==================== accum_zone_ctrl
===== src/rtl/accum_zone_ctrl_pkg.sv =====
//----------------------------------------------------------------------
// Package : accum_zone_ctrl_pkg
// Shared types and lane-wise wrap-around add for the accumulator zone.
// Rev     : 1.0
//----------------------------------------------------------------------
`default_nettype none

package accum_zone_ctrl_pkg;

  localparam int unsigned C_DEF_BUS_WIDTH  = 256;
  localparam int unsigned C_DEF_LANE_WIDTH = 16;

  typedef enum logic [0:0] {
    IDLE   = 1'b0,
    RMW_WB = 1'b1
  } state_e;

  typedef enum logic [0:0] {
    RD = 1'b0,
    WR = 1'b1
  } prio_e;

  // Each lane wraps independently; carries never cross a lane boundary.
  function automatic logic [C_DEF_BUS_WIDTH-1:0] lane_add(
    input logic [C_DEF_BUS_WIDTH-1:0] a,
    input logic [C_DEF_BUS_WIDTH-1:0] b
  );
    logic [C_DEF_BUS_WIDTH-1:0] s;
    s = '0;
    for (int unsigned l = 0; l < C_DEF_BUS_WIDTH / C_DEF_LANE_WIDTH; l++) begin
      s[l*C_DEF_LANE_WIDTH +: C_DEF_LANE_WIDTH] =
        a[l*C_DEF_LANE_WIDTH +: C_DEF_LANE_WIDTH] + b[l*C_DEF_LANE_WIDTH +: C_DEF_LANE_WIDTH];
    end
    return s;
  endfunction

endpackage

`default_nettype wire


===== src/rtl/accum_zone_ctrl_lane_adder.sv =====
//----------------------------------------------------------------------
// Module : accum_lane_adder
// Combinational lane-wise modulo adder (no carry between lanes).
// Rev    : 1.0
//----------------------------------------------------------------------
`default_nettype none

module accum_lane_adder #(
  parameter int unsigned WIDTH      = 256,
  parameter int unsigned LANE_WIDTH = 16
) (
  input  logic [WIDTH-1:0] i_a,
  input  logic [WIDTH-1:0] i_b,
  output logic [WIDTH-1:0] o_sum
);

  localparam int unsigned NUM_LANES = WIDTH / LANE_WIDTH;

  for (genvar l = 0; l < NUM_LANES; l++) begin : g_lane
    assign o_sum[l*LANE_WIDTH +: LANE_WIDTH] =
      i_a[l*LANE_WIDTH +: LANE_WIDTH] + i_b[l*LANE_WIDTH +: LANE_WIDTH];
  end

endmodule

`default_nettype wire


===== src/rtl/accum_zone_ctrl.sv =====
//----------------------------------------------------------------------
// Module : accum_zone_ctrl
// Zone responder: arbitrates write/accumulate vs read onto SRAM banks.
// Rev    : 1.0
//----------------------------------------------------------------------
`default_nettype none

module accum_zone_ctrl
  import accum_zone_ctrl_pkg::*;
#(
  parameter int unsigned NUM_BANKS  = 4,
  parameter int unsigned DATA_WIDTH = 64,
  parameter int unsigned LANE_WIDTH = 16,
  parameter int unsigned ADDR_WIDTH = 9
) (
  input  logic                            clk,
  input  logic                            rstn,
  input  logic                            wr_valid,
  output logic                            wr_ready,
  input  logic                            accum_en,
  input  logic [NUM_BANKS-1:0]            wr_mask,
  input  logic [ADDR_WIDTH-1:0]           wr_addr,
  input  logic [NUM_BANKS*DATA_WIDTH-1:0] wdata,
  input  logic                            rd_valid,
  output logic                            rd_ready,
  input  logic [NUM_BANKS-1:0]            rd_mask,
  input  logic [ADDR_WIDTH-1:0]           rd_addr,
  output logic                            rvalid,
  output logic [NUM_BANKS*DATA_WIDTH-1:0] rdata,
  output logic [NUM_BANKS-1:0]            bank_ce,
  output logic [NUM_BANKS-1:0]            bank_we,
  output logic [ADDR_WIDTH-1:0]           bank_addr,
  output logic [NUM_BANKS*DATA_WIDTH-1:0] bank_wdata,
  input  logic [NUM_BANKS*DATA_WIDTH-1:0] bank_rdata
);

  localparam int unsigned BUS_WIDTH = NUM_BANKS * DATA_WIDTH;

  state_e                  state_q, state_d;
  prio_e                   prio_q, prio_d;
  logic [NUM_BANKS-1:0]    mask_q, mask_d;
  logic [ADDR_WIDTH-1:0]   addr_q, addr_d;
  logic [BUS_WIDTH-1:0]    wdata_q, wdata_d;
  logic                    rvalid_q, rvalid_d;
  logic [NUM_BANKS-1:0]    rd_mask_q, rd_mask_d;

  logic [BUS_WIDTH-1:0]    acc_sum;
  logic                    conflict;
  logic                    grant_wr;
  logic                    grant_rd;

  accum_lane_adder #(
    .WIDTH      (BUS_WIDTH),
    .LANE_WIDTH (LANE_WIDTH)
  ) u_lane_adder (
    .i_a   (bank_rdata),
    .i_b   (wdata_q),
    .o_sum (acc_sum)
  );

  always_ff @(posedge clk or negedge rstn) begin
    if (!rstn) begin
      state_q   <= IDLE;
      prio_q    <= RD;
      mask_q    <= '0;
      addr_q    <= '0;
      wdata_q   <= '0;
      rvalid_q  <= 1'b0;
      rd_mask_q <= '0;
    end else begin
      state_q   <= state_d;
      prio_q    <= prio_d;
      mask_q    <= mask_d;
      addr_q    <= addr_d;
      wdata_q   <= wdata_d;
      rvalid_q  <= rvalid_d;
      rd_mask_q <= rd_mask_d;
    end
  end

  always_comb begin
    state_d    = state_q;
    prio_d     = prio_q;
    mask_d     = mask_q;
    addr_d     = addr_q;
    wdata_d    = wdata_q;
    rvalid_d   = 1'b0;
    rd_mask_d  = rd_mask_q;
    wr_ready   = 1'b0;
    rd_ready   = 1'b0;
    bank_ce    = '0;
    bank_we    = '0;
    bank_addr  = wr_addr;
    bank_wdata = wdata;
    conflict   = wr_valid && rd_valid;
    grant_rd   = 1'b0;
    grant_wr   = 1'b0;

    case (state_q)
      IDLE: begin
        // Readies are gated by reset so nothing is granted while rstn is low.
        if (rstn) begin
          grant_rd = rd_valid && (!wr_valid || (prio_q == RD));
          grant_wr = wr_valid && !grant_rd;
          if (conflict) begin
            prio_d = (prio_q == RD) ? WR : RD;
          end

          if (grant_wr) begin
            wr_ready  = 1'b1;
            bank_ce   = wr_mask;
            bank_addr = wr_addr;
            if (accum_en) begin
              mask_d  = wr_mask;
              addr_d  = wr_addr;
              wdata_d = wdata;
              state_d = RMW_WB;
            end else begin
              bank_we    = wr_mask;
              bank_wdata = wdata;
            end
          end

          if (grant_rd) begin
            rd_ready  = 1'b1;
            bank_ce   = rd_mask;
            bank_addr = rd_addr;
            rvalid_d  = 1'b1;
            rd_mask_d = rd_mask;
          end
        end
      end

      RMW_WB: begin
        bank_ce    = mask_q;
        bank_we    = mask_q;
        bank_addr  = addr_q;
        bank_wdata = acc_sum;
        state_d    = IDLE;
      end

      default: begin
        state_d = IDLE;
      end
    endcase
  end

  assign rvalid = rvalid_q;

  for (genvar b = 0; b < NUM_BANKS; b++) begin : g_rdata
    assign rdata[b*DATA_WIDTH +: DATA_WIDTH] =
      rd_mask_q[b] ? bank_rdata[b*DATA_WIDTH +: DATA_WIDTH] : '0;
  end

endmodule

`default_nettype wire

===== config.mk =====
export PLATFORM = sky130hd
export DESIGN_NAME = accum_zone_ctrl
export DESIGN_NICKNAME = d
export VERILOG_FILES = /design/src/rtl/accum_zone_ctrl_pkg.sv /design/src/rtl/accum_zone_ctrl_lane_adder.sv /design/src/rtl/accum_zone_ctrl.sv
export SDC_FILE = /design/constraint.sdc
export NUM_CORES = 2
export LEC_CHECK = 0
export CAP_MARGIN = 20
export CORE_AREA = 2 2 422 424
export DETAILED_ROUTE_END_ITERATION = 8
export DIE_AREA = 0 0 424 426
export PLACE_DENSITY = 0.42
export SYNTH_ARGS = -nofsm -noshare
export SYNTH_HDL_FRONTEND = slang
export SYNTH_SLANG_ARGS = --single-unit

===== constraint.sdc =====
create_clock -name clk -period 9.7 [get_ports clk]
set_input_delay 2.91 -clock clk [delete_from_list [all_inputs] [get_ports clk]]
set_output_delay 2.91 -clock clk [all_outputs]
set_load 0.01 [all_outputs]

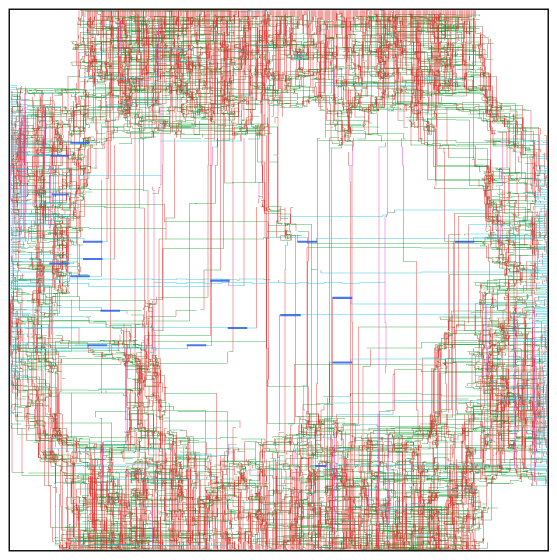
**Above:** accum_zone_ctrl (routed metal, one colour a layer).
legend:
  met5:
    colour: blue
    wire_length: 240 µm
  met4:
    colour: magenta
    wire_length: 2830 µm
  met1:
    colour: green
    wire_length: 60.9 mm
  met2:
    colour: red
    wire_length: 75.7 mm
  met3:
    colour: cyan
    wire_length: 8440 µm
via count of the routed design: 27200
All-Layer GR Usage: 15.7%

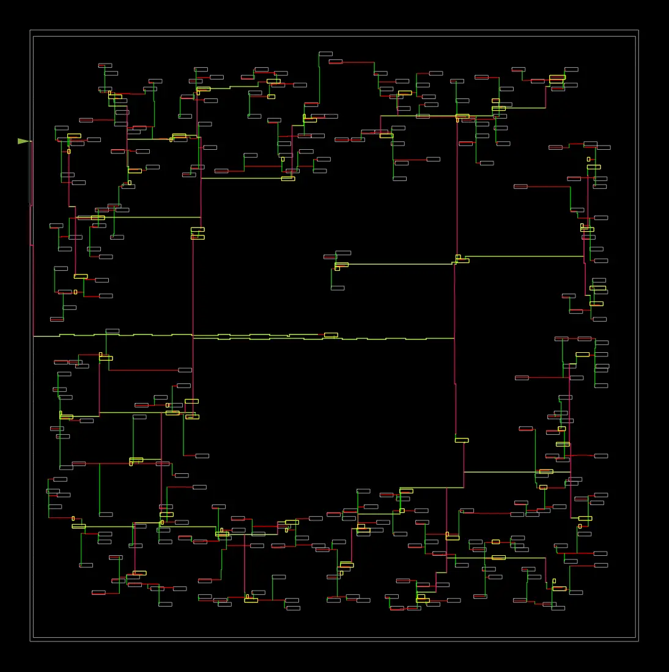
**Above:** accum_zone_ctrl (clock routing).
sequential cells: 276
Clock Skew: 0.0385 ns

==> impl_results.html <==
<!-- implementation run metrics -->
<table>
<tr><th>Metric</th><th>Value</th></tr>
<tr><th colspan="2">Run status</th></tr>
<tr><td>Outcome</td><td>finished, final reports clean</td></tr>
<tr><th colspan="2">Final layout</th></tr>
<tr><td>Total non-filler cell area in the finished layout</td><td>40800 µm²</td></tr>
<tr><td>Number of buffers outside the clock class in the layout</td><td>1107</td></tr>
<tr><td>Largest cell class by area</td><td>logic gates</td></tr>
<tr><td>Final clock-cell share</td><td>3.59%</td></tr>
<tr><td>Flop share of the area</td><td>16.9%</td></tr>
<tr><th colspan="2">Setup path</th></tr>
<tr><td>Stage delay of the slowest cell on the critical path</td><td>0.54 ns</td></tr>
<tr><td>Worst r2r dst</td><td>wdata_q[52]</td></tr>
<tr><td>Crit. End Element</td><td>output port</td></tr>
<tr><td>Worst-path cell chain</td><td>clkdlybuf4s50_1 -&gt; ha_1 -&gt; fa_1 -&gt; a21o_1 -&gt; a31o_2 -&gt; a31oi_1 -&gt; o21ai_0 -&gt; o311a_1 -&gt; o21a_1 -&gt; o31ai_4 -&gt; buf_4 -&gt; clkdlybuf4s50_1</td></tr>
<tr><td>Required time worst endpoint</td><td>6.79 ns</td></tr>
<tr><th colspan="2">Synthesis</th></tr>
<tr><td>Cells taking the most area after synthesis</td><td>sky130_fd_sc_hd__dfrtp_1 (27%), sky130_fd_sc_hd__nand2_1 (13%), sky130_fd_sc_hd__ha_1 (12%)</td></tr>
<tr><td>Most common cell in the netlist</td><td>sky130_fd_sc_hd__nand2_1</td></tr>
<tr><td>Proportion of synthesized flip-flops having asynchronous set or reset</td><td>100%</td></tr>
<tr><td>Post-synthesis sequential area ratio</td><td>26.7%</td></tr>
<tr><td>Post-synth EDFFs</td><td>0</td></tr>
<tr><td>Post-synthesis chip area from yosys</td><td>roughly 26000 µm²</td></tr>
<tr><th colspan="2">Placed design</th></tr>
<tr><td>Placement-stage cell area</td><td>39300 µm²</td></tr>
<tr><th colspan="2">Route</th></tr>
<tr><td>Met2 Routed Length</td><td>75700 µm</td></tr>
<tr><td>Violation tally from detailed-route iteration zero</td><td>1435</td></tr>
<tr><td>Post-DR wirelength/cell</td><td>roughly 22 µm</td></tr>
<tr><th colspan="2">Floorplan</th></tr>
<tr><td>Full die area</td><td>between 150000 and 200000 µm²</td></tr>
<tr><td>FP Util</td><td>14.7%</td></tr>
<tr><td>Tapcell Cnt</td><td>2340</td></tr>
<tr><th colspan="2">Final timing</th></tr>
<tr><td>Worst Tran Pin Value</td><td>1.01 ns</td></tr>
<tr><td>Tightest slew margin relative to the limit</td><td>approximately 32%</td></tr>
<tr><td>Ratio of final minimum period to clock period</td><td>a little over nine tenths</td></tr>
<tr><th colspan="2">Hold path</th></tr>
<tr><td>Hold path startpoint</td><td>wdata_q[185]</td></tr>
<tr><th colspan="2">Power and ir drop</th></tr>
<tr><td>Post-route total power</td><td>8660 µW</td></tr>
<tr><th colspan="2">Global routing</th></tr>
<tr><td>Global-route track usage on met2</td><td>28.6%</td></tr>
</table>
==> where the power goes <==
part | internal, µW | switching, µW
logic | 2440 | 2680
registers | 1550 | 302
clock network | 990 | 697
==> cells by family after synthesis <==
logic type                 count (synthesis)  share of synthesized area, %
AOI/OAI and AO/OA                        632                          16.2
xor gates and xnor gates                 202                          6.85
adders and majority gates                256                          12.9
buffers and inverters                    200                          3.00
DFF                                      276                          26.7
muxes                                    198                          8.52
and+or+nand+nor                         1477                          25.8
==> how the worst max path moves through the flow <==
stage	from	endpoint	slack [ns]	depth (start not counted)
final	bank_rdata[224]	bank_wdata[238]	0.12	12
after global routing	bank_rdata[224]	bank_wdata[238]	0.04	12
after CTS	bank_rdata[224]	bank_wdata[238]	0.03	12
after detailed placement	bank_rdata[224]	bank_wdata[238]	-0.18	12
after global placement	bank_rdata[224]	bank_wdata[238]	-0.17	12
after floorplan	bank_rdata[32]	bank_wdata[46]	1.61	9
==> flip-flops by register name (all words and copies together) (netlist names) <==
| register | cells |
|---|---|
| state_q | 1 |
| rvalid | 1 |
| prio_q | 1 |
| rd_mask_q | 4 |
| wdata_q | 256 |
| mask_q | 4 |
| addr_q | 9 |

==================== inst_queue_param
**inst_queue_param: a small window of the routed layout**

Region (176, 176) to (216, 216) µm. Cells in grey, sequential cells in the stronger grey; small squares are vias.
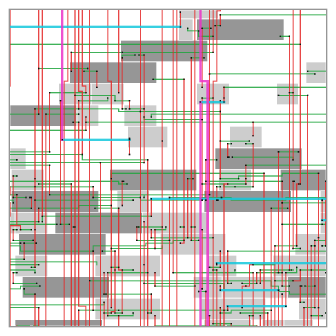
<file path="config.mk">
export PLATFORM = sky130hd
export DESIGN_NAME = inst_queue_param
export DESIGN_NICKNAME = d
export VERILOG_FILES = /design/src/rtl/inst_queue_param.sv
export SDC_FILE = /design/constraint.sdc
export NUM_CORES = 2
export LEC_CHECK = 0
export CORE_UTILIZATION = 40
export CTS_BUF_LIST = sky130_fd_sc_hd__clkbuf_4 sky130_fd_sc_hd__clkbuf_8
export CTS_CLUSTER_DIAMETER = 80
export DETAILED_ROUTE_END_ITERATION = 12
export SLEW_MARGIN = 20
export SYNTH_ARGS = -nofsm -noshare
export SYNTH_HDL_FRONTEND = slang
export SYNTH_SLANG_ARGS = --single-unit
</file>
<file path="constraint.sdc">
create_clock -name clk -period 19.9 [get_ports clk]
set_input_delay 2.985 -clock clk [delete_from_list [all_inputs] [get_ports clk]]
set_output_delay 2.985 -clock clk [all_outputs]
set_load 0.01 [all_outputs]
</file>
<file path="src/rtl/inst_queue_param.sv">
// inst_queue_param: IF2->ID1 instruction queue. Compacts sparse fetch groups into a circular buffer and issues the oldest entries in order.
// Optional macro IQ_BYPASS_EN: incoming slots pass straight to the outputs while the queue is empty.
module inst_queue_param #(
  parameter int DEPTH   = 16,
  parameter int FETCH_W = 2,
  parameter int ISSUE_W = 2,
  parameter int AW      = 32
) (
  input  logic                         clk,
  input  logic                         rst,
  input  logic                         flush,
  input  logic [FETCH_W-1:0]           i_valid,
  input  logic [FETCH_W*AW-1:0]        i_pc,
  input  logic [FETCH_W*AW-1:0]        i_ir,
  input  logic [$clog2(ISSUE_W+1)-1:0] i_take,
  output logic [ISSUE_W*AW-1:0]        o_pc,
  output logic [ISSUE_W*AW-1:0]        o_ir,
  output logic [ISSUE_W-1:0]           o_valid,
  output logic                         o_full,
  output logic [$clog2(DEPTH+1)-1:0]   o_count
);
  localparam int PW = $clog2(DEPTH);
  localparam int CW = $clog2(DEPTH+1);

  logic [PW-1:0] head_q, head_d, tail_q, tail_d;
  logic [CW-1:0] count_q, count_d;
  logic          full_q, full_d;
  logic [AW-1:0] pc_mem [DEPTH];
  logic [AW-1:0] ir_mem [DEPTH];

  logic [CW-1:0] slot_off [FETCH_W];
  logic [CW-1:0] wr_n, wr_cnt, avail, take_n;
  logic          wr_en, byp_act;

  // slot_off[k] is the position of incoming slot k inside the compacted group
  always_comb begin
    wr_n = '0;
    for (int k = 0; k < FETCH_W; k++) begin
      slot_off[k] = wr_n;
      wr_n        = wr_n + CW'(i_valid[k]);
    end
  end

  assign wr_en  = !full_q && !flush;
  assign wr_cnt = wr_en ? wr_n : '0;

`ifdef IQ_BYPASS_EN
  assign byp_act = (count_q == '0) && wr_en;
`else
  assign byp_act = 1'b0;
`endif

  // Consumption is clamped to what is actually presented, so count never underflows
  always_comb begin
    if (byp_act)
      avail = (wr_cnt > CW'(ISSUE_W)) ? CW'(ISSUE_W) : wr_cnt;
    else
      avail = (count_q > CW'(ISSUE_W)) ? CW'(ISSUE_W) : count_q;
    take_n = (CW'(i_take) > avail) ? avail : CW'(i_take);
  end

  always_comb begin
    if (flush) begin
      head_d  = '0;
      tail_d  = '0;
      count_d = '0;
    end else begin
      head_d  = head_q + PW'(take_n);
      tail_d  = tail_q + PW'(wr_cnt);
      count_d = count_q + wr_cnt - take_n;
    end
    full_d = (CW'(DEPTH) - count_d) < CW'(FETCH_W);
  end

  always_ff @(posedge clk) begin
    if (rst) begin
      head_q  <= '0;
      tail_q  <= '0;
      count_q <= '0;
      full_q  <= 1'b0;
    end else begin
      head_q  <= head_d;
      tail_q  <= tail_d;
      count_q <= count_d;
      full_q  <= full_d;
    end
  end

  // In bypass mode every accepted slot is still written; taken ones are skipped by head
  always_ff @(posedge clk) begin
    if (!rst && wr_en) begin
      for (int k = 0; k < FETCH_W; k++) begin
        if (i_valid[k]) begin
          pc_mem[tail_q + PW'(slot_off[k])] <= i_pc[k*AW +: AW];
          ir_mem[tail_q + PW'(slot_off[k])] <= i_ir[k*AW +: AW];
        end
      end
    end
  end

  genvar gi;
  generate
    for (gi = 0; gi < ISSUE_W; gi++) begin : g_issue
      logic [PW-1:0] rd_idx;
      logic          slot_vld;
      logic [AW-1:0] slot_pc, slot_ir;

      assign rd_idx = head_q + PW'(gi);
`ifdef IQ_BYPASS_EN
      logic          byp_vld;
      logic [AW-1:0] byp_pc, byp_ir;

      always_comb begin
        byp_vld = 1'b0;
        byp_pc  = '0;
        byp_ir  = '0;
        for (int k = 0; k < FETCH_W; k++) begin
          if (i_valid[k] && slot_off[k] == CW'(gi)) begin
            byp_vld = 1'b1;
            byp_pc  = i_pc[k*AW +: AW];
            byp_ir  = i_ir[k*AW +: AW];
          end
        end
      end

      assign slot_vld = byp_act ? byp_vld : (count_q > CW'(gi));
      assign slot_pc  = byp_act ? byp_pc  : pc_mem[rd_idx];
      assign slot_ir  = byp_act ? byp_ir  : ir_mem[rd_idx];
`else
      assign slot_vld = count_q > CW'(gi);
      assign slot_pc  = pc_mem[rd_idx];
      assign slot_ir  = ir_mem[rd_idx];
`endif
      assign o_valid[gi]        = slot_vld;
      assign o_pc[gi*AW +: AW]  = slot_vld ? slot_pc : '0;
      assign o_ir[gi*AW +: AW]  = slot_vld ? slot_ir : '0;
    end
  endgenerate

  assign o_full  = full_q;
  assign o_count = count_q;

endmodule

</file>
==> impl_results.html <==
<!-- implementation run metrics -->
<table>
<tr><th>Metric</th><th>Value</th></tr>
<tr><th colspan="2">Final layout</th></tr>
<tr><td>Total non-filler cell area in the finished layout</td><td>68500 µm²</td></tr>
<tr><td>Leading cell types in the layout, fill and taps excluded</td><td>sky130_fd_sc_hd__edfxtp_1 (1024), sky130_fd_sc_hd__mux2_2 (906), sky130_fd_sc_hd__mux4_2 (512)</td></tr>
<tr><td>Sequential cell area</td><td>31000 µm²</td></tr>
<tr><th colspan="2">Synthesis</th></tr>
<tr><td>Post-synthesis chip area from yosys</td><td>60800 µm²</td></tr>
<tr><td>List of most frequent post-synthesis cells</td><td>sky130_fd_sc_hd__edfxtp_1 (1024), sky130_fd_sc_hd__mux2_2 (906), sky130_fd_sc_hd__mux4_2 (512)</td></tr>
<tr><td>Cells taking the most area after synthesis</td><td>sky130_fd_sc_hd__edfxtp_1 (51%), sky130_fd_sc_hd__mux4_2 (19%), sky130_fd_sc_hd__mux2_2 (17%)</td></tr>
<tr><td>Flip-flop and latch count after synthesis</td><td>1038</td></tr>
<tr><td>Cell count after synthesis</td><td>3542</td></tr>
<tr><th colspan="2">Placed design</th></tr>
<tr><td>Detailed placer's ending HPWL</td><td>106000 µm</td></tr>
<tr><td>Final Wtd Congestion</td><td>between 0.7 and 0.8</td></tr>
<tr><th colspan="2">Clock tree</th></tr>
<tr><td>Number of sinks driven by the clock tree</td><td>about 1000</td></tr>
<tr><td>Insertion delay at the late pin of the worst-skew pair</td><td>between 0.9 and 1 ns</td></tr>
<tr><th colspan="2">Final timing</th></tr>
<tr><td>Worst Tran Pin Value</td><td>1.23 ns</td></tr>
<tr><td>Max Transition Viols Final</td><td>0</td></tr>
<tr><td>Ratio of final minimum period to clock period</td><td>~45%</td></tr>
<tr><td>Highest Clock Rate</td><td>0.111 GHz</td></tr>
<tr><td>Min Clock Period, post-route</td><td>8.97 ns</td></tr>
<tr><th colspan="2">Route</th></tr>
<tr><td>Routed wire length on met3</td><td>15800 µm</td></tr>
<tr><td>Via/cell ratio</td><td>6.29</td></tr>
<tr><td>Number of nets with antenna violations after routing</td><td>0</td></tr>
<tr><td>Sum of routed wire length over all layers</td><td>201000 µm</td></tr>
<tr><th colspan="2">Setup path</th></tr>
<tr><td>Biggest fanout along the worst timing path</td><td>60</td></tr>
<tr><td>Stage delay of the slowest cell on the critical path</td><td>roughly 0.92 ns</td></tr>
<tr><th colspan="2">Power and ir drop</th></tr>
<tr><td>Power in the clock group</td><td>2010 µW</td></tr>
<tr><td>Maximum resistive drop on vdd</td><td>99.8 µV</td></tr>
<tr><td>Cell leakage power</td><td>between 0.02 and 0.025 µW</td></tr>
<tr><th colspan="2">Run status</th></tr>
<tr><td>Outcome</td><td>finished, final reports clean</td></tr>
<tr><th colspan="2">Job</th></tr>
<tr><td>Max-cap violation count</td><td>0</td></tr>
<tr><th colspan="2">Global routing</th></tr>
<tr><td>Met3 track demand over resource</td><td>5.80%</td></tr>
</table>
Notes on 'a small window of the routed layout' of inst_queue_param above:
legend:
  met1:
    colour: green
  met3:
    colour: cyan
  met4:
    colour: magenta
  met2:
    colour: red
most frequent: edfxtp_1 (12), mux4_2 (7)
cells with their middle in the window: 39
sequential cells in the window: 12
netlist names of flops here include: pc_mem (12)

flip-flops by register name, summed over array words and instances, names as in the netlist:
name and count:
o_count 5, ir_mem 512, head_q 4, o_full 1, tail_q 4, pc_mem 512
area by class of cell:
cell class | instances | share of cell area [%]
Sequential cell | 1038 | 45.3
Inverter | 13 | 0.0712
Clock buffer | 258 | 4.56
Multi-Input combinational cell | 2077 | 40.7
Timing Repair Buffer | 344 | 4.89
Clock inverter | 77 | 0.720
Tap cell | 2016 | 3.68
Antenna cell | 7 | 0.0256
final timing paths:
path | start | endpoint | slack [ns]
max | head_q[1] | o_pc[0] | 10.93
min | head_q[3] | head_q[3] | 0.71
max reg2reg | tail_q[0] | pc_mem[8][12] | 14.80
min reg2reg | head_q[3] | head_q[3] | 0.71
logic make-up (layout without fill, tap and decap cells):
group                      Yosys count  after routing  share of synthesized area (%)
and+or+nand+nor                     82             82                          0.740
adders and majority gates           23             23                          0.522
xor gates and xnor gates            11             11                          0.158
AOI/OAI and AO/OA                  161            161                           1.68
other                                2             10                         0.0123
buffers and inverters              428            692                           3.70
DFF                               1038           1038                           51.0
muxes                             1797           1797                           42.2

==================== mips_mem_arbiter
## config.mk

```make
export PLATFORM = sky130hd
export DESIGN_NAME = mips_mem_arbiter
export DESIGN_NICKNAME = d
export VERILOG_FILES = /design/src/rtl/mips_mem_arbiter.sv
export SDC_FILE = /design/constraint.sdc
export NUM_CORES = 1
export LEC_CHECK = 0
export ABC_CLOCK_PERIOD_IN_PS = 2200
export CAP_MARGIN = 0
export CORE_ASPECT_RATIO = 1.25
export CORE_UTILIZATION = 43
export CTS_BUF_LIST = sky130_fd_sc_hd__clkbuf_4 sky130_fd_sc_hd__clkbuf_8
export DETAILED_ROUTE_END_ITERATION = 7
export PLACE_DENSITY = 0.82
export SLEW_MARGIN = 20
export SYNTH_ARGS = -nofsm -noshare
export SYNTH_HDL_FRONTEND = slang
export SYNTH_SLANG_ARGS = --single-unit
```

## constraint.sdc

```tcl
create_clock -name clk -period 2.2 [get_ports clk]
set_clock_uncertainty 0.2 [all_clocks]
set_input_delay 0.44 -clock clk [delete_from_list [all_inputs] [get_ports clk]]
set_output_delay 0.44 -clock clk [all_outputs]
set_load 0.01 [all_outputs]
```

## src/rtl/mips_mem_arbiter.sv

```systemverilog
// Two-port round-robin arbiter that lets the instruction-fetch and data
// ports of a MIPS core share one single-outstanding memory interface.
// Each transaction runs IDLE -> BUSY -> RESP, and a wait counter aborts
// a stalled BUSY phase so that neither requester can hang forever.
module mips_mem_arbiter #(
    parameter int AW      = 32,
    parameter int DW      = 32,
    parameter int TIMEOUT = 16
) (
    input  logic          clk,
    input  logic          rst,
    input  logic          i_req,
    input  logic [AW-1:0] i_adr,
    output logic [DW-1:0] i_rdata,
    output logic          i_ack,
    output logic          i_err,
    input  logic          d_req,
    input  logic          d_we,
    input  logic [AW-1:0] d_adr,
    input  logic [DW-1:0] d_wdata,
    output logic [DW-1:0] d_rdata,
    output logic          d_ack,
    output logic          d_err,
    output logic          m_req,
    output logic          m_we,
    output logic [AW-1:0] m_adr,
    output logic [DW-1:0] m_wdata,
    input  logic [DW-1:0] m_rdata,
    input  logic          m_ready
);

    typedef enum logic [1:0] {
        IDLE = 2'd0,
        BUSY = 2'd1,
        RESP = 2'd2
    } state_t;

    // The last BUSY cycle that may still see m_ready before the abort
    localparam logic [7:0] WAIT_LAST = 8'(TIMEOUT - 1);

    state_t        state_q;
    logic          grantData_q;
    logic          lastGrantData_q;
    logic [AW-1:0] adr_q;
    logic          we_q;
    logic [DW-1:0] wdata_q;
    logic [7:0]    waitCnt_q;
    logic          err_q;
    logic [DW-1:0] iRdata_q;
    logic [DW-1:0] dRdata_q;
    logic          grantData_d;

    // Decide who wins in IDLE: a lone requester wins outright, and on a tie the
    // port that was not served last time goes next.
    always_comb begin
        grantData_d = d_req && (!i_req || !lastGrantData_q);
    end

    // Main FSM: latches the winning request, waits for memory or the timeout,
    // then spends one cycle acknowledging before arbitration resumes.
    always_ff @(posedge clk) begin
        if (rst) begin
            state_q         <= IDLE;
            grantData_q     <= 1'b0;
            lastGrantData_q <= 1'b1;
            adr_q           <= '0;
            we_q            <= 1'b0;
            wdata_q         <= '0;
            waitCnt_q       <= '0;
            err_q           <= 1'b0;
            iRdata_q        <= '0;
            dRdata_q        <= '0;
        end else begin
            case (state_q)
                IDLE: begin
                    if (i_req || d_req) begin
                        state_q         <= BUSY;
                        grantData_q     <= grantData_d;
                        lastGrantData_q <= grantData_d;
                        adr_q           <= grantData_d ? d_adr : i_adr;
                        we_q            <= grantData_d & d_we;
                        wdata_q         <= grantData_d ? d_wdata : '0;
                        waitCnt_q       <= '0;
                        err_q           <= 1'b0;
                    end
                end
                BUSY: begin
                    if (m_ready) begin
                        if (!we_q) begin
                            if (grantData_q) begin
                                dRdata_q <= m_rdata;
                            end else begin
                                iRdata_q <= m_rdata;
                            end
                        end
                        state_q <= RESP;
                    end else if (waitCnt_q == WAIT_LAST) begin
                        err_q   <= 1'b1;
                        state_q <= RESP;
                    end else begin
                        waitCnt_q <= waitCnt_q + 8'd1;
                    end
                end
                RESP: begin
                    state_q <= IDLE;
                end
                default: begin
                    state_q <= IDLE;
                end
            endcase
        end
    end

    // Memory side only sees the latched request while BUSY; everything else is
    // held at zero so the bus is quiet between transactions.
    always_comb begin
        m_req   = (state_q == BUSY);
        m_we    = m_req & we_q;
        m_adr   = m_req ? adr_q : '0;
        m_wdata = m_req ? wdata_q : '0;
    end

    // Completion strobes go only to the grantee during the single RESP cycle.
    always_comb begin
        i_ack   = (state_q == RESP) && !grantData_q;
        d_ack   = (state_q == RESP) && grantData_q;
        i_err   = i_ack & err_q;
        d_err   = d_ack & err_q;
        i_rdata = iRdata_q;
        d_rdata = dRdata_q;
    end

endmodule
```

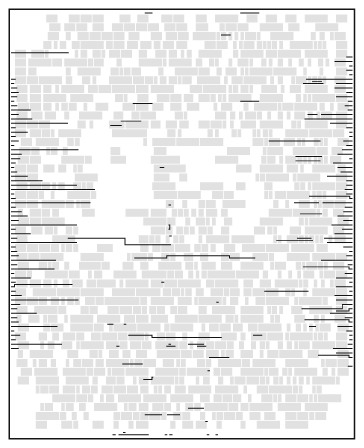
**Above:** mips_mem_arbiter (met3 routing).
Cells faint in the background.
main direction: horizontal
longest straight run: 25.5 µm
via count of the routed design: 5777
sum of routed wire length over all layers: 16600 µm

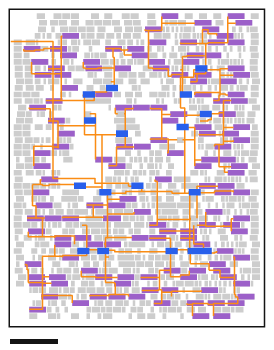
**Above:** mips_mem_arbiter (clock wires, drivers and flops).
Scale bar: 20 µm.
legend:
  clock wires:
    colour: orange
    length: 1670 µm
  flip-flops:
    colour: purple
    count: 142
  cells driving clock nets:
    colour: blue
    count: 17
flops lie: all over the die
power in the clock group: 2140 µW
insertion delay at the late pin of the worst-skew pair: 0.42 ns
power share of the clock group: 35.5%

==> impl_results.html <==
<!-- implementation run metrics -->
<table>
<tr><th>Metric</th><th>Value</th></tr>
<tr><th colspan="2">Setup path</th></tr>
<tr><td>Worst r2r dst</td><td>d_rdata[22]</td></tr>
<tr><td>Crit. End Element</td><td>output port</td></tr>
<tr><td>Stage delay of the slowest cell on the critical path</td><td>0.36 ns</td></tr>
<tr><td>Required time worst endpoint</td><td>1.56 ns</td></tr>
<tr><td>Crit-path most repeated cell</td><td>sky130_fd_sc_hd__buf_6</td></tr>
<tr><td>Crit Path Category</td><td>register to output port</td></tr>
<tr><th colspan="2">Global routing</th></tr>
<tr><td>Largest net degree at the start of global routing</td><td>66</td></tr>
<tr><td>Global-route track usage on met2</td><td>40.2%</td></tr>
<tr><th colspan="2">Floorplan</th></tr>
<tr><td>Placeable Area</td><td>13200 µm²</td></tr>
<tr><td>Rows</td><td>47</td></tr>
<tr><th colspan="2">Synthesis</th></tr>
<tr><td>Synthesized area per cell</td><td>8.45 µm²</td></tr>
<tr><td>Number of nets at floorplan</td><td>approximately 820</td></tr>
<tr><td>Post-synthesis sequential area ratio</td><td>between 40% and 50%</td></tr>
<tr><td>Total standard cell area after synthesis</td><td>between 5000 and 6000 µm²</td></tr>
<tr><td>Post-synthesis chip area from yosys</td><td>5800 µm²</td></tr>
<tr><td>Post-synth EDFFs</td><td>0</td></tr>
<tr><td>Synth Area in Simple Gates</td><td>23.8%</td></tr>
<tr><th colspan="2">Final layout</th></tr>
<tr><td>Final clock-cell share</td><td>4.43%</td></tr>
<tr><td>Non-filler instance count after layout</td><td>roughly 1100</td></tr>
<tr><td>Leading cell types in the layout, fill and taps excluded</td><td>sky130_fd_sc_hd__clkdlybuf4s50_1 (196), sky130_fd_sc_hd__dfxtp_1 (140), sky130_fd_sc_hd__nand2_1 (129)</td></tr>
<tr><td>Commonest Layout Cell</td><td>sky130_fd_sc_hd__clkdlybuf4s50_1</td></tr>
<tr><td>Largest cell class by area</td><td>buffers</td></tr>
<tr><th colspan="2">Power and ir drop</th></tr>
<tr><td>Comb power</td><td>roughly 1100 µW</td></tr>
<tr><td>Pwr Density</td><td>650 nW/µm²</td></tr>
<tr><td>Cell leakage power</td><td>0.00366 µW</td></tr>
<tr><td>P_sw</td><td>1660 µW</td></tr>
<tr><th colspan="2">Placed design</th></tr>
<tr><td>Count of buffers from port buffering</td><td>around 270</td></tr>
<tr><td>Detailed placer's ending HPWL</td><td>11100 µm</td></tr>
<tr><th colspan="2">Route</th></tr>
<tr><td>Number of nets with antenna violations after routing</td><td>0</td></tr>
<tr><th colspan="2">Run status</th></tr>
<tr><td>Outcome</td><td>finished with violations</td></tr>
<tr><td>Violated checks</td><td>setup timing</td></tr>
<tr><th colspan="2">Final timing</th></tr>
<tr><td>Setup repair after global routing missed its margin</td><td>yes</td></tr>
<tr><td>Final number of setup-violating endpoints</td><td>10</td></tr>
<tr><td>Fin worst setup slack</td><td>-0.151 ns</td></tr>
<tr><th colspan="2">Hold path</th></tr>
<tr><td>Cell depth of the worst hold path</td><td>2</td></tr>
<tr><td>Hold path startpoint</td><td>i_rdata[27]</td></tr>
<tr><th colspan="2">Clock tree</th></tr>
<tr><td>Clock input transition at the sequential cells of the worst setup and hold paths</td><td>roughly 0.09 ns</td></tr>
<tr><td>Hold buffers post-CTS</td><td>0</td></tr>
</table>
stage by stage:
step	util, %	setup slack [ns]	total power [µW]
final	70.6	-0.151	6040
after global routing	70.6	-0.226	6320
after detailed placement	66.7	0.0139	3870
after global placement	66.7	0.0519	3850
after floorplan	-	0.230	3290
after CTS	70.5	-0.272	6060
worst min-delay path, delay by kind of cell (launching register included):
family	cells	cell delay [ns]
compound gates	1	0.05
flops	1	0.31
simple gates	1	0.05
synthesized netlist by cell type (all sizes together), types with 2 or more instances:
cell type / instances
buf: 22
dfxtp: 142
nand2b: 3
nand4b: 2
o21ai: 5
nor3: 4
mux2i: 34
and2: 67
a22oi: 34
o211ai: 2
nor3b: 2
a21oi: 72
inv: 2
a211oi: 32
nand3: 6
clkbuf: 36
nand2: 129
nor2: 73
and3b: 2
and3: 2
or3: 2
o32ai: 2
state kept, by name, indices dropped and copies added (netlist names):
signal and count:
err_q 1, grantData_q 1, adr_q 32, i_rdata 32, d_rdata 32, waitCnt_q 8
we_q 1, state_q 2, lastGrantData_q 1, wdata_q 32
timing repair:
action                     CTS  global route
gates cloned                 1             1
buffers inserted             5             8
resized                    185           116
setup endpoints to repair   70            67
pin swaps                    1            15

==================== sagu_miss_replay
**sagu_miss_replay: clock routing**

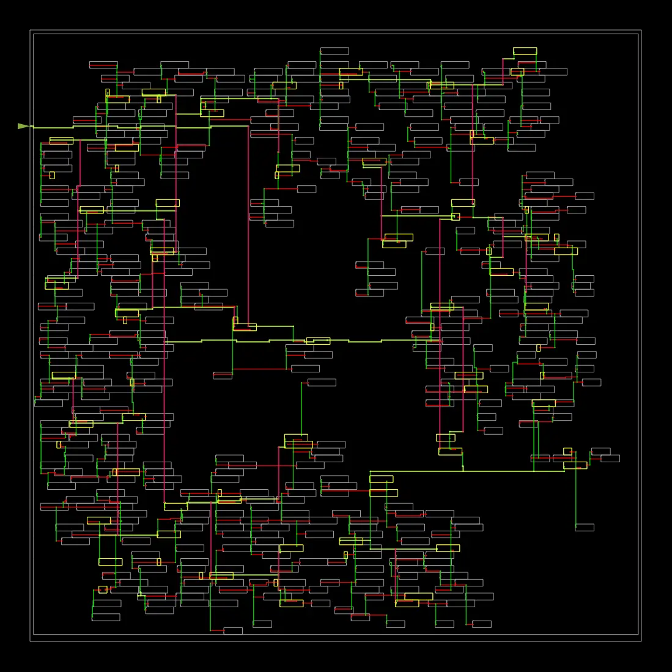
`config.mk`:
```
export PLATFORM = sky130hd
export DESIGN_NAME = sagu_miss_replay
export DESIGN_NICKNAME = d
export VERILOG_FILES = /design/src/rtl/sagu_miss_replay.sv
export SDC_FILE = /design/constraint.sdc
export NUM_CORES = 1
export LEC_CHECK = 0
export CORE_UTILIZATION = 29
export CTS_CLUSTER_DIAMETER = 200
export DETAILED_ROUTE_END_ITERATION = 12
export RECOVER_POWER = 100
export SLEW_MARGIN = 0
export SYNTH_ARGS = -nofsm -noshare
export SYNTH_HDL_FRONTEND = slang
export SYNTH_SLANG_ARGS = --single-unit
```
`constraint.sdc`:
```
create_clock -name clk -period 5.4 [get_ports clk]
set_input_delay 1.08 -clock clk [delete_from_list [all_inputs] [get_ports clk]]
set_output_delay 1.08 -clock clk [all_outputs]
set_load 0.05 [all_outputs]
```
`src/rtl/sagu_miss_replay.sv`:
```
// sagu_miss_replay
//   Store TLB-miss replay queue. Captures store micro-ops flagged with a TLB
//   miss by the store AGU into an in-order FIFO. It requests a page walk for
//   the oldest entry, then replays that entry back into the AGU mex_* inputs.
//   Walk faults go to retire instead of being replayed.
//
// Ports
//   clk, rst          clock, synchronous active-high reset
//   except            pipeline flush (highest priority)
//   miss_*            miss capture from the AGU mOp stage
//   full, overflow    stall request / sticky overflow error
//   count             occupied entries
//   walk_*            page-walk request/response handshake
//   rpl_*             replay of the head entry into the AGU, rpl_gnt accepts
//   fault_*           one-cycle walk-fault report to retire
//
// FSM states
//   state    | meaning
//   S_IDLE   | decide next action for the head entry (or wait for one)
//   S_WREQ   | walk_req held for the head page until walk_ack
//   S_WWAIT  | walk in flight, waiting for walk_done
//   S_REPLAY | rpl_en held with head fields until rpl_gnt
module sagu_miss_replay #(
  parameter int DEPTH     = 4,
  parameter int OPW       = 8,
  parameter int REG_WIDTH = 6
) (
  input  logic                   clk,
  input  logic                   rst,
  input  logic                   except,
  input  logic                   miss_en,
  input  logic [43:0]            miss_addr,
  input  logic [3:0]             miss_attr,
  input  logic [OPW-1:0]         miss_op,
  input  logic [REG_WIDTH-1:0]   miss_regno,
  input  logic [8:0]             miss_LSQ,
  input  logic [9:0]             miss_II,
  input  logic [5:0]             miss_WQ,
  input  logic                   miss_thread,
  input  logic                   miss_lsflag,
  output logic                   full,
  output logic                   overflow,
  output logic [$clog2(DEPTH):0] count,
  output logic                   walk_req,
  output logic [30:0]            walk_vpage,
  output logic                   walk_thread,
  output logic [3:0]             walk_attr,
  input  logic                   walk_ack,
  input  logic                   walk_done,
  input  logic                   walk_fault,
  output logic                   rpl_en,
  output logic [43:0]            rpl_addr,
  output logic [3:0]             rpl_attr,
  output logic [OPW-1:0]         rpl_op,
  output logic [REG_WIDTH-1:0]   rpl_regno,
  output logic [8:0]             rpl_LSQ,
  output logic [9:0]             rpl_II,
  output logic [5:0]             rpl_WQ,
  output logic                   rpl_thread,
  output logic                   rpl_lsflag,
  input  logic                   rpl_gnt,
  output logic                   fault_en,
  output logic [8:0]             fault_LSQ,
  output logic [9:0]             fault_II
);

  localparam int PW = $clog2(DEPTH);
  localparam int CW = PW + 1;
  localparam logic [CW-1:0] DEPTH_C = CW'(DEPTH);
  localparam logic [CW-1:0] FULL_C  = CW'(DEPTH - 1);

  typedef struct packed {
    logic [43:0]          addr;
    logic [3:0]           attr;
    logic [OPW-1:0]       op;
    logic [REG_WIDTH-1:0] regno;
    logic [8:0]           lsq;
    logic [9:0]           ii;
    logic [5:0]           wq;
    logic                 thread;
    logic                 lsflag;
  } entry_t;

  typedef enum logic [1:0] {S_IDLE, S_WREQ, S_WWAIT, S_REPLAY} state_t;

  state_t        state, state_nxt;
  entry_t        mem [DEPTH];
  entry_t        head;
  logic [PW-1:0] head_ptr, tail_ptr;

  logic          lp_valid;
  logic          lp_thread;
  logic [30:0]   lp_vpage;
  logic          page_hit;

  logic          push, pop, fault_set, lp_load, lp_clear;

  assign head     = mem[head_ptr];
  assign page_hit = lp_valid && (head.thread == lp_thread) && (head.addr[43:13] == lp_vpage);
  assign push     = miss_en && !except && (count < DEPTH_C);
  assign full     = (count >= FULL_C);

  // next-state / control
  always_comb begin
    state_nxt = state;
    pop       = 1'b0;
    fault_set = 1'b0;
    lp_load   = 1'b0;
    lp_clear  = 1'b0;
    if (except) begin
      state_nxt = S_IDLE;
      lp_clear  = 1'b1;
    end else begin
      case (state)
        S_IDLE: begin
          if (count != '0) state_nxt = page_hit ? S_REPLAY : S_WREQ;
        end
        S_WREQ: begin
          if (walk_ack) state_nxt = S_WWAIT;
        end
        S_WWAIT: begin
          if (walk_done) begin
            if (walk_fault) begin
              pop       = 1'b1;
              fault_set = 1'b1;
              lp_clear  = 1'b1;
              state_nxt = S_IDLE;
            end else begin
              lp_load   = 1'b1;
              state_nxt = S_REPLAY;
            end
          end
        end
        S_REPLAY: begin
          if (rpl_gnt) begin
            pop       = 1'b1;
            state_nxt = S_IDLE;
          end
        end
        default: state_nxt = S_IDLE;
      endcase
    end
  end

  always_ff @(posedge clk) begin
    if (rst) state <= S_IDLE;
    else     state <= state_nxt;
  end

  // FIFO pointers and occupancy
  always_ff @(posedge clk) begin
    if (rst || except) begin
      head_ptr <= '0;
      tail_ptr <= '0;
      count    <= '0;
    end else begin
      if (push) tail_ptr <= tail_ptr + PW'(1);
      if (pop)  head_ptr <= head_ptr + PW'(1);
      case ({push, pop})
        2'b10:   count <= count + CW'(1);
        2'b01:   count <= count - CW'(1);
        default: count <= count;
      endcase
    end
  end

  // entry storage needs no reset; count qualifies every read
  always_ff @(posedge clk) begin
    if (push) begin
      mem[tail_ptr] <= '{addr: miss_addr, attr: miss_attr, op: miss_op,
                         regno: miss_regno, lsq: miss_LSQ, ii: miss_II,
                         wq: miss_WQ, thread: miss_thread, lsflag: miss_lsflag};
    end
  end

  always_ff @(posedge clk) begin
    if (rst)
      overflow <= 1'b0;
    else if (miss_en && !except && (count == DEPTH_C))
      overflow <= 1'b1;
  end

  // page of the last successful walk, used to skip re-walking the same page
  always_ff @(posedge clk) begin
    if (rst) begin
      lp_valid  <= 1'b0;
      lp_thread <= 1'b0;
      lp_vpage  <= '0;
    end else if (lp_clear) begin
      lp_valid  <= 1'b0;
    end else if (lp_load) begin
      lp_valid  <= 1'b1;
      lp_thread <= head.thread;
      lp_vpage  <= head.addr[43:13];
    end
  end

  always_ff @(posedge clk) begin
    if (rst) begin
      fault_en  <= 1'b0;
      fault_LSQ <= '0;
      fault_II  <= '0;
    end else begin
      fault_en <= fault_set;
      if (fault_set) begin
        fault_LSQ <= head.lsq;
        fault_II  <= head.ii;
      end
    end
  end

  // request outputs are zero unless their request is active, so nothing
  // from unwritten storage escapes after reset
  assign walk_req    = (state == S_WREQ);
  assign rpl_en      = (state == S_REPLAY);
  assign walk_vpage  = walk_req ? head.addr[43:13] : '0;
  assign walk_thread = walk_req ? head.thread      : 1'b0;
  assign walk_attr   = walk_req ? head.attr        : '0;

  assign rpl_addr    = rpl_en ? head.addr   : '0;
  assign rpl_attr    = rpl_en ? head.attr   : '0;
  assign rpl_op      = rpl_en ? head.op     : '0;
  assign rpl_regno   = rpl_en ? head.regno  : '0;
  assign rpl_LSQ     = rpl_en ? head.lsq    : '0;
  assign rpl_II      = rpl_en ? head.ii     : '0;
  assign rpl_WQ      = rpl_en ? head.wq     : '0;
  assign rpl_thread  = rpl_en ? head.thread : 1'b0;
  assign rpl_lsflag  = rpl_en ? head.lsflag : 1'b0;

endmodule

```
==> impl_results.html <==
<!-- implementation run metrics -->
<table>
<tr><th>Metric</th><th>Value</th></tr>
<tr><th colspan="2">Setup path</th></tr>
<tr><td>Worst R2R Setup Slack</td><td>1.74 ns</td></tr>
<tr><th colspan="2">Power and ir drop</th></tr>
<tr><td>Pwr Density</td><td>323 nW/µm²</td></tr>
<tr><th colspan="2">Clock tree</th></tr>
<tr><td>Number of sinks driven by the clock tree</td><td>421</td></tr>
<tr><td>Insertion delay at the late pin of the worst-skew pair</td><td>0.58 ns</td></tr>
<tr><th colspan="2">Route</th></tr>
<tr><td>Routed wire length on met3</td><td>2740 µm</td></tr>
<tr><td>Number of detailed-routing iterations run before antenna repair</td><td>4</td></tr>
<tr><td>Max layer used</td><td>met5</td></tr>
<tr><th colspan="2">Job</th></tr>
<tr><td>Max-cap violation count</td><td>5</td></tr>
<tr><th colspan="2">Final layout</th></tr>
<tr><td>Leading cell types in the layout, fill and taps excluded</td><td>sky130_fd_sc_hd__edfxtp_1 (356), sky130_fd_sc_hd__dlygate4sd3_1 (238), sky130_fd_sc_hd__and2_1 (114)</td></tr>
<tr><td>Sequential cell area</td><td>12000 µm²</td></tr>
<tr><th colspan="2">Synthesis</th></tr>
<tr><td>Cells taking the most area after synthesis</td><td>sky130_fd_sc_hd__edfxtp_1 (65%), sky130_fd_sc_hd__mux4_2 (11%), sky130_fd_sc_hd__dfxtp_1 (7.9%)</td></tr>
<tr><th colspan="2">Run status</th></tr>
<tr><td>Outcome</td><td>finished with violations</td></tr>
<tr><td>Violated checks</td><td>capacitance limit, slew limit</td></tr>
<tr><th colspan="2">Global routing</th></tr>
<tr><td>Met3 track demand over resource</td><td>3.68%</td></tr>
<tr><th colspan="2">Final timing</th></tr>
<tr><td>Fin worst setup slack</td><td>approximately 0.68 ns</td></tr>
<tr><td>Max Transition Viols Final</td><td>182</td></tr>
<tr><th colspan="2">Floorplan</th></tr>
<tr><td>Number of top-level pins</td><td>249</td></tr>
</table>
About 'clock routing' of sagu_miss_replay:
cts bufs inserted: 47
power in the clock group: 3120 µW
layout clock buffer count: 60
Clock Skew: 0.0197 ns

## registers in the layout, indices dropped and copies added (netlist names), named ones only
| signal | cells |
|---|---|
| lp_valid | 1 |
| tail_ptr | 2 |
| mem | 356 |
| state | 2 |
| fault_LSQ | 9 |
| overflow | 1 |
| lp_vpage | 31 |
| fault_en | 1 |
| count | 3 |
| lp_thread | 1 |
| fault_II | 10 |
| head_ptr | 2 |
## worst max-delay path: stages (launching register included)
cell                            delay, ns
sky130_fd_sc_hd__dfxtp_2             0.98
sky130_fd_sc_hd__buf_12              0.42
sky130_fd_sc_hd__mux2_2              0.40
sky130_fd_sc_hd__o21ai_1             0.38
sky130_fd_sc_hd__nor2_1              0.10
sky130_fd_sc_hd__dlygate4sd3_1       0.77
## area by class of cell
class	instances	area share (%)
clock inverter	23	1.20
antenna	3	0.0351
sequential	421	56.0
clock buffer	60	5.77
timing repair buffer	266	12.4
tap	756	4.42
multi-input combinational	502	20.0
inverter	12	0.210
## power breakdown
part | total [µW] | switching [µW] | leakage [µW] | internal (µW)
Clock | 3120 | 1260 | 0.000730 | 1850
Sequential | 3580 | 9.21 | 0.00376 | 3570
Combinational | 217 | 124 | 0.00276 | 93.2
Total | 6910 | 1400 | 0.00724 | 5510

==================== fib_bcd_converter
**fib_bcd_converter: routed metal, one colour a layer**

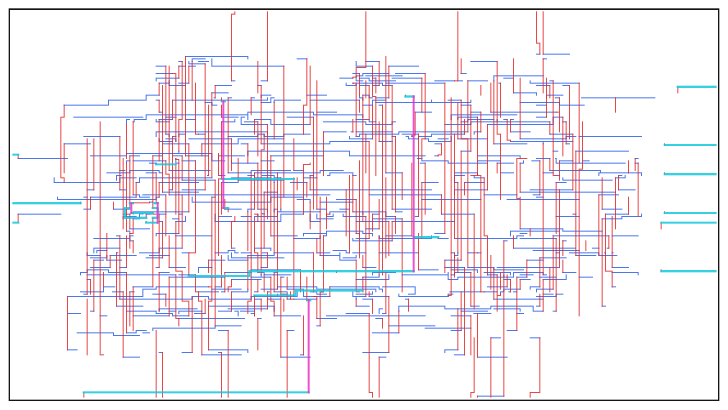
**fib_bcd_converter: routed metal per tile**

Scale bar: 20 µm. 20 x 11 tiles, from white (low) to dark blue (high), scaled to the fullest tile. Values are wire area over tile area, all layers added.
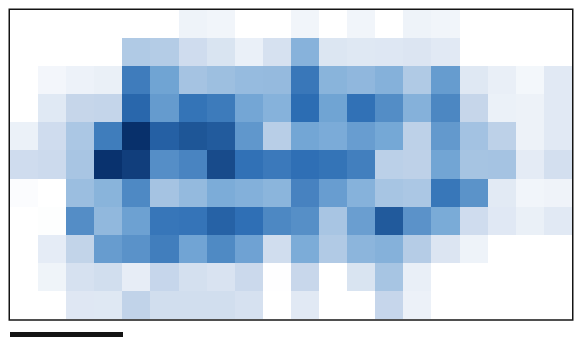
**fib_bcd_converter: clock routing**

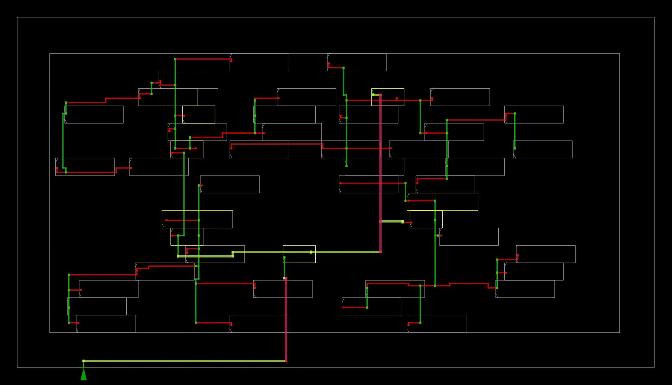
`src/rtl/fib_bcd_converter.sv`:
```
// fib_bcd_converter: serial double-dabble binary-to-BCD stage with wrap detection
module fib_bcd_converter #(
    parameter int WIDTH = 8
) (
    input  logic             clk,
    input  logic             reset,
    input  logic             in_valid,
    output logic             in_ready,
    input  logic [WIDTH-1:0] in_data,
    output logic             out_valid,
    input  logic             out_ready,
    output logic [3:0]       out_hundreds,
    output logic [3:0]       out_tens,
    output logic [3:0]       out_ones,
    output logic             out_wrap
);
    typedef enum logic [1:0] {IDLE, SHIFT, DONE} state_t;
    state_t state;
    logic [11:0] bcd, adj;
    logic [WIDTH-1:0] shreg, last;
    logic [WIDTH+11:0] sh;
    logic [3:0] cnt;
    logic prev_valid;
    always_comb begin
        adj = {bcd[11:8] >= 4'd5 ? bcd[11:8] + 4'd3 : bcd[11:8],
               bcd[7:4]  >= 4'd5 ? bcd[7:4]  + 4'd3 : bcd[7:4],
               bcd[3:0]  >= 4'd5 ? bcd[3:0]  + 4'd3 : bcd[3:0]};
        sh = {adj, shreg} << 1;
    end
    assign {out_hundreds, out_tens, out_ones} = bcd;
    always_ff @(posedge clk or posedge reset) begin
        if (reset) begin
            state      <= IDLE;
            in_ready   <= 1'b1;
            out_valid  <= 1'b0;
            out_wrap   <= 1'b0;
            bcd        <= '0;
            shreg      <= '0;
            last       <= '0;
            cnt        <= '0;
            prev_valid <= 1'b0;
        end else begin
            unique case (state)
                IDLE: if (in_valid) begin
                    shreg      <= in_data;
                    bcd        <= '0;
                    cnt        <= 4'(WIDTH - 1);
                    out_wrap   <= prev_valid && (in_data < last);
                    last       <= in_data;
                    prev_valid <= 1'b1;
                    in_ready   <= 1'b0;
                    state      <= SHIFT;
                end
                SHIFT: begin
                    bcd   <= sh[WIDTH+11:WIDTH];
                    shreg <= sh[WIDTH-1:0];
                    cnt   <= cnt - 4'd1;
                    if (cnt == 4'd0) begin
                        out_valid <= 1'b1;
                        state     <= DONE;
                    end
                end
                DONE: if (out_ready) begin
                    out_valid <= 1'b0;
                    in_ready  <= 1'b1;
                    state     <= IDLE;
                end
                default: state <= IDLE;
            endcase
        end
    end
endmodule

```
`config.mk`:
```
export PLATFORM = sky130hd
export DESIGN_NAME = fib_bcd_converter
export DESIGN_NICKNAME = d
export VERILOG_FILES = /design/src/rtl/fib_bcd_converter.sv
export SDC_FILE = /design/constraint.sdc
export NUM_CORES = 1
export LEC_CHECK = 0
export CAP_MARGIN = 10
export CORE_ASPECT_RATIO = 0.5
export CORE_MARGIN = 5
export CORE_UTILIZATION = 50
export CTS_CLUSTER_SIZE = 16
export DETAILED_ROUTE_END_ITERATION = 8
export GPL_TIMING_DRIVEN = 1
export PLACE_DENSITY = 0.73
export SYNTH_ARGS = -nofsm -noshare
export SYNTH_HDL_FRONTEND = slang
export SYNTH_SLANG_ARGS = --single-unit
```
`constraint.sdc`:
```
create_clock -name clk -period 1.9 [get_ports clk]
set_input_delay 0.285 -clock clk [delete_from_list [all_inputs] [get_ports clk]]
set_output_delay 0.285 -clock clk [all_outputs]
set_load 0.02 [all_outputs]
```
==> impl_results.html <==
<!-- implementation run metrics -->
<table>
<tr><th>Metric</th><th>Value</th></tr>
<tr><th colspan="2">Run status</th></tr>
<tr><td>Outcome</td><td>finished, final reports clean</td></tr>
<tr><th colspan="2">Synthesis</th></tr>
<tr><td>Post-synth EDFFs</td><td>0</td></tr>
<tr><td>Cell taking the most area after synthesis</td><td>sky130_fd_sc_hd__dfrtp_1</td></tr>
<tr><td>Proportion of synthesized flip-flops having asynchronous set or reset</td><td>100%</td></tr>
<tr><td>Post-synthesis chip area from yosys</td><td>1990 µm²</td></tr>
<tr><td>Area leader share</td><td>46.5%</td></tr>
<tr><th colspan="2">Power and ir drop</th></tr>
<tr><td>Maximum resistive drop on vdd</td><td>617 µV</td></tr>
<tr><td>Share of total power consumed by net switching</td><td>37.6%</td></tr>
<tr><td>Seq power</td><td>1390 µW</td></tr>
<tr><th colspan="2">Final timing</th></tr>
<tr><td>Fin worst setup slack</td><td>roughly 0.17 ns</td></tr>
<tr><td>Min Clock Period, post-route</td><td>1.73 ns</td></tr>
<tr><td>Total count of hold-check failures in the final report</td><td>0</td></tr>
<tr><th colspan="2">Global routing</th></tr>
<tr><td>Total congestion overflow after global routing</td><td>0</td></tr>
<tr><td>Vias in the first global route</td><td>between 1500 and 2000</td></tr>
<tr><th colspan="2">Placed design</th></tr>
<tr><td>Placed Cells</td><td>278</td></tr>
<tr><td>Count of buffers from port buffering</td><td>26</td></tr>
<tr><td>Final Wtd Congestion</td><td>0.800</td></tr>
<tr><th colspan="2">Job</th></tr>
<tr><td>Max-cap violation count</td><td>0</td></tr>
<tr><th colspan="2">Final layout</th></tr>
<tr><td>Top flop regs</td><td>bcd: 12 flops, last: 8 flops, shreg: 8 flops</td></tr>
<tr><td>Number of inserted diodes</td><td>0</td></tr>
<tr><td>Non-filler instance count after layout</td><td>286</td></tr>
<tr><td>Sequential cell area</td><td>952 µm²</td></tr>
<tr><td>Fraction of final layout cells with drive strength greater than 1</td><td>about a tenth</td></tr>
<tr><td>Largest cell class by area</td><td>registers</td></tr>
<tr><td>Multi-input gate area</td><td>932 µm²</td></tr>
<tr><th colspan="2">Setup path</th></tr>
<tr><td>Crit Path Category</td><td>register to output port</td></tr>
<tr><td>Data arrival time of the critical path</td><td>1.45 ns</td></tr>
<tr><td>Number of stages on the worst setup path</td><td>1</td></tr>
</table>
About 'routed metal, one colour a layer' of fib_bcd_converter:
legend:
  met3:
    colour: cyan
    wire_length: 164 µm
  met1:
    colour: blue
    wire_length: 1940 µm
  met2:
    colour: red
    wire_length: 2170 µm
  met4:
    colour: magenta
    wire_length: 56.4 µm
post-DR wirelength/cell: 15.2 µm
All-Layer GR Usage: 17.7%
via count of the routed design: 1566

About 'routed metal per tile' of fib_bcd_converter:
emptiest ninth of the die: bottom right
mean over tiles: 0.13
fullest tile: 0.42
tiles over half the peak: 26%
nearly empty tiles: 23%
sum of routed wire length over all layers: 4340 µm

About 'clock routing' of fib_bcd_converter:
number of sinks driven by the clock tree: 38
cts bufs inserted: 5

==> cells by family (layout without fill, tap and decap cells) <==
| logic type | Yosys count | count (layout) | share of synthesized area, % |
|---|---|---|---|
| simple gates | 49 | 49 | 13.7 |
| fa+ha+maj | 14 | 14 | 8.79 |
| mux | 3 | 3 | 1.57 |
| buf+inv | 24 | 57 | 5.40 |
| xor+xnor | 5 | 5 | 2.20 |
| compound gates | 66 | 66 | 20.5 |
| flops | 38 | 38 | 47.8 |
==> layer usage <==
layer  global-route usage [%]  vias up  wire length, µm
met5                        0        -                0
met1                     21.2      759             1940
met3                     3.94       11              163
met4                     6.12        0               56
met2                     32.7       33             2170
li1                         -      763                -
==> path summary, 6_finish.rpt <==
path / startpoint / endpoint
worst min register to register: prev_valid / prev_valid
worst max register to register: bcd[4] / bcd[6]
worst min-delay path: reset / bcd[11]
min in group clk: prev_valid / prev_valid
worst max-delay path: in_ready / in_ready
max in group asynchronous: reset / in_ready
==> stage by stage <==
step	hold slack (ns)	area [µm²]
6_report	0.400	2460
5_1_grt	0.446	2460
4_1_cts	0.417	2460
3_5_place_dp	0.459	2320
3_3_place_gp	0.457	2320
2_1_floorplan	0.390	1990

==================== divider_flat
**divider_flat: met3 routing**

Cells faint in the background.
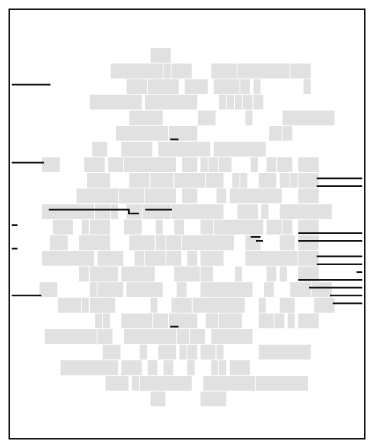
**divider_flat: clock wires, drivers and flops**

Scale bar: 20 µm.
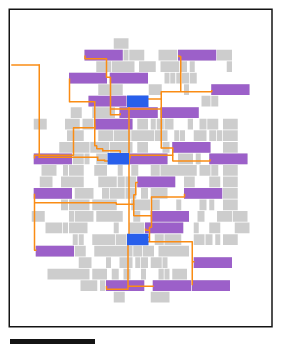
==> src/rtl/divider_pkg.sv <==
// Shared types for the restoring divider.
package divider_pkg;
    typedef enum logic [1:0] {
        IDLE = 2'd0,
        CALC = 2'd1,
        DONE = 2'd2
    } state_t;
endpackage

==> src/rtl/divider_if.sv <==
// Level start/ready handshake bus between a divide requester and the divider.
interface divider_if #(parameter int N = 4);
    logic           start;
    logic [2*N-1:0] Din;
    logic [N-1:0]   Min;
    logic [N-1:0]   Q;
    logic [N-1:0]   R;
    logic           ready;
    logic           error;

    modport master (output start, Din, Min, input Q, R, ready, error);
    modport slave  (input start, Din, Min, output Q, R, ready, error);
endinterface

==> src/rtl/divider.sv <==
// Restoring 2N/N unsigned divider, one quotient bit per clock; ready N+1 edges after accept, 1 edge on error.
// Result held in DONE while start stays high; outputs keep their values until the next accept.
import divider_pkg::*;

module divider #(
    parameter int N = 4
) (
    input  logic     clock,
    input  logic     rst,
    divider_if.slave bus
);
    localparam int CW = $clog2(N + 1);

    state_t         state;
    logic [N:0]     a;
    logic [N-1:0]   q;
    logic [N-1:0]   m;
    logic [N-1:0]   r;
    logic [CW-1:0]  count;
    logic           ready;
    logic           error;

    logic [N:0]     a_sh;
    logic [N+1:0]   diff;
    logic           neg;
    logic [N:0]     a_next;

    // A never exceeds M-1 between steps, so its top bit is always zero before the shift.
    always_comb begin
        a_sh   = {a[N-1:0], q[N-1]};
        diff   = {1'b0, a_sh} - {2'b00, m};
        neg    = diff[N+1];
        a_next = neg ? a_sh : diff[N:0];
    end

    always_ff @(posedge clock or posedge rst) begin
        if (rst) begin
            state <= IDLE;
            a     <= '0;
            q     <= '0;
            m     <= '0;
            r     <= '0;
            count <= '0;
            ready <= 1'b0;
            error <= 1'b0;
        end else begin
            case (state)
                IDLE: begin
                    if (bus.start) begin
                        // Zero divisor or high half >= divisor: quotient would not fit in N bits.
                        if (bus.Min == '0 || bus.Din[2*N-1:N] >= bus.Min) begin
                            q     <= '1;
                            r     <= '0;
                            error <= 1'b1;
                            ready <= 1'b1;
                            state <= DONE;
                        end else begin
                            a     <= {1'b0, bus.Din[2*N-1:N]};
                            q     <= bus.Din[N-1:0];
                            m     <= bus.Min;
                            count <= CW'(N);
                            error <= 1'b0;
                            state <= CALC;
                        end
                    end
                end
                CALC: begin
                    a     <= a_next;
                    q     <= {q[N-2:0], ~neg};
                    count <= count - 1'b1;
                    if (count == CW'(1)) begin
                        r     <= a_next[N-1:0];
                        ready <= 1'b1;
                        state <= DONE;
                    end
                end
                DONE: begin
                    if (!bus.start) begin
                        ready <= 1'b0;
                        state <= IDLE;
                    end
                end
                default: state <= IDLE;
            endcase
        end
    end

    assign bus.Q     = q;
    assign bus.R     = r;
    assign bus.ready = ready;
    assign bus.error = error;
endmodule
==> src/flat_wrapper.sv <==
// flat-port wrapper written by rule: the top's interface ports become plain ports
module divider_flat 
#(
    parameter int N = 4
)
  (clock, rst, bus_start, bus_Din, bus_Min, bus_Q, bus_R, bus_ready, bus_error);
  divider_if #(.N(N)) bus_i ();
  input  logic clock;
  input  logic rst;
  input wire logic [$bits(bus_i.start)-1:0] bus_start;
  input wire logic [$bits(bus_i.Din)-1:0] bus_Din;
  input wire logic [$bits(bus_i.Min)-1:0] bus_Min;
  output wire logic [$bits(bus_i.Q)-1:0] bus_Q;
  output wire logic [$bits(bus_i.R)-1:0] bus_R;
  output wire logic [$bits(bus_i.ready)-1:0] bus_ready;
  output wire logic [$bits(bus_i.error)-1:0] bus_error;
  assign bus_i.start = bus_start;
  assign bus_i.Din = bus_Din;
  assign bus_i.Min = bus_Min;
  assign bus_Q = bus_i.Q;
  assign bus_R = bus_i.R;
  assign bus_ready = bus_i.ready;
  assign bus_error = bus_i.error;
  divider #(.N(N)) u_core (.clock(clock), .rst(rst), .bus(bus_i));
endmodule
==> config.mk <==
export PLATFORM = sky130hd
export DESIGN_NAME = divider_flat
export DESIGN_NICKNAME = d
export VERILOG_FILES = /design/src/rtl/divider_pkg.sv /design/src/rtl/divider_if.sv /design/src/rtl/divider.sv /design/src/flat_wrapper.sv
export SDC_FILE = /design/constraint.sdc
export NUM_CORES = 1
export LEC_CHECK = 0
export CAP_MARGIN = 30
export CORE_ASPECT_RATIO = 1.25
export CORE_MARGIN = 5
export CORE_UTILIZATION = 41
export DETAILED_ROUTE_END_ITERATION = 7
export GPL_TIMING_DRIVEN = 0
export PLACE_DENSITY = 0.68
export SYNTH_ARGS = -nofsm -noshare
export SYNTH_HDL_FRONTEND = slang
export SYNTH_SLANG_ARGS = --single-unit
==> constraint.sdc <==
create_clock -name clock -period 2 [get_ports clock]
set_input_delay 0.4 -clock clock [delete_from_list [all_inputs] [get_ports clock]]
set_output_delay 0.4 -clock clock [all_outputs]
set_load 0.02 [all_outputs]
==> impl_results.html <==
<!-- implementation run metrics -->
<table>
<tr><th>Metric</th><th>Value</th></tr>
<tr><th colspan="2">Global routing</th></tr>
<tr><td>Vias in the first global route</td><td>~1100</td></tr>
<tr><th colspan="2">Route</th></tr>
<tr><td>Met2 Routed Length</td><td>1710 µm</td></tr>
<tr><td>Number of detailed-routing iterations run before antenna repair</td><td>4</td></tr>
<tr><td>Max layer used</td><td>met4</td></tr>
<tr><td>Routed wire length on met3</td><td>125 µm</td></tr>
<tr><th colspan="2">Clock tree</th></tr>
<tr><td>Number of H-tree branching levels</td><td>1</td></tr>
<tr><td>Clock input transition at the sequential cells of the worst setup and hold paths</td><td>0.09 ns</td></tr>
<tr><th colspan="2">Final layout</th></tr>
<tr><td>Number of buffers outside the clock class in the layout</td><td>36</td></tr>
<tr><td>Non-filler instance count after layout</td><td>205</td></tr>
<tr><td>Fill cell total of the finished layout</td><td>around 290</td></tr>
<tr><td>Non-clock buffer contribution to total cell area</td><td>18.0%</td></tr>
<tr><th colspan="2">Floorplan</th></tr>
<tr><td>FP Util</td><td>42.4%</td></tr>
<tr><td>Number of top-level pins</td><td>25</td></tr>
<tr><td>Rows</td><td>23</td></tr>
<tr><th colspan="2">Placed design</th></tr>
<tr><td>Count of buffers from port buffering</td><td>24</td></tr>
<tr><th colspan="2">Final timing</th></tr>
<tr><td>Clock Skew</td><td>around 0.009 ns</td></tr>
<tr><td>Fin worst setup slack</td><td>-0.00835 ns</td></tr>
<tr><td>Final number of setup-violating endpoints</td><td>1</td></tr>
<tr><td>Max Transition Viols Final</td><td>0</td></tr>
<tr><td>Worst Tran Pin Value</td><td>0.915 ns</td></tr>
<tr><td>Highest Clock Rate</td><td>around 0.50 GHz</td></tr>
<tr><td>Ratio of final minimum period to clock period</td><td>100%</td></tr>
<tr><th colspan="2">Synthesis</th></tr>
<tr><td>Yosys warnings</td><td>0</td></tr>
<tr><td>Cell count after synthesis</td><td>132</td></tr>
<tr><td>Total standard cell area after synthesis</td><td>1370 µm²</td></tr>
<tr><td>Synthesized area per cell</td><td>10.4 µm²</td></tr>
<tr><td>List of most frequent post-synthesis cells</td><td>sky130_fd_sc_hd__dfrtp_1 (23), sky130_fd_sc_hd__inv_1 (14), sky130_fd_sc_hd__nand2_1 (13)</td></tr>
<tr><th colspan="2">Run status</th></tr>
<tr><td>Outcome</td><td>finished with violations</td></tr>
<tr><td>Violated checks</td><td>setup timing</td></tr>
<tr><th colspan="2">Setup path</th></tr>
<tr><td>Crit. End Element</td><td>register</td></tr>
<tr><td>Biggest fanout along the worst timing path</td><td>3</td></tr>
<tr><td>Crit Path Category</td><td>register to register</td></tr>
<tr><th colspan="2">Power and ir drop</th></tr>
<tr><td>Cell leakage power</td><td>approximately 0.00086 µW</td></tr>
</table>
## Picture notes: 'met3 routing' of divider_flat
share of all routed wire: 3.8%
main direction: horizontal
via count of the routed design: 1114
sum of routed wire length over all layers: 3300 µm

## Picture notes: 'clock wires, drivers and flops' of divider_flat
legend:
  flip-flops:
    colour: purple
    count: 23
  clock wires:
    colour: orange
    length: 368 µm
  cells driving clock nets:
    colour: blue
    count: 3
routed clock nets: 4
insertion delay at the late pin of the worst-skew pair: 0.28 ns
power in the clock group: 315 µW

-- registers in the layout (all words and copies together), names as in the netlist --
signal            flops
u_core.m              4
u_core.count          3
u_core.bus.Q          4
u_core.bus.error      1
u_core.a              4
u_core.bus.R          4
u_core.state          2
u_core.bus.ready      1
-- final timing paths --
check,slack (ns),cells after the start,endpoint,start
worst max register to register,-0.008,7,u_core.a[2],u_core.m[1]
min in group asynchronous,0.61,2,u_core.count[2],rst
max in group asynchronous,0.82,2,u_core.m[1],rst
worst max-delay path,-0.008,7,u_core.a[2],u_core.m[1]
worst min-delay path,0.42,3,u_core.m[3],bus_Min[3]
worst min register to register,0.50,2,u_core.bus.error,u_core.bus.error
-- per-stage QoR --
step	setup slack [ns]	total power [µW]	area (µm²)
2_1_floorplan	0.00490	2070	1390
3_3_place_gp	-0.565	2490	1680
3_5_place_dp	-0.592	2560	1680
4_1_cts	-0.00480	2940	1790
5_1_grt	-0.0361	3250	1850
6_report	-0.00835	3020	1850
-- repair_timing --
item / 4_1_cts / 5_1_grt
resized: 17 / 8
pin swaps: 8 / 4
setup buffers: 4 / 4
endpoints found under the setup margin: 18 / 8

==================== multdiv_ctrl
**multdiv_ctrl: clock routing**

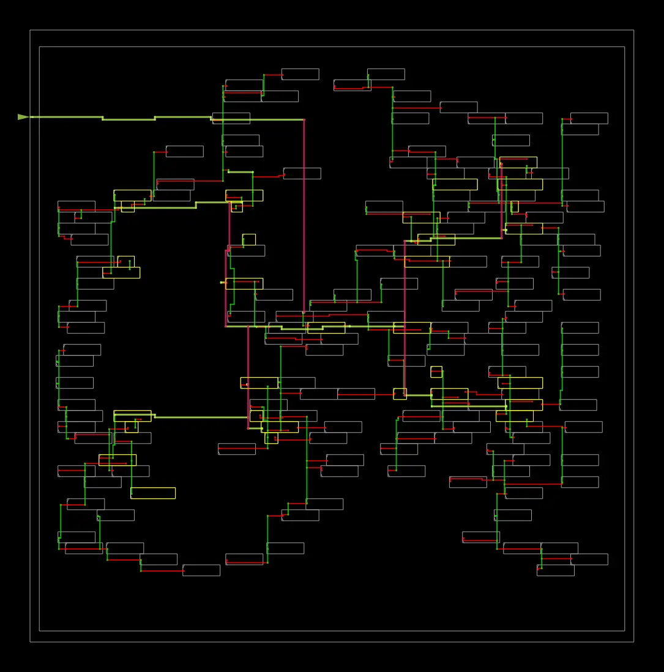
**multdiv_ctrl: clock wires, drivers and flops**

Scale bar: 50 µm.
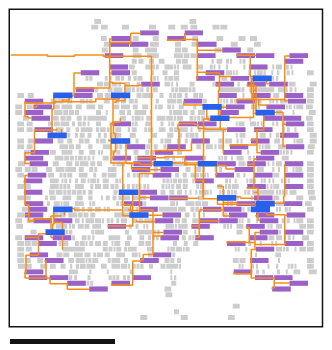
[config.mk]
export PLATFORM = sky130hd
export DESIGN_NAME = multdiv_ctrl
export DESIGN_NICKNAME = d
export VERILOG_FILES = /design/src/rtl/multdiv_pkg.sv /design/src/rtl/multdiv_ctrl_addsub32.sv /design/src/rtl/multdiv_ctrl.sv
export SDC_FILE = /design/constraint.sdc
export NUM_CORES = 1
export LEC_CHECK = 0
export ABC_CLOCK_PERIOD_IN_PS = 3400
export CAP_MARGIN = 20
export CELL_PAD_IN_SITES_DETAIL_PLACEMENT = 0
export CELL_PAD_IN_SITES_GLOBAL_PLACEMENT = 1
export CORE_AREA = 2 2 147 149
export CTS_CLUSTER_SIZE = 14
export DETAILED_ROUTE_END_ITERATION = 7
export DIE_AREA = 0 0 149 151
export PLACE_DENSITY = 0.87
export SYNTH_ARGS = -nofsm -noshare
export SYNTH_HDL_FRONTEND = slang
export SYNTH_SLANG_ARGS = --single-unit
[constraint.sdc]
create_clock -name clock -period 3.4 [get_ports clock]
set_clock_uncertainty 0.05 [all_clocks]
set_input_delay 0.34 -clock clock [delete_from_list [all_inputs] [get_ports clock]]
set_output_delay 0.34 -clock clock [all_outputs]
set_load 0.1 [all_outputs]
[src/rtl/multdiv_pkg.sv]
// Shared types and constants for the multicycle multiply/divide controller.
package multdiv_pkg;

  localparam int WIDTH = 32;
  localparam int STEPS = 32;
  localparam logic [WIDTH-1:0] INT_MIN = 32'h8000_0000;

  typedef enum logic [2:0] {
    ST_IDLE,
    ST_MUL,
    ST_DIV_PREP,
    ST_DIV,
    ST_DIV_FIX,
    ST_DONE
  } state_e;

  typedef enum logic [1:0] {
    BOOTH_NOP,
    BOOTH_ADD,
    BOOTH_SUB
  } booth_op_e;

  // Radix-2 Booth recoding of the {Q[0], q-1} pair.
  function automatic booth_op_e booth_decode(input logic q0, input logic qm1);
    case ({q0, qm1})
      2'b01:   return BOOTH_ADD;
      2'b10:   return BOOTH_SUB;
      default: return BOOTH_NOP;
    endcase
  endfunction

endpackage

[src/rtl/multdiv_ctrl_addsub32.sv]
// Shared add/subtract path: b is conditionally inverted and sub is the carry-in.
module addsub32
  import multdiv_pkg::*;
(
  input  logic [WIDTH-1:0] a,
  input  logic [WIDTH-1:0] b,
  input  logic             sub,
  output logic [WIDTH-1:0] sum,
  output logic             cout
);

  logic [WIDTH-1:0] b_x;

  assign b_x         = b ^ {WIDTH{sub}};
  assign {cout, sum} = {1'b0, a} + {1'b0, b_x} + {{WIDTH{1'b0}}, sub};

endmodule

[src/rtl/multdiv_ctrl.sv]
// Multicycle signed multiply (radix-2 Booth) / divide (non-restoring) controller.
// Divide support is built only when MULTDIV_DIV_EN is defined.
module multdiv_ctrl
  import multdiv_pkg::*;
(
  input  logic             clock,
  input  logic             reset_n,
  input  logic             ctrl_MULT,
  input  logic             ctrl_DIV,
  input  logic [WIDTH-1:0] data_operandA,
  input  logic [WIDTH-1:0] data_operandB,
  output logic [WIDTH-1:0] data_result,
  output logic             data_exception,
  output logic             data_resultRDY,
  output logic             busy
);

  localparam logic [5:0] CNT_LAST = 6'(STEPS - 1);
  localparam logic [5:0] CNT_FIN  = 6'(STEPS);

  state_e           state_q, state_d;
  logic [5:0]       cnt_q, cnt_d;
  logic [WIDTH-1:0] acc_q, acc_d;
  logic [WIDTH-1:0] q_q, q_d;
  logic             qm1_q, qm1_d;
  logic [WIDTH-1:0] m_q, m_d;
  logic             err_q, err_d;
  logic [WIDTH-1:0] res_q, res_d;
  logic             exc_q, exc_d;
`ifdef MULTDIV_DIV_EN
  logic             neg_q, neg_d;
`endif

  logic [WIDTH-1:0] as_a, as_b, as_sum;
  logic             as_sub, as_cout;
  booth_op_e        bop;
  logic             mul_sign;
  logic [WIDTH-1:0] mul_val;
  logic [WIDTH:0]   prod_hi;
  logic             mul_ovf;

  addsub32 u_addsub (
    .a    (as_a),
    .b    (as_b),
    .sub  (as_sub),
    .sum  (as_sum),
    .cout (as_cout)
  );

  // Operand steering for the single shared adder.
  always_comb begin
    as_a   = acc_q;
    as_b   = m_q;
    as_sub = 1'b0;
    bop    = booth_decode(q_q[0], qm1_q);
    case (state_q)
      ST_MUL: as_sub = (bop == BOOTH_SUB);
`ifdef MULTDIV_DIV_EN
      ST_DIV_PREP: begin
        as_a   = '0;
        as_b   = (cnt_q == 6'd0) ? q_q : m_q;
        as_sub = 1'b1;
      end
      ST_DIV: begin
        as_a   = {acc_q[WIDTH-2:0], q_q[WIDTH-1]};
        as_sub = ~acc_q[WIDTH-1];
      end
      ST_DIV_FIX: begin
        as_a   = '0;
        as_b   = q_q;
        as_sub = 1'b1;
      end
`endif
      default: ;
    endcase
  end

  // The 32-bit sum can wrap (e.g. subtracting INT_MIN); the true 33-bit sign
  // is recovered from the operand signs and carry-out before the shift.
  always_comb begin
    mul_val  = (bop == BOOTH_NOP) ? acc_q : as_sum;
    mul_sign = (bop == BOOTH_NOP) ? acc_q[WIDTH-1]
                                  : (acc_q[WIDTH-1] ^ m_q[WIDTH-1] ^ as_sub ^ as_cout);
    prod_hi  = {acc_q, q_q[WIDTH-1]};
    mul_ovf  = ~((&prod_hi) | ~(|prod_hi));
  end

  always_comb begin
    state_d = state_q;
    cnt_d   = cnt_q;
    acc_d   = acc_q;
    q_d     = q_q;
    qm1_d   = qm1_q;
    m_d     = m_q;
    err_d   = err_q;
    res_d   = res_q;
    exc_d   = exc_q;
`ifdef MULTDIV_DIV_EN
    neg_d   = neg_q;
`endif
    case (state_q)
      ST_IDLE: begin
        if (ctrl_MULT) begin
          state_d = ST_MUL;
          cnt_d   = '0;
          acc_d   = '0;
          q_d     = data_operandA;
          qm1_d   = 1'b0;
          m_d     = data_operandB;
          err_d   = 1'b0;
        end else if (ctrl_DIV) begin
`ifdef MULTDIV_DIV_EN
          state_d = ST_DIV_PREP;
          cnt_d   = '0;
          acc_d   = '0;
          q_d     = data_operandA;
          qm1_d   = 1'b0;
          m_d     = data_operandB;
          err_d   = (data_operandA == INT_MIN) && (data_operandB == '1);
          neg_d   = data_operandA[WIDTH-1] ^ data_operandB[WIDTH-1];
`else
          // Unsupported divide: reuse the multiply finish cycle to flag it.
          state_d = ST_MUL;
          cnt_d   = CNT_FIN;
          acc_d   = '0;
          q_d     = '0;
          qm1_d   = 1'b0;
          m_d     = '0;
          err_d   = 1'b1;
`endif
        end
      end
      ST_MUL: begin
        if (cnt_q == CNT_FIN) begin
          state_d = ST_DONE;
          res_d   = err_q ? '0 : q_q;
          exc_d   = err_q | mul_ovf;
        end else begin
          acc_d = {mul_sign, mul_val[WIDTH-1:1]};
          q_d   = {mul_val[0], q_q[WIDTH-1:1]};
          qm1_d = q_q[0];
          cnt_d = cnt_q + 6'd1;
        end
      end
`ifdef MULTDIV_DIV_EN
      ST_DIV_PREP: begin
        if (cnt_q == 6'd0) begin
          if (m_q == '0) begin
            state_d = ST_DONE;
            res_d   = '0;
            exc_d   = 1'b1;
          end else begin
            q_d   = q_q[WIDTH-1] ? as_sum : q_q;
            cnt_d = 6'd1;
          end
        end else begin
          m_d     = m_q[WIDTH-1] ? as_sum : m_q;
          cnt_d   = '0;
          state_d = ST_DIV;
        end
      end
      ST_DIV: begin
        acc_d = as_sum;
        q_d   = {q_q[WIDTH-2:0], ~as_sum[WIDTH-1]};
        cnt_d = cnt_q + 6'd1;
        if (cnt_q == CNT_LAST) begin
          state_d = ST_DIV_FIX;
          cnt_d   = '0;
        end
      end
      ST_DIV_FIX: begin
        if (cnt_q == 6'd0) begin
          if (neg_q) q_d = as_sum;
          cnt_d = 6'd1;
        end else begin
          state_d = ST_DONE;
          res_d   = q_q;
          exc_d   = err_q;
        end
      end
`endif
      ST_DONE: state_d = ST_IDLE;
      default: state_d = ST_IDLE;
    endcase
  end

  always_ff @(posedge clock or negedge reset_n) begin
    if (!reset_n) begin
      state_q <= ST_IDLE;
      cnt_q   <= '0;
      acc_q   <= '0;
      q_q     <= '0;
      qm1_q   <= 1'b0;
      m_q     <= '0;
      err_q   <= 1'b0;
      res_q   <= '0;
      exc_q   <= 1'b0;
    end else begin
      state_q <= state_d;
      cnt_q   <= cnt_d;
      acc_q   <= acc_d;
      q_q     <= q_d;
      qm1_q   <= qm1_d;
      m_q     <= m_d;
      err_q   <= err_d;
      res_q   <= res_d;
      exc_q   <= exc_d;
    end
  end

`ifdef MULTDIV_DIV_EN
  always_ff @(posedge clock or negedge reset_n) begin
    if (!reset_n) neg_q <= 1'b0;
    else          neg_q <= neg_d;
  end
`endif

  assign data_result    = res_q;
  assign data_exception = exc_q;
  assign data_resultRDY = (state_q == ST_DONE);
  assign busy           = (state_q != ST_IDLE);

endmodule

==> impl_results.html <==
<!-- implementation run metrics -->
<table>
<tr><th>Metric</th><th>Value</th></tr>
<tr><th colspan="2">Clock tree</th></tr>
<tr><td>Post-CTS sizing</td><td>3</td></tr>
<tr><td>Bufs on Longest Clock Path</td><td>2</td></tr>
<tr><td>TritonCTS clock tree</td><td>built</td></tr>
<tr><th colspan="2">Final layout</th></tr>
<tr><td>Area growth, synth to finish</td><td>29.5%</td></tr>
<tr><td># nets final</td><td>roughly 1100</td></tr>
<tr><td>Logic Gate Count</td><td>677</td></tr>
<tr><td>Number of buffers outside the clock class in the layout</td><td>156</td></tr>
<tr><td>Commonest Layout Cell</td><td>sky130_fd_sc_hd__dfrtp_1</td></tr>
<tr><td>Number of inserted diodes</td><td>0</td></tr>
<tr><td>Total non-filler cell area in the finished layout</td><td>10400 µm²</td></tr>
<tr><td>Non-clock buffer contribution to total cell area</td><td>14.1%</td></tr>
<tr><th colspan="2">Run status</th></tr>
<tr><td>Violated checks</td><td>hold timing</td></tr>
<tr><td>Outcome</td><td>finished with violations</td></tr>
<tr><th colspan="2">Setup path</th></tr>
<tr><td>Data arrival time of the critical path</td><td>3.56 ns</td></tr>
<tr><td>Crit-path most repeated cell</td><td>sky130_fd_sc_hd__buf_12</td></tr>
<tr><td>Worst r2r dst</td><td>acc_q[31]</td></tr>
<tr><td>Crit. End Element</td><td>register</td></tr>
<tr><td>Launch instance of the worst register-to-register path</td><td>qm1_q</td></tr>
<tr><td>Buffers plus inverters on the worst setup path</td><td>3</td></tr>
<tr><td>Gate family responsible for the most delay along the worst path</td><td>AND-OR/OR-AND gates</td></tr>
<tr><td>Reg2Reg Depth</td><td>16</td></tr>
<tr><th colspan="2">Synthesis</th></tr>
<tr><td>Cell count after synthesis</td><td>885</td></tr>
<tr><td>Post-synthesis sequential area ratio</td><td>43.3%</td></tr>
<tr><td>Cells taking the most area after synthesis</td><td>sky130_fd_sc_hd__dfrtp_1 (43%), sky130_fd_sc_hd__ha_1 (6.4%), sky130_fd_sc_hd__xnor2_1 (5.2%)</td></tr>
<tr><td>List of most frequent post-synthesis cells</td><td>sky130_fd_sc_hd__dfrtp_1 (139), sky130_fd_sc_hd__nand2_1 (105), sky130_fd_sc_hd__nor2_1 (94)</td></tr>
<tr><td>Number of distinct standard cells referenced by the synthesized netlist</td><td>61</td></tr>
<tr><td>Flip-flop and latch count after synthesis</td><td>between 100 and 150</td></tr>
<tr><td>Yosys warnings</td><td>0</td></tr>
<tr><td>Post-synthesis chip area from yosys</td><td>8030 µm²</td></tr>
<tr><td>Area leader share</td><td>43.3%</td></tr>
<tr><td>Cell taking the most area after synthesis</td><td>sky130_fd_sc_hd__dfrtp_1</td></tr>
<tr><th colspan="2">Floorplan</th></tr>
<tr><td>Tapcell Cnt</td><td>275</td></tr>
<tr><td>Die X</td><td>about 150 µm</td></tr>
<tr><td>Rows</td><td>53</td></tr>
<tr><td>FP Util</td><td>~39%</td></tr>
<tr><td>Number of top-level pins</td><td>103</td></tr>
<tr><th colspan="2">Global routing</th></tr>
<tr><td>Met1 Track Usage GR</td><td>25.8%</td></tr>
<tr><td>Number of antenna violations at the first check in global routing</td><td>0</td></tr>
<tr><td>Global-route track usage on met2</td><td>around 30%</td></tr>
<tr><td>All-Layer GR Usage</td><td>a little under a fifth</td></tr>
<tr><td>Total congestion overflow after global routing</td><td>0</td></tr>
<tr><td>Largest net degree at the start of global routing</td><td>~100</td></tr>
<tr><th colspan="2">Route</th></tr>
<tr><td>Via count of the routed design</td><td>6902</td></tr>
<tr><td>DR DRC count</td><td>0</td></tr>
<tr><td>Violation tally from detailed-route iteration zero</td><td>352</td></tr>
<tr><td>Max layer used</td><td>met4</td></tr>
<tr><td>Met2 Routed Length</td><td>a little under 10000 µm</td></tr>
<tr><th colspan="2">Final timing</th></tr>
<tr><td>Total count of hold-check failures in the final report</td><td>36</td></tr>
<tr><td>Hold slack</td><td>-0.0763 ns</td></tr>
<tr><td>Highest Clock Rate</td><td>around 0.30 GHz</td></tr>
<tr><td>Max Transition Viols Final</td><td>0</td></tr>
<tr><td>Worst Tran Pin Value</td><td>around 1.0 ns</td></tr>
<tr><td>Ratio of final minimum period to clock period</td><td>97.2%</td></tr>
<tr><th colspan="2">Job</th></tr>
<tr><td>Max-cap violation count</td><td>0</td></tr>
<tr><th colspan="2">Placed design</th></tr>
<tr><td>Pre-CTS worst setup slack</td><td>-0.0481 ns</td></tr>
<tr><td>Placement-stage cell area</td><td>~9600 µm²</td></tr>
<tr><td>Detailed placer's ending HPWL</td><td>14500 µm</td></tr>
</table>
## Picture notes: 'clock routing' of multdiv_ctrl
sequential cells: 139
cts bufs inserted: 17
insertion delay at the late pin of the worst-skew pair: 0.42 ns

## Picture notes: 'clock wires, drivers and flops' of multdiv_ctrl
legend:
  flip-flops:
    colour: purple
    count: 139
  clock wires:
    colour: orange
    length: 1810 µm
  cells driving clock nets:
    colour: blue
    count: 17
flops lie: all over the die
routed clock nets: 18

cells by family (layout without fill, tap and decap cells):
logic type,after synthesis,after routing,synth area share (%)
compound gates,263,263,22.2
xor+xnor,61,61,6.66
fa+ha+maj,42,42,6.64
buf+inv,69,199,3.35
flops,139,139,43.3
mux,5,5,0.623
simple gates,306,306,17.2
metrics by stage:
| step | TNS (ns) | utilization [%] | std cells |
|---|---|---|---|
| 2_1_floorplan | 0 | - | 885 |
| 3_3_place_gp | 0 | 46.0 | 1254 |
| 3_5_place_dp | -0.157 | 46.0 | 1254 |
| 4_1_cts | 0 | 49.2 | 1286 |
| 5_1_grt | -0.0958 | 49.9 | 1290 |
| 6_report | 0 | 49.9 | 1290 |
sequential cells by signal (all words and copies together) (netlist names):
| name | count |
|---|---|
| acc_q | 32 |
| as_b | 32 |
| data_result | 32 |
| q_q | 32 |
| cnt_q | 6 |
| state_q | 2 |
| data_exception | 1 |
| err_q | 1 |
| qm1_q | 1 |

==================== detect_n_ones
**detect_n_ones: routed metal per tile**

Scale bar: 20 µm. 11 x 11 tiles, from white (low) to dark blue (high), scaled to the fullest tile. Values are wire area over tile area, all layers added.
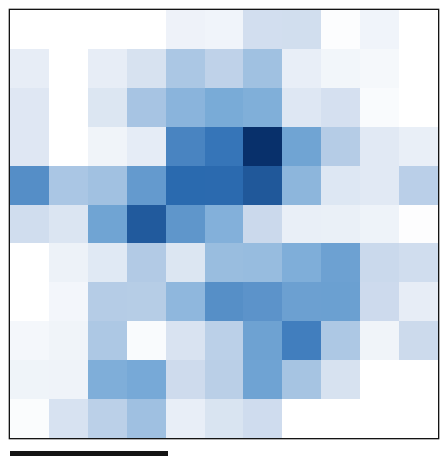
**detect_n_ones: clock routing**

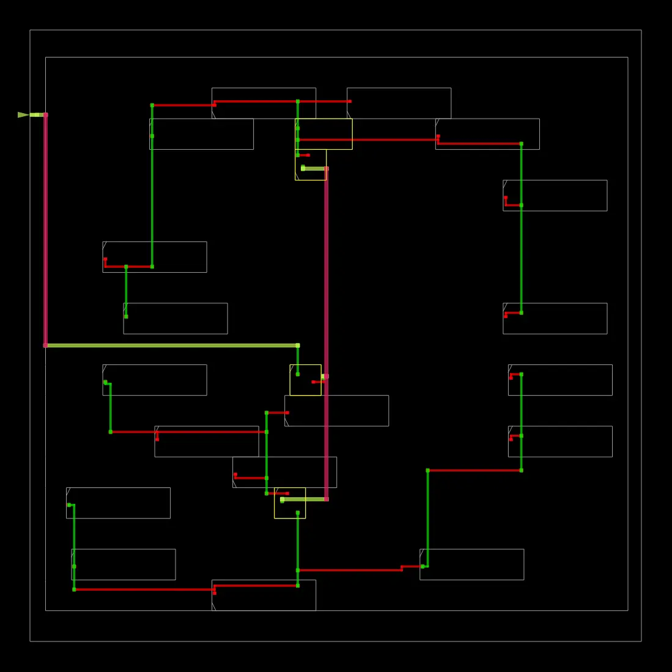
===== src/rtl/detect_n_ones.sv =====
// rtl/detect_n_ones.sv - run detector for N consecutive qualified 1s with saturating hit counter
module detect_n_ones #(
    parameter int N  = 3,
    parameter int RW = 8,
    parameter int CW = 8
) (
    input  logic          ck,
    input  logic          rst,
    input  logic          din,
    input  logic          en,
    input  logic          mode,
    input  logic          clr,
    output logic          dout,
    output logic [RW-1:0] run,
    output logic [CW-1:0] hits,
    output logic          hit_sat
);

    localparam logic [RW-1:0] N_V   = RW'(N);
    localparam logic [RW-1:0] N_M1  = RW'(N - 1);
    localparam logic [CW-1:0] H_MAX = '1;

    logic          match;
    logic [RW-1:0] run_nx;
    logic [CW-1:0] hits_nx;

    assign match = en && din && (run >= N_M1);

    always_comb begin
        run_nx  = run;
        hits_nx = hits;
        if (clr) begin
            run_nx  = '0;
            hits_nx = '0;
        end else if (en) begin
            if (!din) begin
                run_nx = '0;
            end else if (mode) begin
                run_nx = match ? '0 : run + RW'(1);
            end else begin
                // Overlapping mode parks the run at N so every further 1 keeps matching.
                run_nx = (run >= N_V) ? N_V : run + RW'(1);
            end
            if (match && (hits != H_MAX)) begin
                hits_nx = hits + CW'(1);
            end
        end
    end

    always_ff @(posedge ck or negedge rst) begin
        if (!rst) begin
            run     <= '0;
            hits    <= '0;
            hit_sat <= 1'b0;
            dout    <= 1'b0;
        end else begin
            run     <= run_nx;
            hits    <= hits_nx;
            hit_sat <= (hits_nx == H_MAX);
            dout    <= match && !clr;
        end
    end

endmodule


===== config.mk =====
export PLATFORM = sky130hd
export DESIGN_NAME = detect_n_ones
export DESIGN_NICKNAME = d
export VERILOG_FILES = /design/src/rtl/detect_n_ones.sv
export SDC_FILE = /design/constraint.sdc
export NUM_CORES = 1
export LEC_CHECK = 0
export CORE_UTILIZATION = 35
export DETAILED_ROUTE_END_ITERATION = 12
export HOLD_SLACK_MARGIN = 0.06
export SLEW_MARGIN = 20
export SYNTH_ARGS = -nofsm -noshare
export SYNTH_HDL_FRONTEND = slang
export SYNTH_SLANG_ARGS = --single-unit

===== constraint.sdc =====
create_clock -name ck -period 3.15 [get_ports ck]
set_input_delay 0.63 -clock ck [delete_from_list [all_inputs] [get_ports ck]]
set_output_delay 0.63 -clock ck [all_outputs]
set_load 0.1 [all_outputs]

==> impl_results.html <==
<!-- implementation run metrics -->
<table>
<tr><th>Metric</th><th>Value</th></tr>
<tr><th colspan="2">Setup path</th></tr>
<tr><td>Data arrival time of the critical path</td><td>approximately 2.5 ns</td></tr>
<tr><td>Element type at the critical path start</td><td>primary input</td></tr>
<tr><td>Buffers plus inverters on the worst setup path</td><td>1</td></tr>
<tr><td>Stage delay of the slowest cell on the critical path</td><td>0.54 ns</td></tr>
<tr><td>Biggest fanout along the worst timing path</td><td>5</td></tr>
<tr><th colspan="2">Synthesis</th></tr>
<tr><td>Count of instantiated cells in the yosys netlist</td><td>95</td></tr>
<tr><td>Post-synth top flop</td><td>sky130_fd_sc_hd__dfrtp_1</td></tr>
<tr><td>Post-synthesis sequential area ratio</td><td>47.4%</td></tr>
<tr><td>Parity-gate share of the synthesized area counting xor and xnor cells</td><td>1.84%</td></tr>
<tr><td>AND-OR/OR-AND share of the synthesized area</td><td>between 10% and 20%</td></tr>
<tr><td>List of most frequent post-synthesis cells</td><td>sky130_fd_sc_hd__dfrtp_1 (18), sky130_fd_sc_hd__a21oi_1 (8), sky130_fd_sc_hd__nor2_1 (8)</td></tr>
<tr><td>Area share of fa/ha/maj cells after synthesis</td><td>3.95%</td></tr>
<tr><td>Number of distinct standard cells referenced by the synthesized netlist</td><td>33</td></tr>
<tr><td>Flip-flop and latch count after synthesis</td><td>18</td></tr>
<tr><td>Yosys warnings</td><td>0</td></tr>
<tr><td>Proportion of synthesized flip-flops having asynchronous set or reset</td><td>100%</td></tr>
<tr><th colspan="2">Final timing</th></tr>
<tr><td>Setup repair after global routing missed its margin</td><td>no</td></tr>
<tr><td>Ratio of final minimum period to clock period</td><td>73.8%</td></tr>
<tr><td>Final number of setup-violating endpoints</td><td>0</td></tr>
<tr><td>Worst Tran Pin Value</td><td>0.811 ns</td></tr>
<tr><td>Min Clock Period, post-route</td><td>2.32 ns</td></tr>
<tr><th colspan="2">Placed design</th></tr>
<tr><td>Placed Cells</td><td>145</td></tr>
<tr><th colspan="2">Final layout</th></tr>
<tr><td>Final Core Density</td><td>a little under half</td></tr>
<tr><td>Area growth, synth to finish</td><td>25.4%</td></tr>
<tr><td>Total non-filler cell area in the finished layout</td><td>1190 µm²</td></tr>
<tr><th colspan="2">Hold path</th></tr>
<tr><td>Path class of the lowest-slack min-delay path</td><td>register to register</td></tr>
<tr><th colspan="2">Global routing</th></tr>
<tr><td>Total congestion overflow after global routing</td><td>0</td></tr>
<tr><td>Vias in the first global route</td><td>739</td></tr>
<tr><th colspan="2">Clock tree</th></tr>
<tr><td>Post-CTS sizing</td><td>0</td></tr>
<tr><th colspan="2">Run status</th></tr>
<tr><td>Outcome</td><td>finished, final reports clean</td></tr>
<tr><th colspan="2">Route</th></tr>
<tr><td>Number of nets with antenna violations after routing</td><td>0</td></tr>
</table>
## Picture notes: 'routed metal per tile' of detect_n_ones
densest ninth of the die: middle
emptiest ninth of the die: top left
tiles over half the peak: 17%
post-DR wirelength/cell: 13.1 µm
All-Layer GR Usage: 16.3%

## Picture notes: 'clock routing' of detect_n_ones
number of sinks driven by the clock tree: 18
insertion delay at the late pin of the worst-skew pair: 0.30 ns
layout clock buffer count: 4
power in the clock group: 147 µW
sequential cells: 18

## cell type report
cell class / instances / area [µm²]
clock buffer: 4 / 36.3
fill: 262 / 1330
inverter: 3 / 11.3
multi-input combinational: 70 / 463
sequential: 18 / 450
tap: 30 / 37.5
timing repair buffer: 24 / 193
## path summary, 6_finish.rpt
check / slack (ns) / endpoint / start / depth (start not counted)
worst min-delay path: 0.54 / run[7] / run[7] / 1
worst max register to register: 0.90 / hit_sat / run[0] / 7
max in group asynchronous: 1.86 / hits[2] / rst / 1
worst max-delay path: 0.83 / hit_sat / en / 6
worst min register to register: 0.54 / run[7] / run[7] / 1
min in group asynchronous: 0.78 / run[7] / rst / 1
## cells by family after synthesis
logic type	after synthesis
simple gates	40
compound gates	24
flops	18
buf+inv	7
fa+ha+maj	3
xor+xnor	2
mux	1
## power by group
part	switching, µW	internal [µW]
Clock	76.6	70.6
Combinational	29.5	13.0
Sequential	1.84	232
Total	108	316
## routing by layer
layer / track usage [%] / part of all wire, % / vias to the layer above
met3: 2.54 / 2.7 / 5
li1: - / - / 401
met1: 23.2 / 51 / 384
met2: 22.6 / 43 / 12
met5: 0 / 0 / -
met4: 10.3 / 2.5 / 0

==================== pipe_hazard_ctrl
**pipe_hazard_ctrl: clock wires, drivers and flops**

Scale bar: 20 µm.
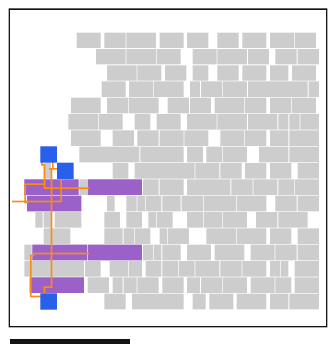
**pipe_hazard_ctrl: routed metal per tile**

Scale bar: 20 µm. 11 x 11 tiles, from white (low) to dark blue (high), scaled to the fullest tile. Values are wire area over tile area, all layers added.
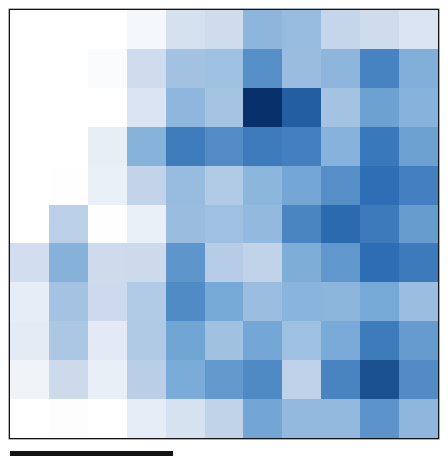
$ cat src/rtl/pipe_hazard_ctrl.sv
// Hazard/redirect sequencer: stage enables, flushes and PC select.
// Optional perf counters (stallCnt, flushCnt) under PIPE_PERF_CNT_EN.
module pipe_hazard_ctrl #(
  parameter int JALR_TIMEOUT = 4
) (
  input  logic        Clock,
  input  logic        nReset,
  input  logic        flushReq,
  input  logic        holdReq,
  input  logic        branchReq,
  input  logic        bypassReq,
  input  logic [31:0] PCnextIn,
  input  logic        loadUse,
  output logic        pcWrite,
  output logic        pcSel,
  output logic [31:0] pcTarget,
  output logic        enIFID,
  output logic        enIDEXE,
  output logic        flushIFID,
  output logic        flushIDEXE,
  output logic [1:0]  state,
  output logic        jalrErr
`ifdef PIPE_PERF_CNT_EN
  ,
  output logic [31:0] stallCnt,
  output logic [31:0] flushCnt
`endif
);

  typedef enum logic [1:0] {
    S_BOOT   = 2'd0,
    S_RUN    = 2'd1,
    S_WAIT   = 2'd2,
    S_SQUASH = 2'd3
  } st_t;

  localparam int CW = $clog2(JALR_TIMEOUT + 1);
  localparam logic [CW-1:0] TMO_LAST = CW'(JALR_TIMEOUT - 1);

  st_t st;
  st_t st_nxt;
  logic [CW-1:0] cnt;

  logic take_exe;
  logic take_lu;
  logic take_hold;
  logic take_br;
  logic tmo;

  // Request decode: which event the current state accepts this cycle
  always_comb begin
    take_exe  = 1'b0;
    take_lu   = 1'b0;
    take_hold = 1'b0;
    take_br   = 1'b0;
    tmo       = 1'b0;
    unique case (st)
      S_BOOT: ;
      S_RUN: begin
        take_exe  = flushReq;
        take_lu   = !flushReq && loadUse;
        take_hold = !flushReq && !loadUse && holdReq;
        take_br   = !flushReq && !loadUse && !holdReq
                    && branchReq;
      end
      S_WAIT: begin
        take_exe = flushReq && bypassReq;
        tmo      = !take_exe && (cnt == TMO_LAST);
      end
      S_SQUASH: take_exe = flushReq;
    endcase
  end

  always_ff @(posedge Clock or negedge nReset) begin
    if (!nReset) begin
      st      <= S_BOOT;
      cnt     <= '0;
      jalrErr <= 1'b0;
    end else begin
      st      <= st_nxt;
      cnt     <= (st == S_WAIT) ? cnt + CW'(1) : '0;
      jalrErr <= jalrErr | tmo;
    end
  end

  always_comb begin
    st_nxt = st;
    unique case (st)
      S_BOOT: st_nxt = S_RUN;
      S_RUN: begin
        if (take_exe || take_br)
          st_nxt = S_SQUASH;
        else if (take_hold)
          st_nxt = S_WAIT;
        else
          st_nxt = S_RUN;
      end
      S_WAIT: begin
        if (take_exe)
          st_nxt = S_SQUASH;
        else if (tmo)
          st_nxt = S_RUN;
        else
          st_nxt = S_WAIT;
      end
      S_SQUASH:
        st_nxt = take_exe ? S_SQUASH : S_RUN;
    endcase
  end

  always_comb begin
    pcWrite    = 1'b0;
    pcSel      = 1'b0;
    pcTarget   = '0;
    enIFID     = 1'b0;
    enIDEXE    = 1'b0;
    flushIFID  = 1'b1;
    flushIDEXE = 1'b1;
    if (take_exe) begin
      pcWrite  = 1'b1;
      pcSel    = 1'b1;
      pcTarget = PCnextIn;
      enIFID   = 1'b1;
      enIDEXE  = 1'b1;
    end else begin
      unique case (st)
        S_BOOT: ;
        S_RUN: begin
          flushIFID  = 1'b0;
          flushIDEXE = 1'b0;
          enIDEXE    = 1'b1;
          if (take_lu) begin
            flushIDEXE = 1'b1;
          end else if (take_hold) begin
            enIFID = 1'b0;
          end else if (take_br) begin
            pcWrite   = 1'b1;
            pcSel     = 1'b1;
            pcTarget  = PCnextIn;
            enIFID    = 1'b1;
            flushIFID = 1'b1;
          end else begin
            pcWrite = 1'b1;
            enIFID  = 1'b1;
          end
        end
        S_WAIT: begin
          enIDEXE   = 1'b1;
          flushIFID = 1'b0;
        end
        S_SQUASH: begin
          pcWrite    = 1'b1;
          enIFID     = 1'b1;
          enIDEXE    = 1'b1;
          flushIDEXE = 1'b0;
        end
      endcase
    end
  end

  assign state = st;

`ifdef PIPE_PERF_CNT_EN
  always_ff @(posedge Clock or negedge nReset) begin
    if (!nReset) begin
      stallCnt <= '0;
      flushCnt <= '0;
    end else begin
      if (!pcWrite && st != S_BOOT)
        stallCnt <= stallCnt + 32'd1;
      if (pcSel)
        flushCnt <= flushCnt + 32'd1;
    end
  end
`endif

endmodule

$ cat config.mk
export PLATFORM = sky130hd
export DESIGN_NAME = pipe_hazard_ctrl
export DESIGN_NICKNAME = d
export VERILOG_FILES = /design/src/rtl/pipe_hazard_ctrl.sv
export SDC_FILE = /design/constraint.sdc
export NUM_CORES = 1
export LEC_CHECK = 0
export CORE_UTILIZATION = 26
export DETAILED_ROUTE_END_ITERATION = 12
export PLACE_DENSITY = 0.9
export SLEW_MARGIN = 15
export SYNTH_ARGS = -nofsm -noshare
export SYNTH_HDL_FRONTEND = slang
export SYNTH_SLANG_ARGS = --single-unit
$ cat constraint.sdc
create_clock -name Clock -period 2.7 [get_ports Clock]
set_clock_uncertainty 0.1 [all_clocks]
set_input_delay 0.81 -clock Clock [delete_from_list [all_inputs] [get_ports Clock]]
set_output_delay 0.81 -clock Clock [all_outputs]
set_load 0.01 [all_outputs]
==> impl_results.html <==
<!-- implementation run metrics -->
<table>
<tr><th>Metric</th><th>Value</th></tr>
<tr><th colspan="2">Run status</th></tr>
<tr><td>Violated checks</td><td>setup timing</td></tr>
<tr><td>Outcome</td><td>finished with violations</td></tr>
<tr><th colspan="2">Route</th></tr>
<tr><td>Violation tally from detailed-route iteration zero</td><td>5</td></tr>
<tr><td>Sum of routed wire length over all layers</td><td>3730 µm</td></tr>
<tr><td>Via/cell ratio</td><td>4.69</td></tr>
<tr><th colspan="2">Power and ir drop</th></tr>
<tr><td>Seq power</td><td>98.3 µW</td></tr>
<tr><td>Combinational group share of total power</td><td>65.7%</td></tr>
<tr><th colspan="2">Hold path</th></tr>
<tr><td>Path class of the lowest-slack min-delay path</td><td>register to register</td></tr>
<tr><th colspan="2">Synthesis</th></tr>
<tr><td>Cell taking the most area after synthesis</td><td>sky130_fd_sc_hd__nor2b_2</td></tr>
<tr><th colspan="2">Final layout</th></tr>
<tr><td>Multi-input gate share of the layout cell area</td><td>31.7%</td></tr>
<tr><th colspan="2">Setup path</th></tr>
<tr><td>Biggest fanout along the worst timing path</td><td>4</td></tr>
<tr><td>Slowest library cell on the worst path</td><td>sky130_fd_sc_hd__nor4b_4</td></tr>
<tr><th colspan="2">Final timing</th></tr>
<tr><td>Final number of setup-violating endpoints</td><td>34</td></tr>
<tr><td>Fin worst setup slack</td><td>-0.277 ns</td></tr>
<tr><th colspan="2">Job</th></tr>
<tr><td>Number of OpenROAD warnings</td><td>28</td></tr>
</table>
## Picture notes: 'clock wires, drivers and flops' of pipe_hazard_ctrl
legend:
  clock wires:
    colour: orange
    length: 83.2 µm
  flip-flops:
    colour: purple
    count: 6
  cells driving clock nets:
    colour: blue
    count: 3
routed clock nets: 4
power share of the clock group: 15.4%
power in the clock group: 80.0 µW
insertion delay at the late pin of the worst-skew pair: 0.24 ns

## Picture notes: 'routed metal per tile' of pipe_hazard_ctrl
tiles over half the peak: 31%
emptiest ninth of the die: top left
nearly empty tiles: 14%
via count of the routed design: 909
All-Layer GR Usage: 24.0%
post-DR wirelength/cell: 19.2 µm

[sequential cells by signal, summed over array words and instances (netlist names)]
name	count
state	2
jalrErr	1
cnt	3
[timing repair]
action,in CTS,in global routing
pin swaps,3,2
cloned,3,0
endpoints found under the setup margin,37,34
buffers inserted,3,1
gates resized,190,26
[metal layers]
layer  track usage, %  wire length, µm  up-vias
met5                0                0        -
met4             7.89              102        0
met3             7.25              365       12
met2             48.1             1990       53
met1             22.4             1270      432
li1                 -                -      412
[critical path, delay by kind of cell]
kind | cells | cell delay, ns
compound gates | 1 | 0.16
simple gates | 2 | 0.59
buf+inv | 4 | 0.50
[cell families after synthesis]
family / after synthesis / share of synthesized area [%]
AND/OR/NAND/NOR: 44 / 54.2
AND-OR/OR-AND: 8 / 9.19
flip-flops: 6 / 22.5
XOR/XNOR: 1 / 1.31
adder cells (fa/ha/maj): 2 / 3.75
buffers and inverters: 9 / 9.01
[per-stage QoR]
stage,area (µm²),utilization [%]
after floorplan,667,-
after global placement,1560,67.4
after detailed placement,1560,67.4
after CTS,1690,72.9
after global routing,1830,79.0
final,1830,79.0

==================== alt_vipvfr131_common_timing_measure
[config.mk]
export PLATFORM = sky130hd
export DESIGN_NAME = alt_vipvfr131_common_timing_measure
export DESIGN_NICKNAME = d
export VERILOG_FILES = /design/src/rtl/alt_vipvfr131_common_timing_measure.sv
export SDC_FILE = /design/constraint.sdc
export NUM_CORES = 1
export LEC_CHECK = 0
export CAP_MARGIN = 10
export CORE_MARGIN = 2
export CORE_UTILIZATION = 53
export DETAILED_ROUTE_END_ITERATION = 7
export GPL_TIMING_DRIVEN = 0
export HOLD_SLACK_MARGIN = 0.03
export PLACE_DENSITY = 0.74
export SETUP_SLACK_MARGIN = 0.05
export SLEW_MARGIN = 10
export SYNTH_ARGS = -nofsm -noshare
export SYNTH_HDL_FRONTEND = slang
export SYNTH_SLANG_ARGS = --single-unit
export TNS_END_PERCENT = 100
[constraint.sdc]
create_clock -name clk -period 2.4 [get_ports clk]
set_clock_uncertainty 0.15 [all_clocks]
set_input_delay 0.36 -clock clk [delete_from_list [all_inputs] [get_ports clk]]
set_output_delay 0.36 -clock clk [all_outputs]
set_load 0.01 [all_outputs]
[src/rtl/alt_vipvfr131_common_timing_measure.sv]
// Video sync timing measurement: samples per line, lines per frame and interlace
// detection, with match-count qualification of the measured totals.

module alt_vipvfr131_common_timing_measure_qual #(
    parameter int W                = 14,
    parameter int TOTALS_MINUS_ONE = 0,
    parameter int MATCH_THRESHOLD  = 2
) (
    input  logic         clk,
    input  logic         rst,
    input  logic         enable,
    input  logic         capture_en,
    input  logic         clear,
    input  logic [W-1:0] capture,
    output logic [W-1:0] total,
    output logic         valid,
    output logic         change
);

    localparam logic [W-1:0] OFFSET    = W'(TOTALS_MINUS_ONE);
    localparam logic [3:0]   THRESHOLD = 4'(MATCH_THRESHOLD);

    logic [W-1:0] prev;
    logic [W-1:0] new_total;
    logic [3:0]   match;
    logic [3:0]   match_nxt;
    logic         valid_nxt;
    logic         had_valid;

    always_comb begin
        match_nxt = match;
        if (clear) begin
            match_nxt = '0;
        end else if (capture_en) begin
            if (capture == prev) begin
                match_nxt = (match == 4'hF) ? match : match + 4'd1;
            end else begin
                match_nxt = 4'd1;
            end
        end
        valid_nxt = (match_nxt >= THRESHOLD);
        new_total = capture - OFFSET;
    end

    always_ff @(posedge clk or negedge rst) begin
        if (!rst) begin
            prev      <= '0;
            match     <= '0;
            valid     <= 1'b0;
            had_valid <= 1'b0;
            total     <= '0;
            change    <= 1'b0;
        end else if (!enable) begin
            prev      <= '0;
            match     <= '0;
            valid     <= 1'b0;
            had_valid <= 1'b0;
            total     <= '0;
            change    <= 1'b0;
        end else begin
            if (capture_en) begin
                prev <= capture;
            end
            match     <= match_nxt;
            valid     <= valid_nxt;
            had_valid <= had_valid | valid_nxt;
            if (valid_nxt && !valid) begin
                total <= new_total;
            end
            // A rise only counts as a change when it replaces an earlier, different total.
            change <= (valid && !valid_nxt) ||
                      (valid_nxt && !valid && had_valid && (new_total != total));
        end
    end

endmodule

module alt_vipvfr131_common_timing_measure #(
    parameter int TOTALS_MINUS_ONE = 0,
    parameter int MATCH_THRESHOLD  = 2
) (
    input  logic        clk,
    input  logic        rst,
    input  logic        enable,
    input  logic        sample_ce,
    input  logic        hsync,
    input  logic        vsync,
    input  logic        field,
    output logic        start_of_vsync,
    output logic        field_prediction,
    output logic        interlaced,
    output logic [13:0] total_sample_count,
    output logic        total_sample_count_valid,
    output logic [12:0] total_line_count,
    output logic        total_line_count_valid,
    output logic        stable,
    output logic        resolution_change
);

    logic        hsync_r, hsync_d;
    logic        vsync_r, vsync_d;
    logic        field_r;
    logic        h_edge, v_edge;

    logic [13:0] sample_cnt;
    logic        h_lost, h_lost_nxt;

    logic [12:0] line_cnt;
    logic        last_field, prev_tog, tog;
    logic        interlaced_nxt, fp_nxt, frame_edge, mode_change;

    logic        sample_change, line_change;

    always_ff @(posedge clk or negedge rst) begin
        if (!rst) begin
            hsync_r <= 1'b0;
            hsync_d <= 1'b0;
            vsync_r <= 1'b0;
            vsync_d <= 1'b0;
            field_r <= 1'b0;
        end else if (!enable) begin
            hsync_r <= 1'b0;
            hsync_d <= 1'b0;
            vsync_r <= 1'b0;
            vsync_d <= 1'b0;
            field_r <= 1'b0;
        end else begin
            hsync_r <= hsync;
            hsync_d <= hsync_r;
            vsync_r <= vsync;
            vsync_d <= vsync_r;
            field_r <= field;
        end
    end

    assign h_edge = hsync_r & ~hsync_d;
    assign v_edge = vsync_r & ~vsync_d;

    always_comb begin
        h_lost_nxt     = h_edge ? 1'b0 : (h_lost | (sample_cnt == '1));
        tog            = field_r ^ last_field;
        interlaced_nxt = interlaced;
        if (v_edge) begin
            if (tog && prev_tog) begin
                interlaced_nxt = 1'b1;
            end else if (!tog && !prev_tog) begin
                interlaced_nxt = 1'b0;
            end
        end
        fp_nxt      = interlaced & ~last_field;
        frame_edge  = v_edge & ~fp_nxt;
        mode_change = interlaced_nxt ^ interlaced;
    end

    always_ff @(posedge clk or negedge rst) begin
        if (!rst) begin
            sample_cnt       <= '0;
            h_lost           <= 1'b0;
            line_cnt         <= '0;
            last_field       <= 1'b0;
            prev_tog         <= 1'b0;
            interlaced       <= 1'b0;
            field_prediction <= 1'b0;
            start_of_vsync   <= 1'b0;
        end else if (!enable) begin
            sample_cnt       <= '0;
            h_lost           <= 1'b0;
            line_cnt         <= '0;
            last_field       <= 1'b0;
            prev_tog         <= 1'b0;
            interlaced       <= 1'b0;
            field_prediction <= 1'b0;
            start_of_vsync   <= 1'b0;
        end else begin
            if (h_edge) begin
                sample_cnt <= {13'b0, sample_ce};
            end else if (sample_ce && (sample_cnt != '1)) begin
                sample_cnt <= sample_cnt + 14'd1;
            end
            h_lost <= h_lost_nxt;

            // An hsync coinciding with the frame boundary belongs to the new frame.
            if (frame_edge) begin
                line_cnt <= {12'b0, h_edge};
            end else if (h_edge && (line_cnt != '1)) begin
                line_cnt <= line_cnt + 13'd1;
            end

            start_of_vsync <= v_edge;
            if (v_edge) begin
                field_prediction <= fp_nxt;
                last_field       <= field_r;
                prev_tog         <= tog;
            end
            interlaced <= interlaced_nxt;
        end
    end

    alt_vipvfr131_common_timing_measure_qual #(
        .W                (14),
        .TOTALS_MINUS_ONE (TOTALS_MINUS_ONE),
        .MATCH_THRESHOLD  (MATCH_THRESHOLD)
    ) u_sample_qual (
        .clk        (clk),
        .rst        (rst),
        .enable     (enable),
        .capture_en (h_edge),
        .clear      (h_lost_nxt),
        .capture    (sample_cnt),
        .total      (total_sample_count),
        .valid      (total_sample_count_valid),
        .change     (sample_change)
    );

    alt_vipvfr131_common_timing_measure_qual #(
        .W                (13),
        .TOTALS_MINUS_ONE (TOTALS_MINUS_ONE),
        .MATCH_THRESHOLD  (MATCH_THRESHOLD)
    ) u_line_qual (
        .clk        (clk),
        .rst        (rst),
        .enable     (enable),
        .capture_en (frame_edge),
        .clear      (mode_change),
        .capture    (line_cnt),
        .total      (total_line_count),
        .valid      (total_line_count_valid),
        .change     (line_change)
    );

    assign stable            = total_sample_count_valid & total_line_count_valid & ~h_lost;
    assign resolution_change = sample_change | line_change;

endmodule

==> impl_results.html <==
<!-- implementation run metrics -->
<table>
<tr><th>Metric</th><th>Value</th></tr>
<tr><th colspan="2">Setup path</th></tr>
<tr><td>Worst-path cell chain</td><td>buf_4 -&gt; xor2_1 -&gt; nor4_1 -&gt; nand2_1 -&gt; nor4_4 -&gt; o211a_1 -&gt; buf_6 -&gt; buf_12 -&gt; mux2i_2</td></tr>
<tr><td>Data arrival time of the critical path</td><td>2.47 ns</td></tr>
<tr><td>Crit Path Category</td><td>register to register</td></tr>
<tr><td>Biggest fanout along the worst timing path</td><td>9</td></tr>
<tr><td>Gate family responsible for the most delay along the worst path</td><td>simple AND/OR/NAND/NOR gates</td></tr>
<tr><td>Buffers plus inverters on the worst setup path</td><td>3</td></tr>
<tr><td>Number of stages on the worst setup path</td><td>9</td></tr>
<tr><td>Element type at the critical path start</td><td>register</td></tr>
<tr><th colspan="2">Placed design</th></tr>
<tr><td>Count of buffers from port buffering</td><td>39</td></tr>
<tr><td>Placed Cells</td><td>787</td></tr>
<tr><td>Final Wtd Congestion</td><td>0.842</td></tr>
<tr><td>Detailed placer's ending HPWL</td><td>9440 µm</td></tr>
<tr><td>Pre-CTS worst setup slack</td><td>-0.255 ns</td></tr>
<tr><th colspan="2">Power and ir drop</th></tr>
<tr><td>Seq pwr share</td><td>55.6%</td></tr>
<tr><td>Post-route total power</td><td>3290 µW</td></tr>
<tr><td>Comb power</td><td>380 µW</td></tr>
<tr><td>P_sw</td><td>862 µW</td></tr>
<tr><td>Cell leakage power</td><td>0.00305 µW</td></tr>
<tr><td>Pwr Density</td><td>between 400 and 500 nW/µm²</td></tr>
<tr><td>Share of total power consumed by net switching</td><td>26.2%</td></tr>
<tr><td>Internal power</td><td>around 2400 µW</td></tr>
<tr><td>Maximum resistive drop on vdd</td><td>about 350 µV</td></tr>
<tr><th colspan="2">Floorplan</th></tr>
<tr><td>Die Y-Extent</td><td>108 µm</td></tr>
<tr><td>Tapcell Cnt</td><td>around 140</td></tr>
<tr><td>Full die area</td><td>11600 µm²</td></tr>
<tr><td>FP Util</td><td>54.8%</td></tr>
<tr><th colspan="2">Final layout</th></tr>
<tr><td>Fraction of final layout cells with drive strength greater than 1</td><td>12.2%</td></tr>
<tr><td>Layout clock buffer count</td><td>10</td></tr>
<tr><td># nets final</td><td>682</td></tr>
<tr><td>Final Core Density</td><td>roughly 65%</td></tr>
<tr><td>Sequential cells</td><td>106</td></tr>
<tr><td>Multi-input gate share of the layout cell area</td><td>42.0%</td></tr>
<tr><td>Number of inverters outside the clock class in the layout</td><td>7</td></tr>
<tr><td>Number of buffers outside the clock class in the layout</td><td>~110</td></tr>
<tr><td>Fill cell total of the finished layout</td><td>~870</td></tr>
<tr><td>Leading cell types in the layout, fill and taps excluded</td><td>sky130_fd_sc_hd__nand2_1 (120), sky130_fd_sc_hd__dfrtp_1 (104), sky130_fd_sc_hd__xor2_1 (42)</td></tr>
<tr><td>Total non-filler cell area in the finished layout</td><td>6780 µm²</td></tr>
<tr><th colspan="2">Clock tree</th></tr>
<tr><td>Clock input transition at the sequential cells of the worst setup and hold paths</td><td>roughly 0.1 ns</td></tr>
<tr><td>Number of sinks driven by the clock tree</td><td>106</td></tr>
<tr><td>Bufs on Longest Clock Path</td><td>2</td></tr>
<tr><td>Insertion delay at the late pin of the worst-skew pair</td><td>0.37 ns</td></tr>
<tr><th colspan="2">Synthesis</th></tr>
<tr><td>Flip-flop and latch count after synthesis</td><td>between 100 and 150</td></tr>
<tr><td>List of most frequent post-synthesis cells</td><td>sky130_fd_sc_hd__nand2_1 (120), sky130_fd_sc_hd__dfrtp_1 (106), sky130_fd_sc_hd__xor2_1 (42)</td></tr>
<tr><td>Number of nets at floorplan</td><td>622</td></tr>
<tr><td>Synthesized area per cell</td><td>slightly above 9 µm²</td></tr>
<tr><td>Proportion of synthesized flip-flops having asynchronous set or reset</td><td>100%</td></tr>
<tr><td>Cell taking the most area after synthesis</td><td>sky130_fd_sc_hd__dfrtp_1</td></tr>
<tr><td>Area leader share</td><td>46.7%</td></tr>
<tr><td>Count of instantiated cells in the yosys netlist</td><td>around 600</td></tr>
<tr><th colspan="2">Route</th></tr>
<tr><td>Via/cell ratio</td><td>~5.7</td></tr>
<tr><td>Number of detailed-routing iterations run before antenna repair</td><td>5</td></tr>
<tr><td>Routed wire length on met3</td><td>about 480 µm</td></tr>
<tr><td>Max layer used</td><td>met4</td></tr>
<tr><th colspan="2">Final timing</th></tr>
<tr><td>Setup repair after global routing missed its margin</td><td>yes</td></tr>
<tr><td>Tightest slew margin relative to the limit</td><td>roughly 56%</td></tr>
<tr><td>Highest Clock Rate</td><td>0.429 GHz</td></tr>
<tr><td>Hold slack</td><td>around 0.25 ns</td></tr>
<tr><td>Final-layout setup total negative slack</td><td>0 ns</td></tr>
<tr><th colspan="2">Hold path</th></tr>
<tr><td>Path class of the lowest-slack min-delay path</td><td>primary input to asynchronous set/reset pin</td></tr>
<tr><th colspan="2">Run status</th></tr>
<tr><td>Outcome</td><td>finished, final reports clean</td></tr>
</table>
-- sequential cells by signal, summed over array words and instances, names as in the netlist, 4 cells and up --
signal / flops
sample_cnt: 14
u_sample_qual.prev: 14
u_sample_qual.total: 14
line_cnt: 13
u_line_qual.prev: 13
u_line_qual.total: 13
u_line_qual.match: 4
u_sample_qual.match: 4
-- cells by family (layout without fill, tap and decap cells) --
kind of cell	count (synthesis)	count (layout)	share of synthesized area [%]
AOI/OAI and AO/OA	109	109	13.3
adders and majority gates	4	4	0.881
DFF	106	106	46.7
and+or+nand+nor	235	235	19.3
xor gates and xnor gates	75	75	11.6
buffers and inverters	66	129	5.46
muxes	16	16	2.82
-- worst paths after layout --
kind | from | to | slack, ns
min in group clk | vsync_d | start_of_vsync | 0.30
worst min register to register | vsync_d | start_of_vsync | 0.30
worst min-delay path | rst | u_sample_qual.total[2] | 0.25
worst max register to register | line_cnt[2] | u_line_qual.total[4] | 0.07
max in group asynchronous | rst | sample_cnt[10] | 1.14
worst max-delay path | line_cnt[2] | u_line_qual.total[4] | 0.07
-- timing repair --
item,CTS,global route
hold buffers,1,0
endpoints found under the hold margin,26,0
setup buffers,5,11
pin swaps,8,9
resized,13,47
cloned,0,1
setup endpoints to repair,38,39
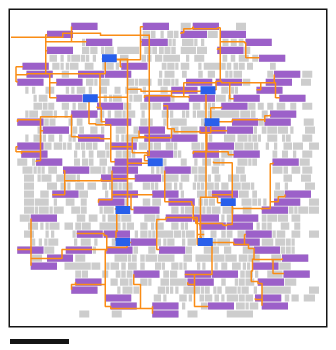
**Above:** alt_vipvfr131_common_timing_measure (clock wires, drivers and flops).
Scale bar: 20 µm.
legend:
  cells driving clock nets:
    colour: blue
    count: 9
  flip-flops:
    colour: purple
    count: 106
  clock wires:
    colour: orange
    length: 1260 µm
flops lie: all over the die
routed clock nets: 10
power in the clock group: 1080 µW
power share of the clock group: 32.9%

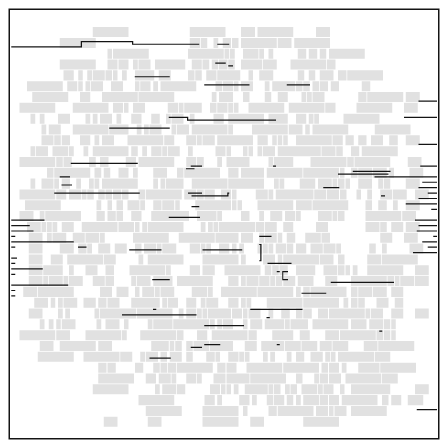
**Above:** alt_vipvfr131_common_timing_measure (met3 routing).
Cells faint in the background.
nets with wire on the layer: 62
main direction: horizontal
longest straight run: 22.1 µm
share of all routed wire: 3.5%
sum of routed wire length over all layers: 13900 µm
met3 track demand over resource: 3.03%
via count of the routed design: 4612



==> layout pictures side by side <==
A small window of the routed layout.
shot_01.png
Region (11, 17) to (51, 57) µm. Cells in grey, sequential cells in the stronger grey; small squares are vias.
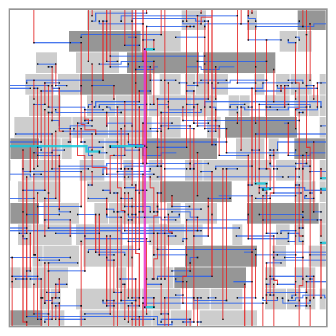
shot_02.png
Region (100, 100) to (140, 140) µm. Cells in grey, sequential cells in the stronger grey; small squares are vias.
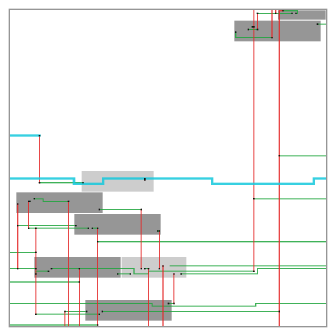
shot_03.png
Region (33, 46) to (73, 86) µm. Cells in grey, sequential cells in the stronger grey; small squares are vias.
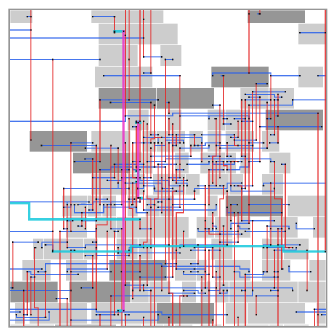
shot_04.png
Region (54, 56) to (94, 96) µm. Cells in grey, sequential cells in the stronger grey; small squares are vias.
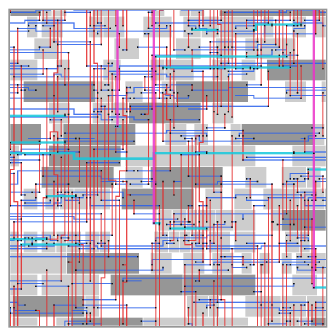
shot_05.png
Region (34, 34) to (74, 74) µm. Cells in grey, sequential cells in the stronger grey; small squares are vias.
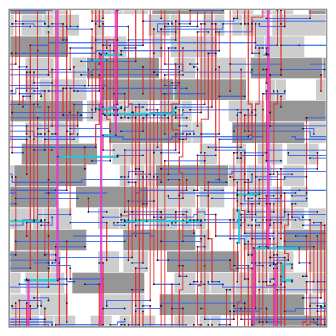
alt_vipvfr131_common_timing_measure is shot_05.png.
sagu_miss_replay is shot_02.png.
mips_mem_arbiter is shot_03.png.
divider_flat is shot_01.png.
multdiv_ctrl is shot_04.png.

Key to shot_05.png:
legend:
  met2:
    colour: red
  met3:
    colour: cyan
  met4:
    colour: magenta
  met1:
    colour: blue
netlist names of flops here include: u_sample_qual.prev (9), sample_cnt (6), line_cnt (5)
cells with their middle in the window: 128
most frequent: nand2_1 (27), dfrtp_1 (21), nor2_1 (10)
sequential cells in the window: 23


## Gallery

Clock routing.
(a)
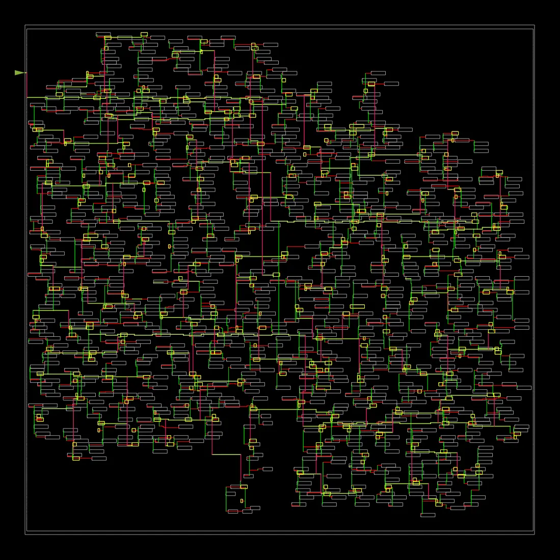
(b)
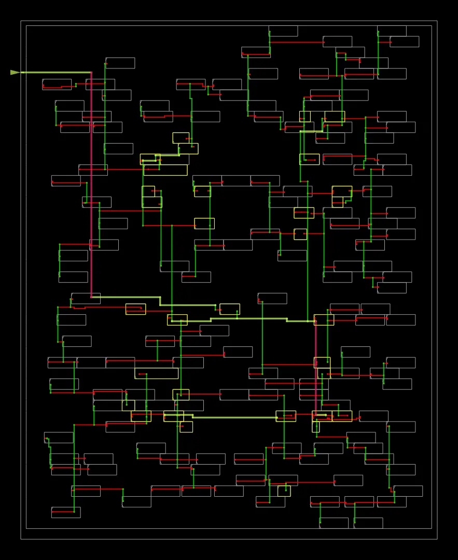
(c)
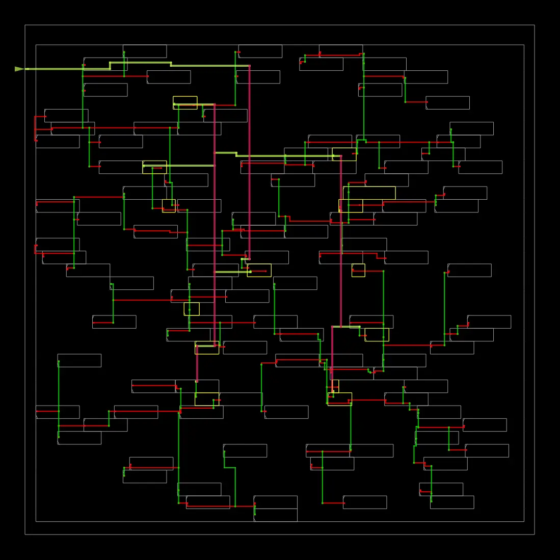
(d)
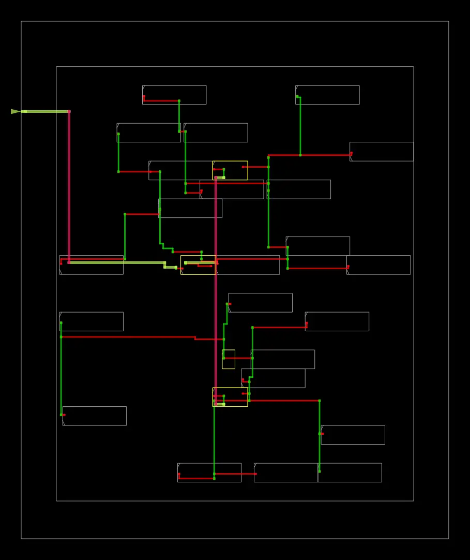
(e)
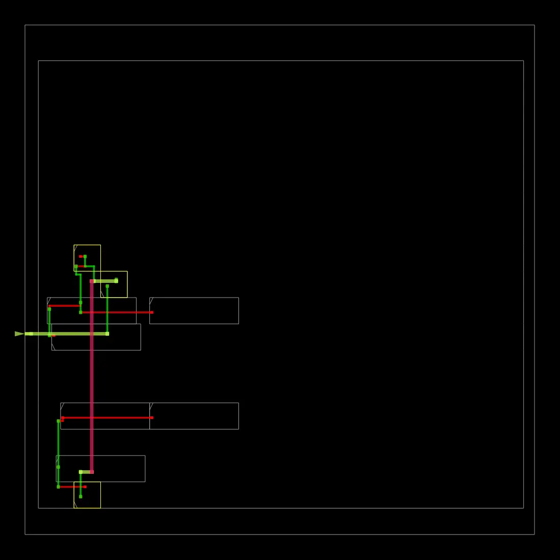
(b) comes from mips_mem_arbiter.
(d) comes from divider_flat.
(e) comes from pipe_hazard_ctrl.
(c) comes from alt_vipvfr131_common_timing_measure.
(a) comes from inst_queue_param.
Of these, most sequential cells: (a)
Of these, fewest sequential cells: (e)

Power is estimated from default activity; no workload was simulated.
